==================== design 1
`src/rtl/apb_shared_pkg.sv`:
```
// Shared types and defaults for the multi-requester APB master.
package apb_shared_pkg;

  typedef enum logic [1:0] {
    IDLE   = 2'd0,
    SETUP  = 2'd1,
    ACCESS = 2'd2
  } apb_state_e;

  localparam int DEF_NREQ       = 2;
  localparam int DEF_ADDR_W     = 16;
  localparam int DEF_DATA_W     = 32;
  localparam int TIMEOUT_CYCLES = 16;

endpackage

```
`src/rtl/apb_rr_arbiter.sv`:
```
// Combinational round-robin pick: first requester at or after ptr, wrapping.
module apb_rr_arbiter #(
  parameter int NREQ  = 2,
  parameter int PTR_W = 1
) (
  input  logic [NREQ-1:0]  req,
  input  logic [PTR_W-1:0] ptr,
  output logic [NREQ-1:0]  pick
);

  logic             found;
  logic [PTR_W-1:0] idx;

  always_comb begin
    pick  = '0;
    found = 1'b0;
    idx   = '0;
    for (int unsigned i = 0; i < NREQ; i++) begin
      idx = PTR_W'((32'(ptr) + i) % NREQ);
      if (!found && req[idx]) begin
        pick[idx] = 1'b1;
        found     = 1'b1;
      end
    end
  end

endmodule

```
`src/rtl/apb_shared_master.sv`:
```
// APB master shared by NREQ requesters with round-robin arbitration.
// Optional ACCESS wait timeout enabled by APB_SHARED_MASTER_TIMEOUT_EN.
module apb_shared_master
  import apb_shared_pkg::*;
#(
  parameter int NREQ   = DEF_NREQ,
  parameter int ADDR_W = DEF_ADDR_W,
  parameter int DATA_W = DEF_DATA_W
) (
  input  logic                   clk,
  input  logic                   Rst,
  input  logic [NREQ-1:0]        req,
  input  logic [NREQ*ADDR_W-1:0] req_addr,
  input  logic [NREQ*DATA_W-1:0] req_wdata,
  input  logic [NREQ-1:0]        req_write,
  output logic [NREQ-1:0]        gnt,
  output logic [NREQ-1:0]        done,
  output logic [DATA_W-1:0]      rdata,
  output logic                   err,
  output logic [ADDR_W-1:0]      PAddr,
  output logic [DATA_W-1:0]      PWData,
  output logic                   PWrite,
  output logic                   PSel,
  output logic                   PEnable,
  input  logic [DATA_W-1:0]      PRData,
  input  logic                   PReady
);

  localparam int PTR_W = (NREQ > 1) ? $clog2(NREQ) : 1;

  apb_state_e       st, nxt;
  logic [PTR_W-1:0] ptr, own_idx, pick_idx, nxt_ptr;
  logic [NREQ-1:0]  pick, owner_oh;
  logic [ADDR_W-1:0] sel_addr;
  logic [DATA_W-1:0] sel_wdata;
  logic             sel_write;
  logic             grant, xfer_ok, timeout;

  apb_rr_arbiter #(
    .NREQ  (NREQ),
    .PTR_W (PTR_W)
  ) u_arb (
    .req  (req),
    .ptr  (ptr),
    .pick (pick)
  );

  always_comb begin
    sel_addr  = '0;
    sel_wdata = '0;
    sel_write = 1'b0;
    pick_idx  = '0;
    for (int unsigned i = 0; i < NREQ; i++) begin
      if (pick[i]) begin
        pick_idx  = PTR_W'(i);
        sel_addr  = req_addr[i*ADDR_W +: ADDR_W];
        sel_wdata = req_wdata[i*DATA_W +: DATA_W];
        sel_write = req_write[i];
      end
    end
  end

  always_comb begin
    owner_oh = '0;
    for (int unsigned i = 0; i < NREQ; i++)
      owner_oh[i] = (own_idx == PTR_W'(i));
  end

  assign nxt_ptr = (own_idx == PTR_W'(NREQ-1)) ? '0 : own_idx + 1'b1;

  // No arbitration in the done cycle: the finished requester still shows its
  // req that cycle, and sampling it would start a transfer it never asked for.
  assign grant   = (st == IDLE) && (|pick) && !(|done);
  assign xfer_ok = (st == ACCESS) && PReady;

`ifdef APB_SHARED_MASTER_TIMEOUT_EN
  logic [4:0] wait_cnt;

  assign timeout = (st == ACCESS) && !PReady &&
                   (wait_cnt == 5'(TIMEOUT_CYCLES-1));

  always_ff @(posedge clk) begin
    if (Rst) begin
      wait_cnt <= '0;
      err      <= 1'b0;
    end else begin
      err <= timeout;
      if ((st == ACCESS) && !PReady && !timeout)
        wait_cnt <= wait_cnt + 5'd1;
      else
        wait_cnt <= '0;
    end
  end
`else
  assign timeout = 1'b0;
  assign err     = 1'b0;
`endif

  always_ff @(posedge clk) begin
    if (Rst) st <= IDLE;
    else     st <= nxt;
  end

  always_comb begin
    nxt = st;
    case (st)
      IDLE:    if (grant) nxt = SETUP;
      SETUP:   nxt = ACCESS;
      ACCESS:  if (xfer_ok || timeout) nxt = IDLE;
      default: nxt = IDLE;
    endcase
  end

  always_comb begin
    PSel    = (st == SETUP) || (st == ACCESS);
    PEnable = (st == ACCESS);
    gnt     = PSel ? owner_oh : '0;
  end

  always_ff @(posedge clk) begin
    if (Rst) begin
      ptr     <= '0;
      own_idx <= '0;
      PAddr   <= '0;
      PWData  <= '0;
      PWrite  <= 1'b0;
      done    <= '0;
      rdata   <= '0;
    end else begin
      done <= '0;
      if (grant) begin
        own_idx <= pick_idx;
        PAddr   <= sel_addr;
        PWData  <= sel_wdata;
        PWrite  <= sel_write;
      end
      if (xfer_ok || timeout) begin
        done <= owner_oh;
        ptr  <= nxt_ptr;
      end
      if (xfer_ok && !PWrite)
        rdata <= PRData;
    end
  end

endmodule

```
`config.mk`:
```
export PLATFORM = sky130hd
export DESIGN_NAME = apb_shared_master
export DESIGN_NICKNAME = d
export VERILOG_FILES = /design/src/rtl/apb_shared_pkg.sv /design/src/rtl/apb_rr_arbiter.sv /design/src/rtl/apb_shared_master.sv
export SDC_FILE = /design/constraint.sdc
export NUM_CORES = 1
export LEC_CHECK = 0
export CORE_MARGIN = 3
export CORE_UTILIZATION = 40
export CTS_BUF_LIST = sky130_fd_sc_hd__clkbuf_2 sky130_fd_sc_hd__clkbuf_4 sky130_fd_sc_hd__clkbuf_8
export CTS_CLUSTER_SIZE = 12
export DETAILED_ROUTE_END_ITERATION = 8
export GPL_TIMING_DRIVEN = 0
export MAX_ROUTING_LAYER = met4
export PLACE_DENSITY = 0.94
export SYNTH_ARGS = -nofsm -noshare
export SYNTH_HDL_FRONTEND = slang
export SYNTH_SLANG_ARGS = --single-unit
```
`constraint.sdc`:
```
create_clock -name clk -period 4.45 [get_ports clk]
set_clock_uncertainty 0.15 [all_clocks]
set_input_delay 0.445 -clock clk [delete_from_list [all_inputs] [get_ports clk]]
set_output_delay 0.445 -clock clk [all_outputs]
set_load 0.03 [all_outputs]
```
==================== design 2
`config.mk`:
```
export PLATFORM = sky130hd
export DESIGN_NAME = instruction_fetch
export DESIGN_NICKNAME = d
export VERILOG_FILES = /design/src/rtl/instruction_fetch.sv
export SDC_FILE = /design/constraint.sdc
export NUM_CORES = 1
export LEC_CHECK = 0
export CORE_MARGIN = 3
export CORE_UTILIZATION = 30
export CTS_BUF_LIST = sky130_fd_sc_hd__clkbuf_4
export DETAILED_ROUTE_END_ITERATION = 10
export SLEW_MARGIN = 20
export SYNTH_ARGS = -nofsm -noshare
export SYNTH_HDL_FRONTEND = slang
export SYNTH_SLANG_ARGS = --single-unit
```
`constraint.sdc`:
```
create_clock -name clk -period 10.1 [get_ports clk]
set_input_delay 1.515 -clock clk [delete_from_list [all_inputs] [get_ports clk]]
set_output_delay 1.515 -clock clk [all_outputs]
set_load 0.02 [all_outputs]
```
`src/rtl/instruction_fetch.sv`:
```
// -----------------------------------------------------------------------------
// instruction_fetch
//
// Purpose:
//   Pipeline instruction-fetch stage. It holds the PC, issues level-sensitive
//   read requests to instruction memory, and loads the IF/ID pipeline register
//   (instruction, PC+4, valid) that feeds decode. A one-entry skid buffer keeps
//   a word that memory returns while the hazard unit is stalling. Redirects
//   (taken branch, jump, RegToPC) take priority over stall and ack.
//
//   Bit ordering is [0:SIZE-1] with bit 0 the MSB. Arithmetic is unaffected,
//   because the vector value is the same as in a descending declaration.
//
// Configuration:
//   IF_STALL_COUNT_EN - when defined, adds stall_count_out, a saturating
//                       counter of cycles lost to stalls or memory wait.
//
// Ports:
//   clk             in   clock, rising edge
//   reset           in   asynchronous, active-high reset
//   stall_in        in   hazard unit hold request for IF/ID
//   redirect_in     in   load PC from redirect_pc_in and flush
//   redirect_pc_in  in   redirect target (two LSBs ignored)
//   imem_req_out    out  instruction memory read request (REQ state only)
//   imem_addr_out   out  fetch address, always equal to the PC
//   imem_ack_in     in   imem_data_in is valid this cycle
//   imem_data_in    in   instruction word from memory
//   instruction_out out  IF/ID instruction
//   nextPC_out      out  IF/ID PC+4 of that instruction
//   valid_out       out  IF/ID holds a real instruction (0 = bubble)
//   stall_count_out out  stall cycle counter (IF_STALL_COUNT_EN only)
// -----------------------------------------------------------------------------
module instruction_fetch #(
  parameter int                SIZE      = 32,
  parameter logic [0:SIZE-1]   RESET_PC  = 32'h00000000,
  parameter logic [0:SIZE-1]   NOP_INSTR = 32'h54000000
) (
  input  logic            clk,
  input  logic            reset,
  input  logic            stall_in,
  input  logic            redirect_in,
  input  logic [0:SIZE-1] redirect_pc_in,
  output logic            imem_req_out,
  output logic [0:SIZE-1] imem_addr_out,
  input  logic            imem_ack_in,
  input  logic [0:SIZE-1] imem_data_in,
  output logic [0:SIZE-1] instruction_out,
  output logic [0:SIZE-1] nextPC_out,
  output logic            valid_out
`ifdef IF_STALL_COUNT_EN
  ,
  output logic [0:SIZE-1] stall_count_out
`endif
);

  typedef enum logic [1:0] {
    IDLE = 2'd0,
    REQ  = 2'd1,
    HOLD = 2'd2
  } state_t;

  localparam logic [0:SIZE-1] PC_INC = SIZE'(4);

  state_t          state_q, state_d;
  logic [0:SIZE-1] pc_q, pc_d;
  logic [0:SIZE-1] instr_q, instr_d;
  logic [0:SIZE-1] npc_q, npc_d;
  logic            valid_q, valid_d;
  logic [0:SIZE-1] skid_instr_q, skid_instr_d;
  logic [0:SIZE-1] skid_npc_q, skid_npc_d;
  logic            skid_valid_q, skid_valid_d;

  logic [0:SIZE-1] pc_plus4;
  logic [0:SIZE-1] redirect_pc_aligned;

  // Wraps modulo 2^SIZE naturally: the carry out of bit 0 is dropped.
  assign pc_plus4            = pc_q + PC_INC;
  assign redirect_pc_aligned = {redirect_pc_in[0:SIZE-3], 2'b00};

  // ---------------------------------------------------------------------------
  // State register
  // ---------------------------------------------------------------------------
  // NOTE: sequential state uses non-blocking assignments so every register
  // samples the pre-edge values of the others, independent of statement order.
  // NOTE: the skid payload is reset along with its valid flag; it is only a
  // couple of words, and a defined value keeps X out of IF/ID on a bad path.
  always_ff @(posedge clk or posedge reset) begin
    if (reset) begin
      state_q      <= IDLE;
      pc_q         <= RESET_PC;
      instr_q      <= NOP_INSTR;
      npc_q        <= '0;
      valid_q      <= 1'b0;
      skid_instr_q <= NOP_INSTR;
      skid_npc_q   <= '0;
      skid_valid_q <= 1'b0;
    end else begin
      state_q      <= state_d;
      pc_q         <= pc_d;
      instr_q      <= instr_d;
      npc_q        <= npc_d;
      valid_q      <= valid_d;
      skid_instr_q <= skid_instr_d;
      skid_npc_q   <= skid_npc_d;
      skid_valid_q <= skid_valid_d;
    end
  end

  // ---------------------------------------------------------------------------
  // Next-state logic
  // ---------------------------------------------------------------------------
  // NOTE: every variable gets its hold value first, so no path through the
  // case can leave one unassigned and infer a latch.
  always_comb begin
    state_d      = state_q;
    pc_d         = pc_q;
    instr_d      = instr_q;
    npc_d        = npc_q;
    valid_d      = valid_q;
    skid_instr_d = skid_instr_q;
    skid_npc_d   = skid_npc_q;
    skid_valid_d = skid_valid_q;

    unique case (state_q)
      IDLE: begin
        if (redirect_in) begin
          pc_d = redirect_pc_aligned;
        end
        state_d = REQ;
      end

      REQ: begin
        if (redirect_in) begin
          // Flush: any word acked this cycle belongs to the wrong path.
          pc_d         = redirect_pc_aligned;
          instr_d      = NOP_INSTR;
          valid_d      = 1'b0;
          skid_valid_d = 1'b0;
          state_d      = REQ;
        end else if (imem_ack_in && !stall_in) begin
          instr_d = imem_data_in;
          npc_d   = pc_plus4;
          valid_d = 1'b1;
          pc_d    = pc_plus4;
        end else if (!imem_ack_in && !stall_in) begin
          // Memory still busy: decode sees a bubble, nextPC is left as is.
          instr_d = NOP_INSTR;
          valid_d = 1'b0;
        end else if (imem_ack_in && stall_in) begin
          // IF/ID is frozen, so park the returned word until the stall drops.
          skid_instr_d = imem_data_in;
          skid_npc_d   = pc_plus4;
          skid_valid_d = 1'b1;
          pc_d         = pc_plus4;
          state_d      = HOLD;
        end
        // ack=0, stall=1: everything holds.
      end

      HOLD: begin
        if (redirect_in) begin
          pc_d         = redirect_pc_aligned;
          instr_d      = NOP_INSTR;
          valid_d      = 1'b0;
          skid_valid_d = 1'b0;
          state_d      = REQ;
        end else if (!stall_in) begin
          instr_d      = skid_instr_q;
          npc_d        = skid_npc_q;
          valid_d      = 1'b1;
          skid_valid_d = 1'b0;
          state_d      = REQ;
        end
      end

      default: begin
        state_d = IDLE;
      end
    endcase
  end

  // ---------------------------------------------------------------------------
  // Outputs
  // ---------------------------------------------------------------------------
  // The request is a function of state only, so the address may move (on a
  // redirect) while no ack has arrived; memory must treat it as cancellable.
  assign imem_req_out    = (state_q == REQ);
  assign imem_addr_out   = pc_q;
  assign instruction_out = instr_q;
  assign nextPC_out      = npc_q;
  assign valid_out       = valid_q;

`ifdef IF_STALL_COUNT_EN
  // ---------------------------------------------------------------------------
  // Stall cycle counter: hazard stalls plus cycles waiting on memory.
  // ---------------------------------------------------------------------------
  logic [0:SIZE-1] stall_cnt_q, stall_cnt_d;
  logic            stall_cycle;

  assign stall_cycle = stall_in || ((state_q == REQ) && !imem_ack_in);

  always_comb begin
    stall_cnt_d = stall_cnt_q;
    if (stall_cycle && (stall_cnt_q != '1)) begin
      stall_cnt_d = stall_cnt_q + SIZE'(1);
    end
  end

  always_ff @(posedge clk or posedge reset) begin
    if (reset) begin
      stall_cnt_q <= '0;
    end else begin
      stall_cnt_q <= stall_cnt_d;
    end
  end

  assign stall_count_out = stall_cnt_q;
`else
  // Counter and its port are absent in this build.
`endif

endmodule
```
==================== design 3
**src/rtl/tdc_pkg.sv**
```systemverilog
// Shared types and widths for the TDC measurement controller.
package tdc_pkg;
    localparam int TDC_WORD_W = 12;
    localparam int RESULT_W   = 20;

    typedef enum logic [2:0] {
        IDLE,
        CLEAR,
        SETTLE,
        ACCUM,
        DONE
    } tdc_state_e;
endpackage

```
**src/rtl/tdc_ctrl_acc.sv**
```systemverilog
// Sample accumulator and result register for tdc_ctrl.
// Build option TDC_CTRL_AVG_EN: result is the rounded mean instead of the raw sum.
module tdc_ctrl_acc
    import tdc_pkg::*;
#(
    parameter int LOG2_N = 4
) (
    input  logic                  clk,
    input  logic                  rst_n,
    input  logic                  clr,
    input  logic                  add,
    input  logic                  load,
    input  logic [TDC_WORD_W-1:0] tdc_word,
    output logic [RESULT_W-1:0]   result
);
`ifdef TDC_CTRL_AVG_EN
    localparam int SHIFT = LOG2_N;
`else
    localparam int SHIFT = 0;
`endif

    logic [RESULT_W-1:0] acc;
    logic [RESULT_W-1:0] sum;
    logic [RESULT_W-1:0] res_d;

    // Result is taken from the sum including the final sample, so it is ready on entry to DONE.
    assign sum = acc + RESULT_W'(tdc_word);

    generate
        if (SHIFT > 0) begin : g_avg
            localparam logic [RESULT_W-1:0] HALF = RESULT_W'(1) << (SHIFT - 1);
            logic [RESULT_W-1:0] rnd;
            // 4095*256 + 128 still fits in 20 bits
            assign rnd   = sum + HALF;
            assign res_d = rnd >> SHIFT;
        end else begin : g_sum
            assign res_d = sum;
        end
    endgenerate

    always_ff @(posedge clk or negedge rst_n) begin
        if (!rst_n) begin
            acc    <= '0;
            result <= '0;
        end else begin
            if (clr)
                acc <= '0;
            else if (add)
                acc <= sum;
            if (load)
                result <= res_d;
        end
    end
endmodule

```
**src/rtl/tdc_ctrl.sv**
```systemverilog
// TDC measurement sequencer: clear, settle, accumulate 2^LOG2_N samples, report.
// Build option TDC_CTRL_AVG_EN selects averaged result (see tdc_ctrl_acc).
module tdc_ctrl
    import tdc_pkg::*;
#(
    parameter int SETTLE_CYC = 4,
    parameter int LOG2_N     = 4
) (
    input  logic                  clk,
    input  logic                  rst_n,
    input  logic                  start,
    input  logic                  abort,
    input  logic [TDC_WORD_W-1:0] tdc_word,
    output logic                  tdc_rst,
    output logic                  tdc_en,
    output logic                  busy,
    output logic                  done,
    output logic [RESULT_W-1:0]   result
);
    localparam int CNT_W = 9;
    localparam logic [CNT_W-1:0] SET_LAST = CNT_W'(SETTLE_CYC - 1);
    localparam logic [CNT_W-1:0] ACC_LAST = CNT_W'((1 << LOG2_N) - 1);

    tdc_state_e       state, state_nx;
    logic [CNT_W-1:0] cnt, cnt_nx;
    logic             acc_last;

    assign acc_last = (state == ACCUM) && (cnt == ACC_LAST);

    always_comb begin
        state_nx = state;
        cnt_nx   = cnt;
        case (state)
            IDLE:   if (start) state_nx = CLEAR;
            CLEAR: begin
                state_nx = SETTLE;
                cnt_nx   = '0;
            end
            SETTLE: begin
                if (cnt == SET_LAST) begin
                    state_nx = ACCUM;
                    cnt_nx   = '0;
                end else begin
                    cnt_nx = cnt + CNT_W'(1);
                end
            end
            ACCUM: begin
                if (cnt == ACC_LAST) begin
                    state_nx = DONE;
                    cnt_nx   = '0;
                end else begin
                    cnt_nx = cnt + CNT_W'(1);
                end
            end
            DONE:    state_nx = IDLE;
            default: state_nx = IDLE;
        endcase
        // abort overrides every transition, including start in IDLE
        if (abort) begin
            state_nx = IDLE;
            cnt_nx   = '0;
        end
    end

    // tdc_rst/tdc_en registered from next state so they are glitch-free and track the state exactly
    always_ff @(posedge clk or negedge rst_n) begin
        if (!rst_n) begin
            state   <= IDLE;
            cnt     <= '0;
            tdc_rst <= 1'b1;
            tdc_en  <= 1'b0;
        end else begin
            state   <= state_nx;
            cnt     <= cnt_nx;
            tdc_rst <= (state_nx == CLEAR);
            tdc_en  <= (state_nx == SETTLE) || (state_nx == ACCUM);
        end
    end

    assign busy = (state != IDLE);
    assign done = (state == DONE);

    tdc_ctrl_acc #(
        .LOG2_N (LOG2_N)
    ) u_acc (
        .clk      (clk),
        .rst_n    (rst_n),
        .clr      ((state == CLEAR) && !abort),
        .add      ((state == ACCUM) && !abort),
        .load     (acc_last && !abort),
        .tdc_word (tdc_word),
        .result   (result)
    );
endmodule

```
**config.mk**
```make
export PLATFORM = sky130hd
export DESIGN_NAME = tdc_ctrl
export DESIGN_NICKNAME = d
export VERILOG_FILES = /design/src/rtl/tdc_pkg.sv /design/src/rtl/tdc_ctrl_acc.sv /design/src/rtl/tdc_ctrl.sv
export SDC_FILE = /design/constraint.sdc
export NUM_CORES = 1
export LEC_CHECK = 0
export CORE_MARGIN = 4
export CORE_UTILIZATION = 50
export DETAILED_ROUTE_END_ITERATION = 6
export PLACE_DENSITY_LB_ADDON = 0.15
export RECOVER_POWER = 100
export SYNTH_ARGS = -nofsm -noshare
export SYNTH_HDL_FRONTEND = slang
export SYNTH_SLANG_ARGS = --single-unit
```
**constraint.sdc**
```tcl
create_clock -name clk -period 2.74 [get_ports clk]
set_input_delay 0.548 -clock clk [delete_from_list [all_inputs] [get_ports clk]]
set_output_delay 0.548 -clock clk [all_outputs]
set_load 0.02 [all_outputs]
```

## Gallery

Routing congestion map.
image #1
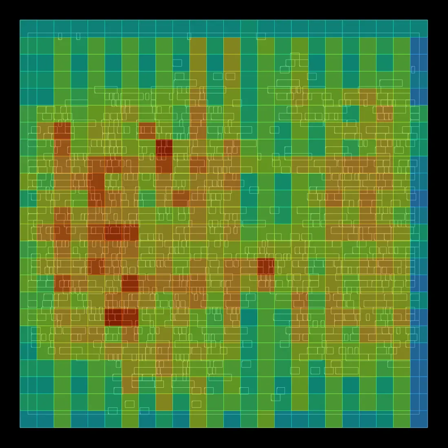
image #2
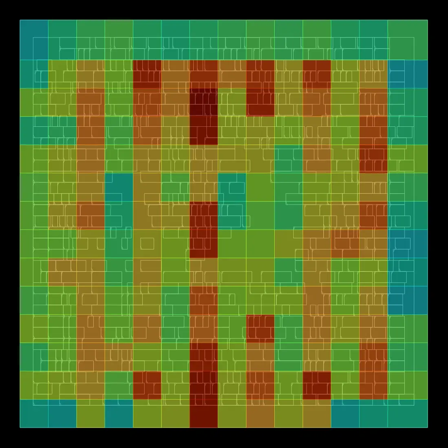
image #3
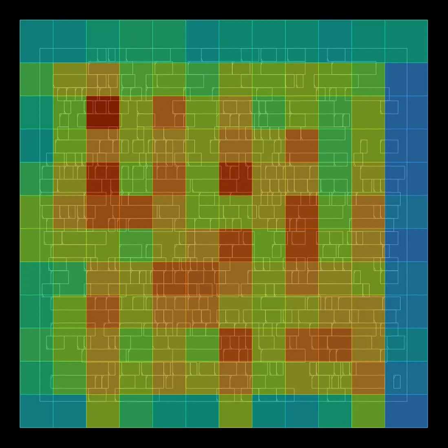
Image #3 is design 3.
Image #2 is design 1.
Image #1 is design 2.
The one with the lowest utilization is image #1.
The one with the lowest track usage is image #1.

==> design_2/wire_density.png <==
Scale: 2 px per µm. The die is cut into 33 by 33 equal tiles; dark blue is low, red is high, scaled to the fullest tile. Values are wire area over tile area, all layers added.
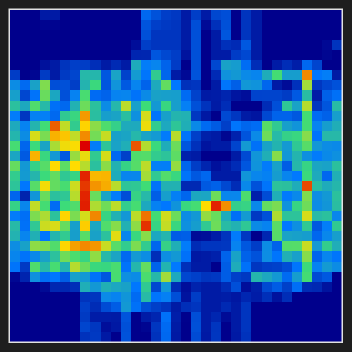
- mean over tiles: 0.13
- emptiest ninth of the die: north-east
- tiles over half the peak: 14%
- nearly empty tiles: 20%
- densest ninth of the die: west
- fullest tile: 0.50

==> results_tabular.tex, design 2 <==
% Table of physical implementation metrics
\begin{tabular}{lr}
\hline
Metric & Value \\
\hline
\multicolumn{2}{l}{\textbf{Layout}} \\
\quad Multi-input combinational gate total & 563 \\
\multicolumn{2}{l}{\textbf{Clock tree}} \\
\quad Total clock buffers created by CTS & 17 \\
\quad Clk Tree Root Cell & sky130\_fd\_sc\_hd\_\_clkbuf\_4 \\
\multicolumn{2}{l}{\textbf{Power and ir drop}} \\
\quad Net switching share of the total power & 42.4\% \\
\quad Static leakage & 3.88 nW \\
\quad Total combinational power & 1.37 mW \\
\quad Pwr Total & 2.95 mW \\
\quad Portion of total power attributed to sequential cells & 39.3\% \\
\multicolumn{2}{l}{\textbf{Yosys}} \\
\quad Synth Area in Adders & 0.817\% \\
\quad Seq share, synth & 51.4\% \\
\quad Number of enable-type register cells in the synthesized netlist & 0 \\
\quad Area share of the largest cell type after synthesis & 49.4\% \\
\multicolumn{2}{l}{\textbf{GRT}} \\
\quad Met3 Use GR & 4.43\% \\
\multicolumn{2}{l}{\textbf{Setup path}} \\
\quad Slack of the worst reg-to-reg path & 7.25 ns \\
\multicolumn{2}{l}{\textbf{Job}} \\
\quad Number of OpenROAD warnings & 31 \\
\multicolumn{2}{l}{\textbf{Status}} \\
\quad Outcome & finished, final reports clean \\
\hline
\end{tabular}
==> design 2: synthesized netlist by cell type (all sizes together) (3+ instances only) <==
cell / n
nor2: 24
ha: 5
clkbuf: 48
a22oi: 31
nand4: 23
nand2b: 3
or4: 3
o21ai: 96
nand3b: 3
nand2: 121
a21oi: 41
mux2i: 3
dfstp: 6
nand3: 31
o22ai: 18
a2bb2oi: 13
or3: 3
o211ai: 12
dfrtp: 151
and4: 7
nor3: 19
a31oi: 8
nor4: 5
and3: 4
inv: 15
mux2: 39
a21boi: 5
nor2b: 3
a21o: 3
xnor2: 9
buf: 19
xor2: 13
==> design 2: worst min-delay path, cell delays in order, from the launching register on <==
cell and delay, ns:
sky130_fd_sc_hd__dfstp_2 0.39, sky130_fd_sc_hd__nand2_1 0.04, sky130_fd_sc_hd__o21ai_0 0.06
==> design 2: how the worst min path moves through the flow <==
stage | to | slack [ns] | depth (start not counted)
CTS | instruction_out[3] | 0.49 | 2
floorplan | skid_npc_q[7] | 0.44 | 2
global route | skid_npc_q[14] | 0.52 | 2
global placement | skid_npc_q[7] | 0.46 | 2
detailed placement | skid_npc_q[7] | 0.47 | 2
finish | instruction_out[5] | 0.49 | 2
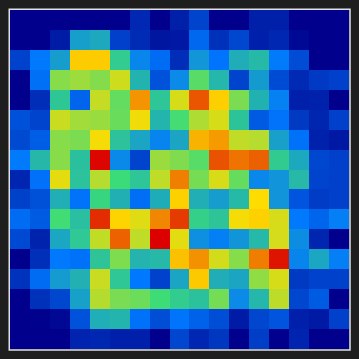
(design_3/wire_density.png)
Scale: 4 px per µm. The die is cut into 17 by 17 equal tiles; dark blue is low, red is high, scaled to the fullest tile. Values are wire area over tile area, all layers added.
- fullest tile: 0.41
- tiles over half the peak: 27%
- mean over tiles: 0.14
- emptiest ninth of the die: north-east
- nearly empty tiles: 13%
- densest ninth of the die: center

==> results_tabular.tex, design 3 <==
% Table of physical implementation metrics
\begin{tabular}{lr}
\hline
Metric & Value \\
\hline
\multicolumn{2}{l}{\textbf{Status}} \\
\quad Outcome & finished, final reports clean \\
\multicolumn{2}{l}{\textbf{Power and ir drop}} \\
\quad Peak supply drop & 0.243 mV \\
\quad Static leakage & 1.72 nW \\
\multicolumn{2}{l}{\textbf{Timing}} \\
\quad Total count of max-transition violations in the final report & 0 \\
\quad FMAX & 404 MHz \\
\quad Unrepaired setup endpoints after global routing & no \\
\quad Final clock skew & 0.0116 ns \\
\multicolumn{2}{l}{\textbf{Setup path}} \\
\quad Kind of cell adding the most delay to the critical path & buffers and inverters \\
\quad Required @ worst endpoint & 2.92 ns \\
\multicolumn{2}{l}{\textbf{GRT}} \\
\quad Gr busiest metal & met2 \\
\quad First-pass GRT wire length & 11400 µm \\
\quad Grt met1 use & 25.6\% \\
\quad Via count of the first global-routing pass & 2493 \\
\multicolumn{2}{l}{\textbf{Routing}} \\
\quad Total detailed-routing wirelength & 6280 µm \\
\multicolumn{2}{l}{\textbf{Yosys}} \\
\quad Distinct lib cells used & 51 \\
\hline
\end{tabular}
[design 3: cells by family after synthesis]
family,count (synthesis)
compound gates,93
xor+xnor,14
buf+inv,16
mux,3
flops,54
simple gates,115
fa+ha+maj,14
[design 3: worst max path at each step]
| stage | startpoint | slack [ns] | endpoint |
|---|---|---|---|
| floorplan | tdc_word[0] | 0.41 | u_acc.result[10] |
| global placement | tdc_word[0] | -0.05 | u_acc.result[10] |
| detailed placement | tdc_word[0] | -0.09 | u_acc.result[10] |
| CTS | tdc_word[0] | 0.23 | u_acc.result[10] |
| global route | tdc_word[0] | 0.06 | u_acc.result[18] |
| finish | tdc_word[7] | 0.27 | u_acc.result[19] |
[design 3: flip-flops by register name, indices dropped and copies added, names as in the netlist]
name	cells
u_acc.acc	20
u_acc.result	20
cnt	9
state	3
tdc_en	1
tdc_rst	1
[design 3: worst register-to-register path: cells and delay by family, from the launching register on]
family / cells / cell delay (ns)
flops: 1 / 0.42
simple gates: 3 / 1.24
mux: 1 / 0.37
buf+inv: 1 / 0.33
[design 3: what timing repair did]
action / 4_1_cts / 5_1_grt
buffers inserted: 0 / 0
setup endpoints to repair: 0 / 2
gates resized: 0 / 1
==> design_1/met2.png <==
Scale: 4 px per µm. Cells faint in the background.
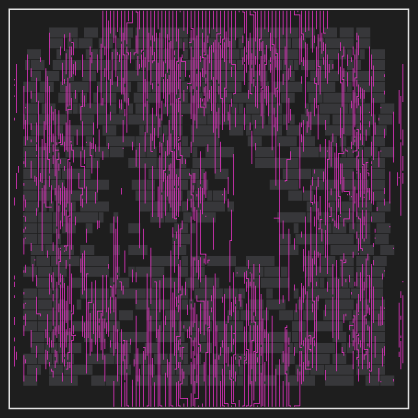
- nets with wire on the layer: 682
- main direction: vertical
- share of all routed wire: 51%

==> design_1/met3.png <==
Scale: 4 px per µm. Cells faint in the background.
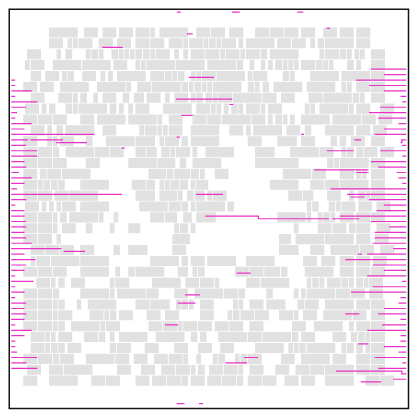
- share of all routed wire: 6.1%
- main direction: horizontal
- longest straight run: 27.4 µm
- nets with wire on the layer: 138

==> results_tabular.tex, design 1 <==
% Table of physical implementation metrics
\begin{tabular}{lr}
\hline
Metric & Value \\
\hline
\multicolumn{2}{l}{\textbf{Yosys}} \\
\quad Distinct lib cells used & 31 \\
\quad Seq share, synth & 49.9\% \\
\multicolumn{2}{l}{\textbf{Routing}} \\
\quad Total detailed-routing wirelength & 12100 µm \\
\quad WL per Instance & 16.1 µm \\
\quad DR vias/cell & 5.31 \\
\multicolumn{2}{l}{\textbf{Layout}} \\
\quad P\&R area growth vs syn & 72.5\% \\
\quad Seq cells & 87 \\
\quad Final instance area & 0.00603 mm² \\
\multicolumn{2}{l}{\textbf{GRT}} \\
\quad Leftover overflow at the end of global routing & 0 \\
\quad Grt met2 use & 40.5\% \\
\quad Initial antenna violation count & 0 \\
\multicolumn{2}{l}{\textbf{Clock tree}} \\
\quad CTS sink count & 87 \\
\multicolumn{2}{l}{\textbf{Timing}} \\
\quad Accumulated negative setup slack & 0 ns \\
\multicolumn{2}{l}{\textbf{Status}} \\
\quad Outcome & finished, final reports clean \\
\multicolumn{2}{l}{\textbf{Die}} \\
\quad Floorplan Utilization & 41.9\% \\
\quad Die area & 0.00989 mm² \\
\multicolumn{2}{l}{\textbf{Job}} \\
\quad Number of OpenROAD warnings & 28 \\
\hline
\end{tabular}
## design 1: cells in the mapped netlist (all sizes together)
cell,n
a41oi,1
nor3,51
conb,1
nor2b,3
and2,1
nand3b,1
a21oi,33
nor3b,2
a211oi,1
nand4,1
a2111o,1
nand2,115
clkbuf,27
or4b,1
a221o,49
nand3,2
buf,13
nand2b,1
nor2,2
a221oi,1
dfxtp,87
a31o,1
mux2i,1
ha,3
nor4bb,1
or2,1
and3b,1
inv,6
## design 1: critical path: stages (launching register included)
cell                              delay (ns)
sky130_fd_sc_hd__dfxtp_1                0.36
sky130_fd_sc_hd__inv_1                  0.08
sky130_fd_sc_hd__ha_1                   0.31
sky130_fd_sc_hd__nor2b_1                0.14
sky130_fd_sc_hd__clkdlybuf4s50_1        0.71
## design 1: stage by stage
step | cells | util (%) | hold WS (ns)
2_1_floorplan | 408 | - | 0.312
3_3_place_gp | 733 | 69.9 | 0.292
3_5_place_dp | 733 | 69.9 | 0.297
4_1_cts | 749 | 72.3 | 0.311
5_1_grt | 749 | 72.3 | 0.332
6_report | 749 | 72.3 | 0.308

==================== design 4
==> design_4/wire_density.png <==
Scale: 8 px per µm. The die is cut into 9 by 9 equal tiles; dark blue is low, red is high, scaled to the fullest tile. Values are wire area over tile area, all layers added.
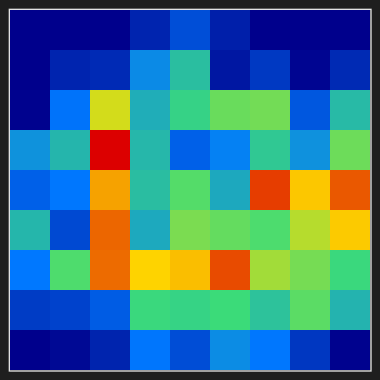

`src/rtl/queue_dispatcher_pkg.sv`:
```
// -----------------------------------------------------------------------------
// queue_dispatcher_pkg
// Shared definitions for the queue dispatcher and the weighted round-robin
// arbiter that drains the same FIFOs: queue count, word width, occupancy
// counter width, holding-register state encoding and the destination-field
// extraction helper.
// -----------------------------------------------------------------------------
package queue_dispatcher_pkg;

    localparam int QUEUE_QUANTITY = 4;
    localparam int DATA_BITS      = 8;
    localparam int BUF_WIDTH      = 3;
    localparam int SEL_BITS       = $clog2(QUEUE_QUANTITY);

    // One-entry holding register state.
    typedef enum logic {
        EMPTY = 1'b0,
        HELD  = 1'b1
    } hold_state_e;

    // Destination queue lives in the top SEL_BITS of each word.
    function automatic logic [SEL_BITS-1:0] dest_of(input logic [DATA_BITS-1:0] word);
        return word[DATA_BITS-1 -: SEL_BITS];
    endfunction

endpackage

```
`src/rtl/queue_dispatcher_hold_reg.sv`:
```
// -----------------------------------------------------------------------------
// dispatch_hold_reg
// One-entry holding register with valid/ready semantics. A load captures the
// incoming word; a pop or drop empties the entry unless a load replaces it in
// the same cycle. Nothing changes while enb_i is low.
//
// Ports:
//   clk      rising-edge clock
//   rst      asynchronous active-high reset
//   enb_i    global enable; low freezes the entry
//   load_i   capture data_i this cycle (accept)
//   pop_i    held word is pushed to its FIFO this cycle
//   drop_i   held word is discarded this cycle
//   data_i   incoming word
//   valid_o  entry holds a word
//   data_o   held word
// -----------------------------------------------------------------------------
module dispatch_hold_reg
    import queue_dispatcher_pkg::*;
(
    input  logic                 clk,
    input  logic                 rst,
    input  logic                 enb_i,
    input  logic                 load_i,
    input  logic                 pop_i,
    input  logic                 drop_i,
    input  logic [DATA_BITS-1:0] data_i,
    output logic                 valid_o,
    output logic [DATA_BITS-1:0] data_o
);

    hold_state_e          state_q, state_d;
    logic [DATA_BITS-1:0] data_q,  data_d;

    // NOTE: sequential state is updated with non-blocking assignments only, so
    // every register samples the pre-edge value of its inputs.
    always_ff @(posedge clk or posedge rst) begin
        if (rst) begin
            state_q <= EMPTY;
            data_q  <= '0;
        end else begin
            state_q <= state_d;
            data_q  <= data_d;
        end
    end

    // NOTE: every signal written here gets a default first, so no path leaves
    // it unassigned and no latch is inferred.
    always_comb begin
        state_d = state_q;
        data_d  = data_q;
        if (enb_i) begin
            if (load_i) begin
                // Covers both EMPTY->HELD and push-with-replace in HELD.
                state_d = HELD;
                data_d  = data_i;
            end else if (pop_i || drop_i) begin
                state_d = EMPTY;
            end
        end
    end

    assign valid_o = (state_q == HELD);
    assign data_o  = data_q;

endmodule

```
`src/rtl/queue_dispatcher.sv`:
```
// -----------------------------------------------------------------------------
// queue_dispatcher
// Write side of the weighted round-robin queue system. Words from a single
// source stream are held one at a time and pushed into the FIFO named by their
// destination field, honouring per-queue backpressure (full flag or occupancy
// at/above FULL_THRESH). A blocked head word stalls the whole stream, so words
// leave in arrival order. Push and accept may coincide for one word per cycle.
//
// Optional feature (macro QUEUE_DISPATCHER_DROP_EN): a held word whose target
// stays blocked for 4 consecutive enabled cycles is discarded and drop_count
// (saturating at 255) increments. Without the macro the dispatcher stalls
// indefinitely and drop_count does not exist.
//
// Ports:
//   clk           rising-edge clock
//   rst           asynchronous active-high reset
//   enb           global enable; low freezes all state and zeroes outputs
//   in_valid      source presents a word
//   in_data       incoming word (destination in its top SEL_BITS)
//   in_ready      dispatcher accepts a word this cycle
//   buf_full      per-FIFO full flags
//   fifo_counter  packed per-FIFO occupancy, queue q at [q*BUF_WIDTH +: BUF_WIDTH]
//   fifo_push     one-hot push strobe, or all zero
//   fifo_data     word written to the selected FIFO (0 when no push)
//   stalled       held word is blocked this cycle
//   drop_count    number of dropped words (QUEUE_DISPATCHER_DROP_EN only)
// -----------------------------------------------------------------------------
module queue_dispatcher
    import queue_dispatcher_pkg::*;
#(
    parameter int FULL_THRESH = 6
) (
    input  logic                                clk,
    input  logic                                rst,
    input  logic                                enb,
    input  logic                                in_valid,
    input  logic [DATA_BITS-1:0]                in_data,
    output logic                                in_ready,
    input  logic [QUEUE_QUANTITY-1:0]           buf_full,
    input  logic [QUEUE_QUANTITY*BUF_WIDTH-1:0] fifo_counter,
    output logic [QUEUE_QUANTITY-1:0]           fifo_push,
    output logic [DATA_BITS-1:0]                fifo_data,
    output logic                                stalled
`ifdef QUEUE_DISPATCHER_DROP_EN
    ,
    output logic [7:0]                          drop_count
`endif
);

    // One extra bit so a threshold of exactly 2^BUF_WIDTH is representable.
    localparam logic [BUF_WIDTH:0] THRESH = (BUF_WIDTH+1)'(FULL_THRESH);

    logic                 hold_valid;
    logic [DATA_BITS-1:0] hold_data;
    logic [SEL_BITS-1:0]  sel;
    logic [BUF_WIDTH-1:0] sel_count;
    logic                 blocked;
    logic                 push_now;
    logic                 accept;
    logic                 drop;

    assign sel       = dest_of(hold_data);
    assign sel_count = fifo_counter[sel*BUF_WIDTH +: BUF_WIDTH];
    assign blocked   = buf_full[sel] || ({1'b0, sel_count} >= THRESH);

    assign push_now  = hold_valid && enb && !blocked;
    assign stalled   = hold_valid && enb && blocked;
    assign in_ready  = enb && !rst && (!hold_valid || push_now);
    assign accept    = in_valid && in_ready;

    assign fifo_push = push_now ? (QUEUE_QUANTITY'(1) << sel) : '0;
    assign fifo_data = push_now ? hold_data : '0;

`ifdef QUEUE_DISPATCHER_DROP_EN
    // Counts consecutive enabled blocked cycles of the current head word;
    // the 4th such cycle discards it.
    logic [1:0] blk_cnt_q, blk_cnt_d;
    logic [7:0] drop_cnt_q, drop_cnt_d;

    assign drop = stalled && (blk_cnt_q == 2'd3);

    always_ff @(posedge clk or posedge rst) begin
        if (rst) begin
            blk_cnt_q  <= '0;
            drop_cnt_q <= '0;
        end else begin
            blk_cnt_q  <= blk_cnt_d;
            drop_cnt_q <= drop_cnt_d;
        end
    end

    always_comb begin
        blk_cnt_d  = blk_cnt_q;
        drop_cnt_d = drop_cnt_q;
        if (push_now || drop) begin
            blk_cnt_d = '0;
        end else if (stalled) begin
            blk_cnt_d = blk_cnt_q + 2'd1;
        end
        if (drop && (drop_cnt_q != 8'hFF)) begin
            drop_cnt_d = drop_cnt_q + 8'd1;
        end
    end

    assign drop_count = drop_cnt_q;
`else
    assign drop = 1'b0;
`endif

    dispatch_hold_reg u_hold (
        .clk     (clk),
        .rst     (rst),
        .enb_i   (enb),
        .load_i  (accept),
        .pop_i   (push_now),
        .drop_i  (drop),
        .data_i  (in_data),
        .valid_o (hold_valid),
        .data_o  (hold_data)
    );

endmodule
```
`config.mk`:
```
export PLATFORM = sky130hd
export DESIGN_NAME = queue_dispatcher
export DESIGN_NICKNAME = d
export VERILOG_FILES = /design/src/rtl/queue_dispatcher_pkg.sv /design/src/rtl/queue_dispatcher_hold_reg.sv /design/src/rtl/queue_dispatcher.sv
export SDC_FILE = /design/constraint.sdc
export NUM_CORES = 1
export LEC_CHECK = 0
export ABC_CLOCK_PERIOD_IN_PS = 3300
export CAP_MARGIN = 20
export CORE_MARGIN = 2
export CORE_UTILIZATION = 37
export DETAILED_ROUTE_END_ITERATION = 7
export GPL_ROUTABILITY_DRIVEN = 0
export HOLD_SLACK_MARGIN = 0.03
export PLACE_DENSITY = 0.83
export RECOVER_POWER = 50
export SKIP_CTS_REPAIR_TIMING = 1
export SLEW_MARGIN = 20
export SYNTH_ARGS = -nofsm -noshare
export SYNTH_HDL_FRONTEND = slang
export SYNTH_HIERARCHICAL = 1
export SYNTH_SLANG_ARGS = --single-unit
```
`constraint.sdc`:
```
create_clock -name clk -period 3.3 [get_ports clk]
set_clock_uncertainty 0.2 [all_clocks]
set_input_delay 0.495 -clock clk [delete_from_list [all_inputs] [get_ports clk]]
set_output_delay 0.495 -clock clk [all_outputs]
set_load 0.05 [all_outputs]
```
==================== design 5
## src/rtl/rosetta_load_sequencer.sv

```systemverilog
// -----------------------------------------------------------------------------
// rosetta_load_sequencer
//
// Host-side sequencer in front of the ROSETTA ext wrapper. It accepts one load
// descriptor, burst-writes a 512b data stream into the AM0/AM1/WM/BM region
// over the 512b ext port, and can then kick the accelerator through the 32b
// CSR port and poll its status register until done or timeout.
//
// Ports
//   ext_clk, ext_rst        clock, asynchronous active-high reset
//   desc_*                  descriptor handshake (region, base beat, length,
//                           kick request)
//   s_valid/s_ready/s_data  512b stream input, one beat per cycle max
//   ext_*_512b              512b region write port (combinational from stream)
//   ext_*_32b               32b CSR port (kick write, status reads)
//   busy, done, err         status; done/err are one-cycle pulses
//   err_code                1 = range error, 2 = poll timeout; holds until
//                           the next descriptor is accepted
//
// Optional feature (macro ROSETTA_LDSEQ_PERF_EN)
//   Adds perf_cycles[31:0]: cycles from KICK through the cycle DONE is
//   entered, saturating, cleared on descriptor accept.
// -----------------------------------------------------------------------------
module rosetta_load_sequencer #(
  parameter int           REGION_BEATS  = 2048,
  parameter int           RD_LAT        = 1,
  parameter int           POLL_TIMEOUT  = 65535,
  parameter logic [11:0]  CSR_CTRL_ADDR = 12'h000,
  parameter logic [11:0]  CSR_STAT_ADDR = 12'h004,
  parameter int           START_BIT     = 0,
  parameter int           DONE_BIT      = 0
) (
  input  logic         ext_clk,
  input  logic         ext_rst,
  input  logic         desc_valid,
  output logic         desc_ready,
  input  logic [1:0]   desc_region,
  input  logic [10:0]  desc_base,
  input  logic [11:0]  desc_len,
  input  logic         desc_kick,
  input  logic         s_valid,
  output logic         s_ready,
  input  logic [511:0] s_data,
  output logic [18:0]  ext_addr_512b,
  output logic [511:0] ext_wdata_512b,
  output logic [63:0]  ext_we_512b,
  output logic         ext_en_512b,
  output logic [11:0]  ext_addr_32b,
  output logic [31:0]  ext_wdata_32b,
  output logic [3:0]   ext_we_32b,
  output logic         ext_en_32b,
  input  logic [31:0]  ext_rdata_32b,
  output logic         busy,
  output logic         done,
  output logic         err,
  output logic [1:0]   err_code
`ifdef ROSETTA_LDSEQ_PERF_EN
  ,
  output logic [31:0]  perf_cycles
`endif
);

  // Poll counter must reach POLL_TIMEOUT; read-latency counter reaches RD_LAT-1.
  localparam int PW = (POLL_TIMEOUT > 1) ? $clog2(POLL_TIMEOUT + 1) : 1;
  localparam int LW = (RD_LAT > 1) ? $clog2(RD_LAT) : 1;

  typedef enum logic [2:0] {
    S_IDLE,
    S_CHECK,
    S_WRITE,
    S_KICK,
    S_POLL_REQ,
    S_POLL_WAIT,
    S_DONE,
    S_ERR
  } state_t;

  state_t          state_q, state_d;
  logic [1:0]      region_q, region_d;
  logic [10:0]     ptr_q, ptr_d;
  logic [11:0]     rem_q, rem_d;
  logic            kick_q, kick_d;
  logic [PW-1:0]   poll_q, poll_d;
  logic [LW-1:0]   lat_q, lat_d;
  logic [1:0]      err_code_q, err_code_d;
  // Holds desc_ready low through reset and for the first cycle after release.
  logic            rdy_q;

  logic            accept;
  logic [12:0]     end_beat;

  // Only DONE_BIT of the status word is meaningful.
  logic            unused_rdata;
  assign unused_rdata = ^ext_rdata_32b;

  // 13-bit sum so base + len cannot wrap before the range compare.
  assign end_beat = {2'b00, ptr_q} + {1'b0, rem_q};

  // NOTE: state registers use non-blocking assignments so every flop samples
  // the pre-edge value of every other flop, independent of process order.
  always_ff @(posedge ext_clk or posedge ext_rst) begin
    if (ext_rst) begin
      state_q    <= S_IDLE;
      region_q   <= '0;
      ptr_q      <= '0;
      rem_q      <= '0;
      kick_q     <= 1'b0;
      poll_q     <= '0;
      lat_q      <= '0;
      err_code_q <= '0;
      rdy_q      <= 1'b0;
    end else begin
      state_q    <= state_d;
      region_q   <= region_d;
      ptr_q      <= ptr_d;
      rem_q      <= rem_d;
      kick_q     <= kick_d;
      poll_q     <= poll_d;
      lat_q      <= lat_d;
      err_code_q <= err_code_d;
      rdy_q      <= 1'b1;
    end
  end

  always_comb begin
    // NOTE: every signal written here gets a default first, so no path through
    // the case statement can leave one unassigned and infer a latch.
    state_d        = state_q;
    region_d       = region_q;
    ptr_d          = ptr_q;
    rem_d          = rem_q;
    kick_d         = kick_q;
    poll_d         = poll_q;
    lat_d          = lat_q;
    err_code_d     = err_code_q;
    accept         = 1'b0;
    desc_ready     = 1'b0;
    s_ready        = 1'b0;
    ext_addr_512b  = '0;
    ext_wdata_512b = '0;
    ext_we_512b    = '0;
    ext_en_512b    = 1'b0;
    ext_addr_32b   = '0;
    ext_wdata_32b  = '0;
    ext_we_32b     = '0;
    ext_en_32b     = 1'b0;
    done           = 1'b0;
    err            = 1'b0;

    unique case (state_q)
      S_IDLE: begin
        desc_ready = rdy_q;
        if (desc_valid && rdy_q) begin
          accept     = 1'b1;
          region_d   = desc_region;
          ptr_d      = desc_base;
          rem_d      = desc_len;
          kick_d     = desc_kick;
          err_code_d = 2'd0;
          state_d    = S_CHECK;
        end
      end

      S_CHECK: begin
        if (end_beat > 13'(REGION_BEATS)) begin
          err_code_d = 2'd1;
          state_d    = S_ERR;
        end else if (rem_q == 12'd0) begin
          state_d = kick_q ? S_KICK : S_DONE;
        end else begin
          state_d = S_WRITE;
        end
      end

      S_WRITE: begin
        s_ready = 1'b1;
        // Stream passes straight through to the region port in the same cycle.
        if (s_valid) begin
          ext_en_512b    = 1'b1;
          ext_we_512b    = '1;
          ext_wdata_512b = s_data;
          ext_addr_512b  = {region_q, ptr_q, 6'b0};
          ptr_d          = ptr_q + 11'd1;
          rem_d          = rem_q - 12'd1;
          if (rem_q == 12'd1) begin
            state_d = kick_q ? S_KICK : S_DONE;
          end
        end
      end

      S_KICK: begin
        ext_en_32b    = 1'b1;
        ext_we_32b    = 4'hF;
        ext_addr_32b  = CSR_CTRL_ADDR;
        ext_wdata_32b = 32'(1) << START_BIT;
        poll_d        = '0;
        state_d       = S_POLL_REQ;
      end

      S_POLL_REQ: begin
        ext_en_32b   = 1'b1;
        ext_addr_32b = CSR_STAT_ADDR;
        poll_d       = poll_q + PW'(1);
        lat_d        = '0;
        state_d      = S_POLL_WAIT;
      end

      S_POLL_WAIT: begin
        // lat_q counts elapsed cycles since the strobe minus one; read data is
        // valid once RD_LAT cycles have passed.
        if (lat_q == LW'(RD_LAT - 1)) begin
          if (ext_rdata_32b[DONE_BIT]) begin
            state_d = S_DONE;
          end else if (poll_q == PW'(POLL_TIMEOUT)) begin
            err_code_d = 2'd2;
            state_d    = S_ERR;
          end else begin
            state_d = S_POLL_REQ;
          end
        end else begin
          lat_d = lat_q + LW'(1);
        end
      end

      S_DONE: begin
        done    = 1'b1;
        state_d = S_IDLE;
      end

      S_ERR: begin
        err     = 1'b1;
        state_d = S_IDLE;
      end

      default: state_d = S_IDLE;
    endcase
  end

  assign busy     = (state_q != S_IDLE);
  assign err_code = err_code_q;

`ifdef ROSETTA_LDSEQ_PERF_EN
  logic [31:0] perf_q;

  // Counts KICK and every poll cycle, including the one that moves to DONE.
  always_ff @(posedge ext_clk or posedge ext_rst) begin
    if (ext_rst) begin
      perf_q <= '0;
    end else if (accept) begin
      perf_q <= '0;
    end else if ((state_q == S_KICK || state_q == S_POLL_REQ ||
                  state_q == S_POLL_WAIT) && (perf_q != 32'hFFFF_FFFF)) begin
      perf_q <= perf_q + 32'd1;
    end
  end

  assign perf_cycles = perf_q;
`else
  logic unused_accept;
  assign unused_accept = accept;
`endif

endmodule

```

## config.mk

```make
export PLATFORM = sky130hd
export DESIGN_NAME = rosetta_load_sequencer
export DESIGN_NICKNAME = d
export VERILOG_FILES = /design/src/rtl/rosetta_load_sequencer.sv
export SDC_FILE = /design/constraint.sdc
export NUM_CORES = 1
export LEC_CHECK = 0
export CAP_MARGIN = 10
export CORE_AREA = 5 5 469 471
export CTS_BUF_LIST = sky130_fd_sc_hd__clkbuf_16
export DETAILED_ROUTE_END_ITERATION = 12
export DIE_AREA = 0 0 474 476
export HOLD_SLACK_MARGIN = 0.15
export PLACE_DENSITY = 0.3
export SYNTH_ARGS = -nofsm -noshare
export SYNTH_HDL_FRONTEND = slang
export SYNTH_SLANG_ARGS = --single-unit
```

## constraint.sdc

```tcl
create_clock -name ext_clk -period 4.2 [get_ports ext_clk]
set_input_delay 1.26 -clock ext_clk [delete_from_list [all_inputs] [get_ports ext_clk]]
set_output_delay 1.26 -clock ext_clk [all_outputs]
set_load 0.1 [all_outputs]
```

==================== design 6
$ cat config.mk
export PLATFORM = sky130hd
export DESIGN_NAME = disp_sel_ctrl
export DESIGN_NICKNAME = d
export VERILOG_FILES = /design/src/rtl/disp_sel_ctrl_pkg.sv /design/src/rtl/disp_sel_ctrl_btn_debounce.sv /design/src/rtl/disp_sel_ctrl.sv
export SDC_FILE = /design/constraint.sdc
export NUM_CORES = 1
export LEC_CHECK = 0
export CAP_MARGIN = 20
export CORE_AREA = 2 2 87 89
export CTS_CLUSTER_SIZE = 12
export DETAILED_ROUTE_END_ITERATION = 8
export DIE_AREA = 0 0 89 91
export MAX_ROUTING_LAYER = met4
export PLACE_DENSITY = 0.95
export RECOVER_POWER = 50
export SLEW_MARGIN = 20
export SYNTH_ARGS = -nofsm -noshare
export SYNTH_HDL_FRONTEND = slang
export SYNTH_SLANG_ARGS = --single-unit
$ cat constraint.sdc
create_clock -name clk -period 3.3 [get_ports clk]
set_input_delay 0.66 -clock clk [delete_from_list [all_inputs] [get_ports clk]]
set_output_delay 0.66 -clock clk [all_outputs]
set_load 0.005 [all_outputs]
$ cat src/rtl/disp_sel_ctrl_pkg.sv
// Shared constants and types for the display-select controller.
// Default word addresses here are also used by the data memory image.
package disp_sel_ctrl_pkg;

    typedef enum logic [1:0] {
        ST_IDLE = 2'd0,
        ST_REQ  = 2'd1,
        ST_WAIT = 2'd2
    } state_t;

    localparam logic [1:0]  SEL_DEFAULT  = 2'b00;
    localparam logic [1:0]  SEL_MAX      = 2'b01;
    localparam logic [1:0]  SEL_MIN      = 2'b10;

    localparam logic [31:0] RESET_DISP   = 32'h0000_1234;

    localparam int unsigned DEF_MAX_ADDR = 0;
    localparam int unsigned DEF_MIN_ADDR = 1;

    // Auto mode alternates max/min; the power-on default is followed by max.
    function automatic logic [1:0] auto_next_sel(input logic [1:0] cur);
        return (cur == SEL_MAX) ? SEL_MIN : SEL_MAX;
    endfunction

endpackage

$ cat src/rtl/disp_sel_ctrl_btn_debounce.sv
// Single-button debouncer: stable-count level filter with a one-cycle rise pulse.
module btn_debounce #(
    parameter int unsigned CYCLES = 500000
) (
    input  logic clk_i,
    input  logic rst_n_i,
    input  logic btn_i,
    output logic level_o,
    output logic rise_o
);

    localparam int unsigned CW = (CYCLES > 1) ? $clog2(CYCLES) : 1;

    logic [CW-1:0] cnt_q, cnt_d;
    logic          level_q, level_d;
    logic          rise_q, rise_d;

    // Any cycle matching the current level (a bounce) restarts the count.
    always_comb begin
        cnt_d   = '0;
        level_d = level_q;
        rise_d  = 1'b0;
        if (btn_i != level_q) begin
            if (cnt_q == CW'(CYCLES - 1)) begin
                level_d = btn_i;
                rise_d  = btn_i;
            end else begin
                cnt_d = cnt_q + 1'b1;
            end
        end
    end

    always_ff @(posedge clk_i) begin
        if (!rst_n_i) begin
            cnt_q   <= '0;
            level_q <= 1'b0;
            rise_q  <= 1'b0;
        end else begin
            cnt_q   <= cnt_d;
            level_q <= level_d;
            rise_q  <= rise_d;
        end
    end

    assign level_o = level_q;
    assign rise_o  = rise_q;

endmodule

$ cat src/rtl/disp_sel_ctrl.sv
// Selects max/min result for the seven-segment display and fetches it from data memory.
// Optional periodic max/min alternation is enabled by defining DISP_SEL_AUTO_EN.
module disp_sel_ctrl
    import disp_sel_ctrl_pkg::*;
#(
    parameter int unsigned WIDTH           = 32,
    parameter int unsigned DEBOUNCE_CYCLES = 500000,
    parameter int unsigned MAX_ADDR        = DEF_MAX_ADDR,
    parameter int unsigned MIN_ADDR        = DEF_MIN_ADDR,
    parameter int unsigned AUTO_PERIOD     = 50000000
) (
    input  logic             clk,
    input  logic             reset,
    input  logic             button_up,
    input  logic             button_down,
    input  logic             cpu_busy,
    input  logic [WIDTH-1:0] mem_data,
    output logic             mem_read,
    output logic [WIDTH-1:0] read_address,
    output logic [WIDTH-1:0] disp_data,
    output logic [1:0]       disp_sel,
    output logic             disp_update
);

    logic lvl_up, rise_up, lvl_dn, rise_dn;

    btn_debounce #(.CYCLES(DEBOUNCE_CYCLES)) u_deb_up (
        .clk_i   (clk),
        .rst_n_i (reset),
        .btn_i   (button_up),
        .level_o (lvl_up),
        .rise_o  (rise_up)
    );

    btn_debounce #(.CYCLES(DEBOUNCE_CYCLES)) u_deb_dn (
        .clk_i   (clk),
        .rst_n_i (reset),
        .btn_i   (button_down),
        .level_o (lvl_dn),
        .rise_o  (rise_dn)
    );

    state_t           state_q, state_d;
    logic [1:0]       sel_lat_q, sel_lat_d;
    logic [WIDTH-1:0] addr_q, addr_d;
    logic [WIDTH-1:0] disp_data_q, disp_data_d;
    logic [1:0]       disp_sel_q, disp_sel_d;
    logic             upd_q, upd_d;

    // A rising button implies its own level is 1, so checking the other
    // level also rejects simultaneous presses.
    logic up_acc, dn_acc, press_go;
    assign up_acc   = rise_up & ~lvl_dn;
    assign dn_acc   = rise_dn & ~lvl_up;
    assign press_go = (state_q == ST_IDLE) & (up_acc | dn_acc);

    logic auto_fire;

`ifdef DISP_SEL_AUTO_EN
    localparam int unsigned AW = (AUTO_PERIOD > 1) ? $clog2(AUTO_PERIOD) : 1;

    logic [AW-1:0] auto_q, auto_d;
    logic          auto_run;

    assign auto_run  = (state_q == ST_IDLE) & ~lvl_up & ~lvl_dn;
    assign auto_fire = auto_run & (auto_q == AW'(AUTO_PERIOD - 1));

    always_comb begin
        auto_d = auto_q;
        if (press_go || auto_fire) begin
            auto_d = '0;
        end else if (auto_run) begin
            auto_d = auto_q + 1'b1;
        end
    end

    always_ff @(posedge clk) begin
        if (!reset) begin
            auto_q <= '0;
        end else begin
            auto_q <= auto_d;
        end
    end
`else
    // Constant-false; the expression only keeps AUTO_PERIOD referenced.
    assign auto_fire = (AUTO_PERIOD == 32'd0) & 1'b0;
`endif

    always_comb begin
        state_d     = state_q;
        sel_lat_d   = sel_lat_q;
        addr_d      = addr_q;
        disp_data_d = disp_data_q;
        disp_sel_d  = disp_sel_q;
        upd_d       = 1'b0;
        mem_read    = 1'b0;
        case (state_q)
            ST_IDLE: begin
                if (up_acc) begin
                    state_d   = ST_REQ;
                    sel_lat_d = SEL_MAX;
                    addr_d    = WIDTH'(MAX_ADDR);
                end else if (dn_acc) begin
                    state_d   = ST_REQ;
                    sel_lat_d = SEL_MIN;
                    addr_d    = WIDTH'(MIN_ADDR);
                end else if (auto_fire) begin
                    state_d   = ST_REQ;
                    sel_lat_d = auto_next_sel(disp_sel_q);
                    addr_d    = (auto_next_sel(disp_sel_q) == SEL_MAX) ?
                                WIDTH'(MAX_ADDR) : WIDTH'(MIN_ADDR);
                end
            end
            ST_REQ: begin
                if (!cpu_busy) begin
                    mem_read = 1'b1;
                    state_d  = ST_WAIT;
                end
            end
            ST_WAIT: begin
                disp_data_d = mem_data;
                disp_sel_d  = sel_lat_q;
                upd_d       = 1'b1;
                state_d     = ST_IDLE;
            end
            default: state_d = ST_IDLE;
        endcase
    end

    always_ff @(posedge clk) begin
        if (!reset) begin
            state_q     <= ST_IDLE;
            sel_lat_q   <= SEL_DEFAULT;
            addr_q      <= '0;
            disp_data_q <= WIDTH'(RESET_DISP);
            disp_sel_q  <= SEL_DEFAULT;
            upd_q       <= 1'b0;
        end else begin
            state_q     <= state_d;
            sel_lat_q   <= sel_lat_d;
            addr_q      <= addr_d;
            disp_data_q <= disp_data_d;
            disp_sel_q  <= disp_sel_d;
            upd_q       <= upd_d;
        end
    end

    assign read_address = addr_q;
    assign disp_data    = disp_data_q;
    assign disp_sel     = disp_sel_q;
    assign disp_update  = upd_q;

endmodule

==================== design 7
### config.mk
export PLATFORM = sky130hd
export DESIGN_NAME = instr_encoder_flat
export DESIGN_NICKNAME = d
export VERILOG_FILES = /design/src/rtl/instr_encoder_if.sv /design/src/rtl/instr_encoder.sv /design/src/flat_wrapper.sv
export SDC_FILE = /design/constraint.sdc
export NUM_CORES = 1
export LEC_CHECK = 0
export CORE_ASPECT_RATIO = 0.9
export CORE_MARGIN = 2
export CORE_UTILIZATION = 40
export CTS_BUF_LIST = sky130_fd_sc_hd__clkbuf_8
export DETAILED_ROUTE_END_ITERATION = 8
export PLACE_DENSITY = 0.74
export REMOVE_ABC_BUFFERS = 1
export SETUP_SLACK_MARGIN = 0.4
export SYNTH_ARGS = -nofsm -noshare
export SYNTH_HDL_FRONTEND = slang
export SYNTH_SLANG_ARGS = --single-unit
### constraint.sdc
create_clock -name clk -period 5.55 [get_ports clk]
set_input_delay 1.3875 -clock clk [delete_from_list [all_inputs] [get_ports clk]]
set_output_delay 1.3875 -clock clk [all_outputs]
set_load 0.005 [all_outputs]
### src/rtl/instr_encoder_if.sv
// Field-set input bus and encoded-word output bus of instr_encoder.
// The encoder connects through the slave modport, the producer/consumer through master.
interface instr_encoder_if #(
    parameter int CNT_W = 16
);
    logic             in_valid;
    logic             in_ready;
    logic [5:0]       opcode;
    logic [5:0]       funct;
    logic [4:0]       rs;
    logic [4:0]       rt;
    logic [4:0]       rd;
    logic [4:0]       shamt;
    logic [15:0]      imm;
    logic [25:0]      addr;
    logic             out_valid;
    logic             out_ready;
    logic [31:0]      instr;
    logic [1:0]       fmt;
    logic [CNT_W-1:0] count;

    modport master (
        output in_valid, opcode, funct, rs, rt, rd, shamt, imm, addr, out_ready,
        input  in_ready, out_valid, instr, fmt, count
    );

    modport slave (
        input  in_valid, opcode, funct, rs, rt, rd, shamt, imm, addr, out_ready,
        output in_ready, out_valid, instr, fmt, count
    );
endinterface

### src/rtl/instr_encoder.sv
// Packs R/I/J instruction fields into 32-bit words, buffers them in a
// DEPTH-entry FIFO and counts the words handed to the consumer.
module instr_encoder #(
    parameter int DEPTH = 2,
    parameter int CNT_W = 16
) (
    input  logic           clk,
    input  logic           rst_n,
    instr_encoder_if.slave bus
);
    localparam int AW = (DEPTH > 1) ? $clog2(DEPTH) : 1;
    localparam logic [AW:0]      PTR_ONE = {{AW{1'b0}}, 1'b1};
    localparam logic [CNT_W-1:0] CNT_ONE = {{(CNT_W-1){1'b0}}, 1'b1};

    typedef enum logic [1:0] {
        FMT_R = 2'b00,
        FMT_I = 2'b01,
        FMT_J = 2'b10
    } fmt_e;

    typedef struct packed {
        logic [31:0] instr;
        fmt_e        fmt;
    } entry_t;

    entry_t           enc_entry;
    entry_t           head;
    entry_t           mem_q [DEPTH];
    entry_t           mem_d [DEPTH];
    logic [AW:0]      wr_ptr_q;
    logic [AW:0]      wr_ptr_d;
    logic [AW:0]      rd_ptr_q;
    logic [AW:0]      rd_ptr_d;
    logic [CNT_W-1:0] count_q;
    logic [CNT_W-1:0] count_d;
    logic             empty;
    logic             full;
    logic             push;
    logic             pop;

    // Format is decided by the opcode alone; unused fields never reach the word.
    always_comb begin : encode
        enc_entry.fmt   = FMT_I;
        enc_entry.instr = {bus.opcode, bus.rs, bus.rt, bus.imm};
        case (bus.opcode)
            6'd0: begin
                enc_entry.fmt   = FMT_R;
                enc_entry.instr = {bus.opcode, bus.rs, bus.rt, bus.rd, bus.shamt, bus.funct};
            end
            6'd2, 6'd3: begin
                enc_entry.fmt   = FMT_J;
                enc_entry.instr = {bus.opcode, bus.addr};
            end
            default: ;
        endcase
    end

    // Pointers carry one extra wrap bit so full and empty are distinguishable.
    always_comb begin : status
        empty = (wr_ptr_q == rd_ptr_q);
        full  = (wr_ptr_q[AW] != rd_ptr_q[AW]) &&
                (wr_ptr_q[AW-1:0] == rd_ptr_q[AW-1:0]);
        head  = mem_q[rd_ptr_q[AW-1:0]];
        push  = bus.in_valid && rst_n && !full;
        pop   = !empty && bus.out_ready;
    end

    assign bus.in_ready  = rst_n && !full;
    assign bus.out_valid = !empty;
    assign bus.instr     = empty ? 32'd0 : head.instr;
    assign bus.fmt       = empty ? 2'b00 : head.fmt;
    assign bus.count     = count_q;

    always_comb begin : next_state
        mem_d    = mem_q;
        wr_ptr_d = wr_ptr_q;
        rd_ptr_d = rd_ptr_q;
        count_d  = count_q;
        if (push) begin
            mem_d[wr_ptr_q[AW-1:0]] = enc_entry;
            wr_ptr_d                = wr_ptr_q + PTR_ONE;
        end
        if (pop) begin
            rd_ptr_d = rd_ptr_q + PTR_ONE;
            count_d  = count_q + CNT_ONE;
        end
    end

    always_ff @(posedge clk or negedge rst_n) begin : state_reg
        if (!rst_n) begin
            for (int i = 0; i < DEPTH; i++) begin
                mem_q[i] <= '0;
            end
            wr_ptr_q <= '0;
            rd_ptr_q <= '0;
            count_q  <= '0;
        end else begin
            mem_q    <= mem_d;
            wr_ptr_q <= wr_ptr_d;
            rd_ptr_q <= rd_ptr_d;
            count_q  <= count_d;
        end
    end
endmodule

### src/flat_wrapper.sv
// flat-port wrapper written by rule: the top's interface ports become plain ports
module instr_encoder_flat 
#(
    parameter int DEPTH = 2,
    parameter int CNT_W = 16
)
  (clk, rst_n, bus_in_valid, bus_opcode, bus_funct, bus_rs, bus_rt, bus_rd, bus_shamt, bus_imm, bus_addr, bus_out_ready, bus_in_ready, bus_out_valid, bus_instr, bus_fmt, bus_count);
  instr_encoder_if #(.CNT_W(CNT_W)) bus_i ();
  input  logic clk;
  input  logic rst_n;
  input wire logic [$bits(bus_i.in_valid)-1:0] bus_in_valid;
  input wire logic [$bits(bus_i.opcode)-1:0] bus_opcode;
  input wire logic [$bits(bus_i.funct)-1:0] bus_funct;
  input wire logic [$bits(bus_i.rs)-1:0] bus_rs;
  input wire logic [$bits(bus_i.rt)-1:0] bus_rt;
  input wire logic [$bits(bus_i.rd)-1:0] bus_rd;
  input wire logic [$bits(bus_i.shamt)-1:0] bus_shamt;
  input wire logic [$bits(bus_i.imm)-1:0] bus_imm;
  input wire logic [$bits(bus_i.addr)-1:0] bus_addr;
  input wire logic [$bits(bus_i.out_ready)-1:0] bus_out_ready;
  output wire logic [$bits(bus_i.in_ready)-1:0] bus_in_ready;
  output wire logic [$bits(bus_i.out_valid)-1:0] bus_out_valid;
  output wire logic [$bits(bus_i.instr)-1:0] bus_instr;
  output wire logic [$bits(bus_i.fmt)-1:0] bus_fmt;
  output wire logic [$bits(bus_i.count)-1:0] bus_count;
  assign bus_i.in_valid = bus_in_valid;
  assign bus_i.opcode = bus_opcode;
  assign bus_i.funct = bus_funct;
  assign bus_i.rs = bus_rs;
  assign bus_i.rt = bus_rt;
  assign bus_i.rd = bus_rd;
  assign bus_i.shamt = bus_shamt;
  assign bus_i.imm = bus_imm;
  assign bus_i.addr = bus_addr;
  assign bus_i.out_ready = bus_out_ready;
  assign bus_in_ready = bus_i.in_ready;
  assign bus_out_valid = bus_i.out_valid;
  assign bus_instr = bus_i.instr;
  assign bus_fmt = bus_i.fmt;
  assign bus_count = bus_i.count;
  instr_encoder #(.DEPTH(DEPTH), .CNT_W(CNT_W)) u_core (.clk(clk), .rst_n(rst_n), .bus(bus_i));
endmodule
==> design_4/met2.png <==
Scale: 10 px per µm. Cells faint in the background.
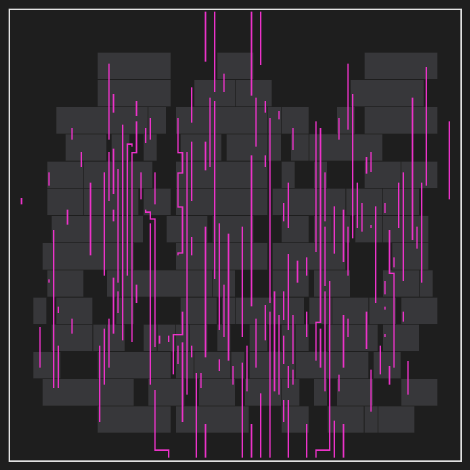
- wire length on this layer: 801 µm
- share of all routed wire: 51%
- main direction: vertical

==> design_4/final_congestion.png <==
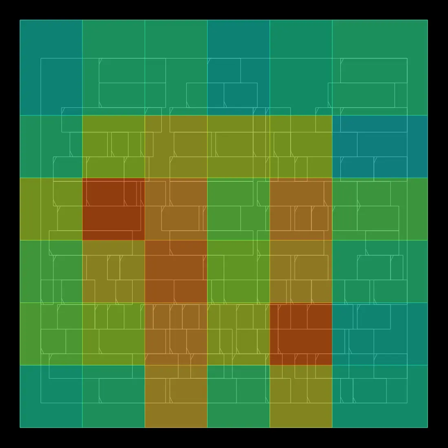
Post-Route Utilization: 72.7%
gr busiest metal: met2
grt met1 use: 20.0%
grt met2 use: 32.6%

Notes on design_4/wire_density.png above:
- fullest tile: 0.36
- emptiest ninth of the die: north-west
- nearly empty tiles: 15%
- densest ninth of the die: east
- mean over tiles: 0.13

==> results_tabular.tex, design 4 <==
% Table of physical implementation metrics
\begin{tabular}{lr}
\hline
Metric & Value \\
\hline
\multicolumn{2}{l}{\textbf{Clock tree}} \\
\quad CTS sink count & 9 \\
\multicolumn{2}{l}{\textbf{Yosys}} \\
\quad Main kind of combinational logic by area & simple AND/OR/NAND/NOR gates \\
\quad AND-OR/OR-AND share of the synthesized area & 18.1\% \\
\quad Synthesized area divided by synthesized cell count & 9.59 µm² \\
\quad Area contributors post-synth & sky130\_fd\_sc\_hd\_\_dfrtp\_1 (36\%), sky130\_fd\_sc\_hd\_\_mux2\_2 (14\%), sky130\_fd\_sc\_hd\_\_nor3\_1 (8.8\%), sky130\_fd\_sc\_hd\_\_nand2\_1 (7.2\%), sky130\_fd\_sc\_hd\_\_a211oi\_4 (6.4\%) \\
\quad Area fraction in mux cells & 14.5\% \\
\quad Library cell occupying the most area in the post-synthesis netlist & sky130\_fd\_sc\_hd\_\_dfrtp\_1 \\
\quad Commonest cells post-synth & sky130\_fd\_sc\_hd\_\_nand2\_1 (12), sky130\_fd\_sc\_hd\_\_nor3\_1 (11), sky130\_fd\_sc\_hd\_\_dfrtp\_1 (9) \\
\multicolumn{2}{l}{\textbf{GRT}} \\
\quad Leftover overflow at the end of global routing & 0 \\
\quad Initial antenna violation count & 0 \\
\multicolumn{2}{l}{\textbf{Status}} \\
\quad Outcome & finished, final reports clean \\
\multicolumn{2}{l}{\textbf{Timing}} \\
\quad Final-report hold violation count & 0 \\
\multicolumn{2}{l}{\textbf{Setup path}} \\
\quad Worst Setup Path Type & in -> out \\
\quad Cell chain of the critical path & clkdlybuf4s50\_1, and2\_0, nand2\_1, nor3b\_1, buf\_12 \\
\quad Kind of cell adding the most delay to the critical path & simple AND/OR/NAND/NOR gates \\
\multicolumn{2}{l}{\textbf{Place}} \\
\quad Placed instance area & 0.00110 mm² \\
\hline
\end{tabular}
==> design 4: registers in the layout, indices dropped and copies added, names as in the netlist <==
signal / cells
u_hold/valid_o: 1
u_hold/data_o: 8
==> design 4: placed cells by master (no fill, tap or decap), types with 2 or more instances in the layout <==
| cell type | netlist | routed |
|---|---|---|
| sky130_fd_sc_hd__clkdlybuf4s50_1 | 0 | 22 |
| sky130_fd_sc_hd__nand2_1 | 12 | 12 |
| sky130_fd_sc_hd__nor3_1 | 11 | 11 |
| sky130_fd_sc_hd__buf_12 | 0 | 10 |
| sky130_fd_sc_hd__dfrtp_1 | 9 | 9 |
| sky130_fd_sc_hd__mux2_2 | 8 | 8 |
| sky130_fd_sc_hd__inv_1 | 3 | 3 |
| sky130_fd_sc_hd__clkbuf_4 | 0 | 3 |
| sky130_fd_sc_hd__buf_4 | 0 | 3 |
| sky130_fd_sc_hd__a211oi_4 | 2 | 2 |
| sky130_fd_sc_hd__dlygate4sd3_1 | 0 | 2 |
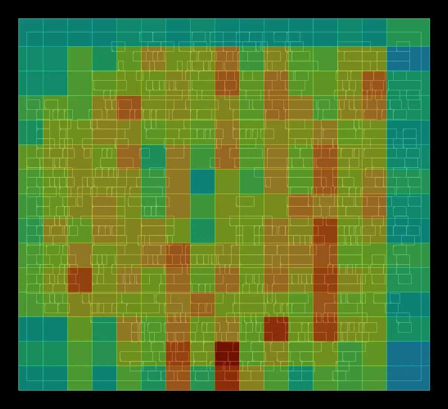
(design_7/final_congestion.png)
total track usage: 18.5%
met3 Use GR: 3.90%
grt met1 use: 24.5%

==> results_tabular.tex, design 7 <==
% Table of physical implementation metrics
\begin{tabular}{lr}
\hline
Metric & Value \\
\hline
\multicolumn{2}{l}{\textbf{Status}} \\
\quad Outcome & finished, final reports clean \\
\multicolumn{2}{l}{\textbf{Setup path}} \\
\quad Capturing element of the worst setup path & bus\_instr[10] \\
\quad Critical path's slowest cell & sky130\_fd\_sc\_hd\_\_and2\_1 \\
\quad Number of cells on the critical path & 5 \\
\multicolumn{2}{l}{\textbf{Routing}} \\
\quad Total detailed-routing wirelength & 10700 µm \\
\multicolumn{2}{l}{\textbf{Power and ir drop}} \\
\quad Net switching share of the total power & 35.1\% \\
\quad Clock Power & 417 µW \\
\quad Portion of total power attributed to combinational logic & 50.2\% \\
\quad Total combinational power & 1.50 mW \\
\multicolumn{2}{l}{\textbf{Timing}} \\
\quad Final clock skew & 0.00861 ns \\
\quad Total count of max-transition violations in the final report & 0 \\
\multicolumn{2}{l}{\textbf{Yosys}} \\
\quad Share of synthesized registers carrying an async set or reset & 100\% \\
\quad Area fraction in mux cells & 13.6\% \\
\quad Library cell occupying the most area in the post-synthesis netlist & sky130\_fd\_sc\_hd\_\_dfrtp\_1 \\
\quad Seq share, synth & 49.1\% \\
\multicolumn{2}{l}{\textbf{Job}} \\
\quad Number of OpenROAD warnings & 25 \\
\hline
\end{tabular}
design 7: worst reg2reg max path, stage by stage (launching register included):
cell                        delay [ns]
sky130_fd_sc_hd__dfrtp_2          0.39
sky130_fd_sc_hd__buf_4            0.56
sky130_fd_sc_hd__inv_1            0.22
sky130_fd_sc_hd__o2111ai_4        0.53
sky130_fd_sc_hd__buf_4            0.49
sky130_fd_sc_hd__mux2_2           0.40
design 7: cell type report:
class / count / area [µm²]
fillers: 971 / 4800
flip-flops and latches: 88 / 2200
multi-input cells: 329 / 2110
repair buffers: 137 / 1350
well taps: 152 / 190
clock buffers: 13 / 179
clock inverters: 2 / 12.5
inverters: 3 / 11.3
design 7: Yosys cell counts (all sizes together), types with 2 or more instances:
cell / number
dfrtp: 88
nand2: 81
o21ai: 56
mux2i: 44
nor2: 39
buf: 25
nand3: 21
and3: 17
a32oi: 16
xnor2: 14
mux2: 13
xor2: 7
clkbuf: 6
nand4: 5
inv: 3
a21boi: 2
and4: 2
nor3: 2
o2111ai: 2
design 7: stage by stage:
step | instance area (µm²) | instances
floorplan | 4330 | 420
global placement | 5870 | 709
detailed placement | 5870 | 709
CTS | 6060 | 724
global route | 6060 | 724
finish | 6060 | 724
==> design_5/pins.png <==
Scale: 1 px per µm. Pins as bars across the die edge, other pins in gray.
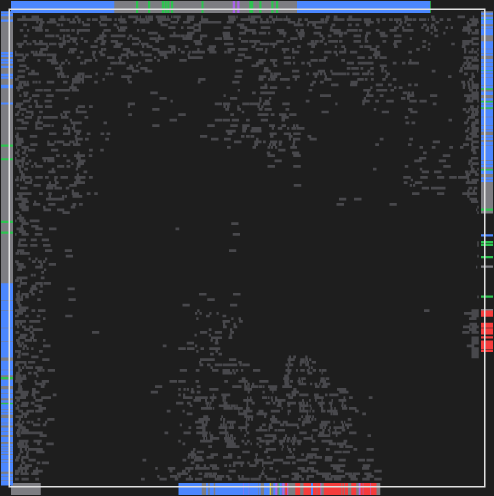
- purple: `desc_base` (pins 11; direction input; edge 9 south, 2 north)
- red: `ext_we_512b` (pins 64; direction output; edge 45 south, 19 east)
- blue: `s_data` (pins 512; direction input; edge 254 north, 118 west, 73 east, 67 south)
- yellow: `desc_region` (pins 2; direction input; edge south)
- green: `ext_wdata_32b` (pins 32; direction output; edge 13 north, 11 east, 6 west, 2 south)
- all pins by edge: 455 north, 348 west, 249 south, 174 east

==> design_5/final_congestion.png <==
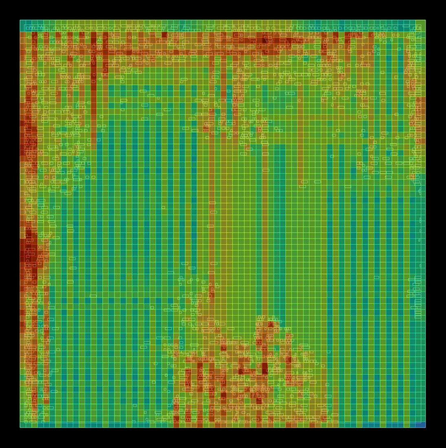
grt met1 use: 13.5%
total track usage: 13.7%
Post-Route Utilization: 13.4%
gr busiest metal: met2

==> results_tabular.tex, design 5 <==
% Table of physical implementation metrics
\begin{tabular}{lr}
\hline
Metric & Value \\
\hline
\multicolumn{2}{l}{\textbf{Status}} \\
\quad Outcome & finished, final reports clean \\
\multicolumn{2}{l}{\textbf{Clock tree}} \\
\quad Clock H-tree levels & 2 \\
\quad Total clock buffers created by CTS & 5 \\
\multicolumn{2}{l}{\textbf{Setup path}} \\
\quad Capturing element of the worst setup path & ext\_wdata\_512b[247] \\
\quad Endpoint type of the worst setup path & output pin \\
\quad Most frequent cell on the critical path & sky130\_fd\_sc\_hd\_\_buf\_12 \\
\multicolumn{2}{l}{\textbf{Layout}} \\
\quad Count of plain and timing-repair buffers in the layout & 1229 \\
\quad Flip-flop and latch area & 0.00120 mm² \\
\quad Count of non-CTS inverters in the layout & 14 \\
\quad Max-area cell class & non-clock buffers \\
\quad Fraction of final layout cells sized beyond drive strength 1 & 31.9\% \\
\multicolumn{2}{l}{\textbf{Yosys}} \\
\quad Distinct lib cells used & 53 \\
\quad Number of cells produced by synthesis & 1175 \\
\multicolumn{2}{l}{\textbf{Timing}} \\
\quad Final period utilization & 93.0\% \\
\multicolumn{2}{l}{\textbf{Die}} \\
\quad Die Wd & 474 µm \\
\multicolumn{2}{l}{\textbf{GRT}} \\
\quad Via count of the first global-routing pass & 13800 \\
\hline
\end{tabular}
==> design 5: per-stage QoR <==
| step | hold slack, ns | utilization, % | area (µm²) | setup WS (ns) |
|---|---|---|---|---|
| detailed placement | 0.469 | 13.2 | 28600 | 0.211 |
| CTS | 0.480 | 13.3 | 28700 | 0.199 |
| finish | 0.489 | 13.4 | 28800 | 0.296 |
| global placement | 0.472 | 13.2 | 28600 | 0.212 |
| floorplan | 0.444 | - | 8050 | 0.0961 |
| global route | 0.493 | 13.3 | 28800 | 0.186 |
==> design 5: routing by layer <==
| metal | vias to the layer above | track usage (%) | share of wire, % |
|---|---|---|---|
| li1 | 6166 | - | - |
| met5 | - | 0 | 0.12 |
| met1 | 6725 | 13.5 | 33 |
| met2 | 941 | 26.2 | 54 |
| met3 | 254 | 6.30 | 11 |
| met4 | 28 | 2.65 | 2.7 |
==> design 5: power breakdown <==
group / total, mW / leakage (nW) / switching, mW / internal (mW)
clock: 0.429 / 0.0719 / 0.208 / 0.221
sequential: 0.891 / 0.596 / 0.273 / 0.618
combinational: 11.2 / 11.6 / 7.56 / 3.67
total: 12.6 / 12.3 / 8.04 / 4.51
==> design_6/wire_density.png <==
Scale: 4 px per µm. The die is cut into 18 by 18 equal tiles; dark blue is low, red is high, scaled to the fullest tile. Values are wire area over tile area, all layers added.
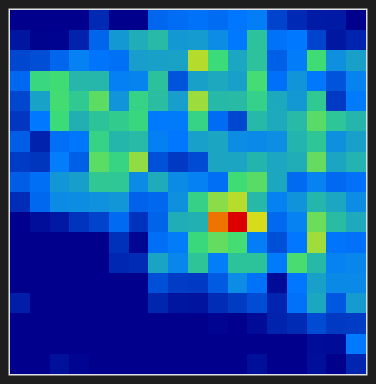
- tiles over half the peak: 7.1%
- emptiest ninth of the die: south-west
- fullest tile: 0.67
- mean over tiles: 0.15

==> design_6/pins.png <==
Scale: 4 px per µm. Pins as bars across the die edge, other pins in gray.
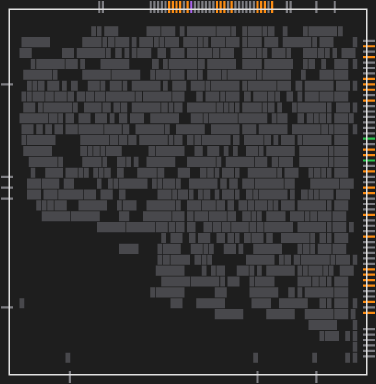
- orange: `disp_data` (pins 32; direction output; edge 19 east, 13 north)
- green: `disp_sel` (pins 2; direction output; edge east)
- purple: `mem_read` (pins 1; direction output; edge north)
- all pins by edge: 57 east, 40 north, 5 west, 3 south

==> results_tabular.tex, design 6 <==
% Table of physical implementation metrics
\begin{tabular}{lr}
\hline
Metric & Value \\
\hline
\multicolumn{2}{l}{\textbf{Status}} \\
\quad Outcome & finished, final reports clean \\
\multicolumn{2}{l}{\textbf{Job}} \\
\quad Number of OpenROAD warnings & 26 \\
\multicolumn{2}{l}{\textbf{Routing}} \\
\quad Violation count after the first detailed-route iteration & 109 \\
\quad Number of design rule violations left after detail routing & 0 \\
\multicolumn{2}{l}{\textbf{Layout}} \\
\quad Flip-flop and latch area & 0.00162 mm² \\
\multicolumn{2}{l}{\textbf{Timing}} \\
\quad FMAX & 399 MHz \\
\quad Accumulated negative setup slack & 0 ns \\
\multicolumn{2}{l}{\textbf{Yosys}} \\
\quad Number of cells produced by synthesis & 423 \\
\quad Most used DFF post-synth & sky130\_fd\_sc\_hd\_\_dfxtp\_1 \\
\multicolumn{2}{l}{\textbf{Min path}} \\
\quad Startpoint of the worst hold path & disp\_data[10] \\
\quad Endpoint, Worst Hold & disp\_data[10] \\
\multicolumn{2}{l}{\textbf{Die}} \\
\quad Core Rows & 31 \\
\quad Number of tap cells inserted & 99 \\
\multicolumn{2}{l}{\textbf{GRT}} \\
\quad Maximum number of pins on one net before global-route repair & 36 \\
\quad Grt met1 use & 21.0\% \\
\hline
\end{tabular}
==> design 6: per-stage QoR <==
step           cells  cell area [µm²]
2_1_floorplan    453             3640
3_3_place_gp     579             4210
3_5_place_dp     579             4210
4_1_cts          595             4400
5_1_grt          595             4390
6_report         595             4390
==> design 6: worst max path at each step <==
stage	depth (start not counted)	to	slack, ns
global placement	3	mem_read	0.79
finish	3	mem_read	0.79
global route	4	read_address[0]	0.63
floorplan	5	u_deb_up.cnt_q[18]	1.58
detailed placement	3	mem_read	0.78
CTS	3	mem_read	0.78
==> design 6: power groups by stage <==
stage / Sequential, mW / Combinational [mW] / Clock (mW)
finish: 0.982 / 0.0754 / 0.654
global route: 0.982 / 0.0834 / 0.717
CTS: 0.982 / 0.0752 / 0.675
detailed placement: 1.01 / 0.0747 / 0
global placement: 1.00 / 0.0739 / 0
floorplan: 1.00 / 0.0534 / 0
==> design 6: flip-flops by register name (all words and copies together), names as in the netlist <==
name and flops:
u_deb_up.level_o 1, u_deb_dn.rise_o 1, disp_sel 2, u_deb_up.rise_o 1
u_deb_dn.cnt_q 19, disp_update 1, read_address 1, disp_data 32
u_deb_up.cnt_q 19, sel_lat_q 1, u_deb_dn.level_o 1, state_q 2


==> gallery <==
Routed metal per tile.
picture 1
Scale: 3 px per µm. The die is cut into 23 by 21 equal tiles; dark blue is low, red is high, scaled to the fullest tile. Values are wire area over tile area, all layers added.
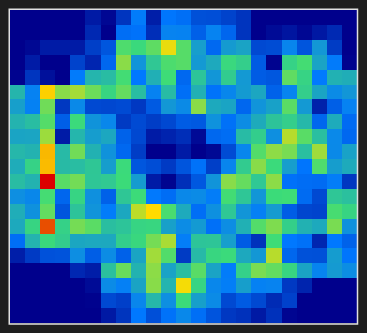
picture 2
The die is cut into 24 by 24 equal tiles; dark blue is low, red is high, scaled to the fullest tile. Values are wire area over tile area, all layers added.
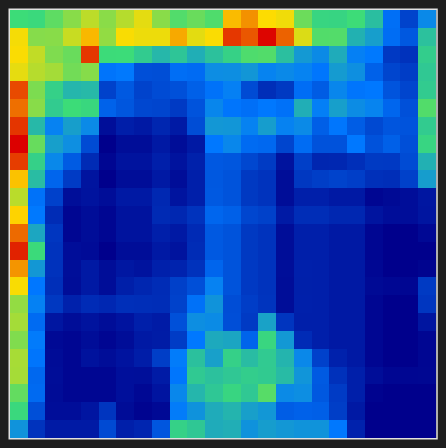
picture 3
Scale: 4 px per µm. The die is cut into 20 by 20 equal tiles; dark blue is low, red is high, scaled to the fullest tile. Values are wire area over tile area, all layers added.
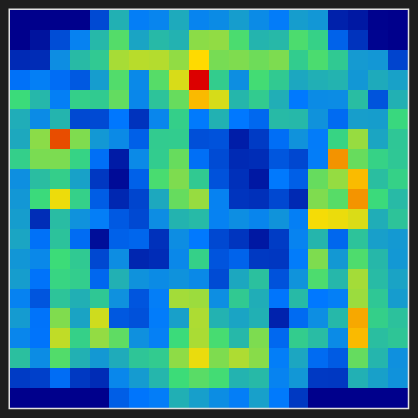
The one with the largest die is picture 2.
The one with the smallest die is picture 3.
picture 2: design 5
picture 1: design 7
picture 3: design 1


==> notes/layouts.md <==
Pictures saved along the way, in no particular order.

Ports around the boundary.
shot_01.png
Scale: 3 px per µm. Pins as bars across the die edge, other pins in gray.
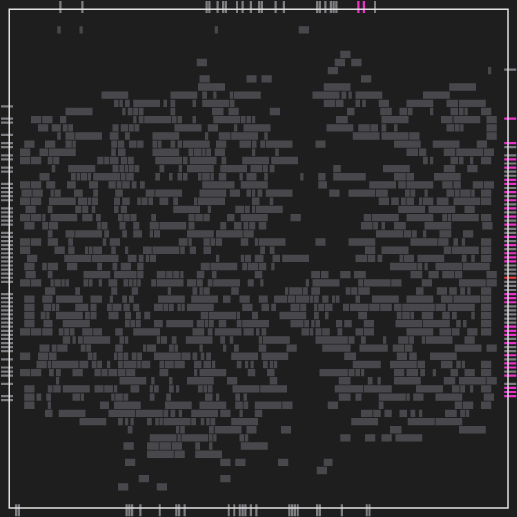
shot_02.png
Scale: 10 px per µm. Pins as bars across the die edge, other pins in gray.
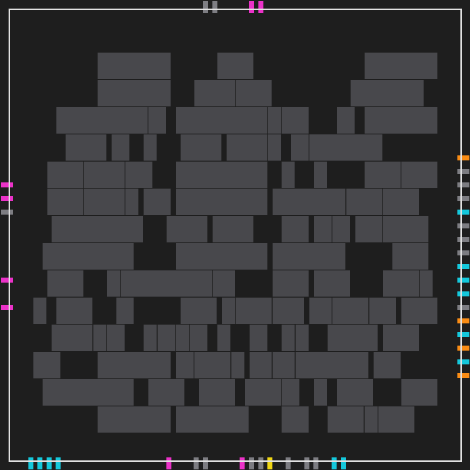
shot_03.png
Scale: 4 px per µm. Pins as bars across the die edge, other pins in gray.
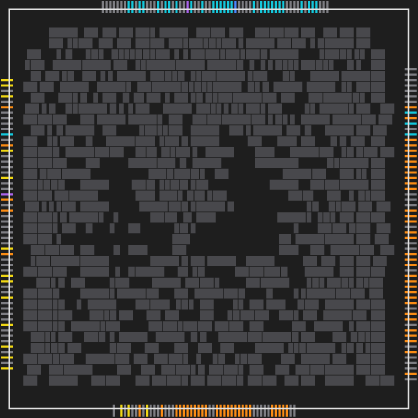
shot_04.png
Scale: 4 px per µm. Pins as bars across the die edge, other pins in gray.
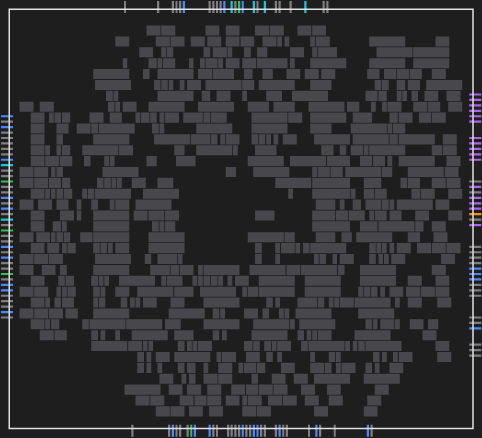
shot_05.png
Scale: 6 px per µm. Pins as bars across the die edge, other pins in gray.
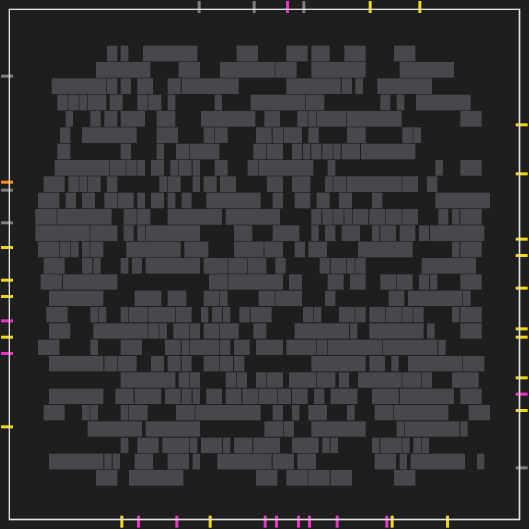
shot_02.png is design 4.
shot_04.png is design 7.
shot_03.png is design 1.
shot_05.png is design 3.
shot_01.png is design 2.
The one with the most pins is shot_03.png.
The one with the smallest die is shot_02.png.

Power and IR drop assume default switching activity.
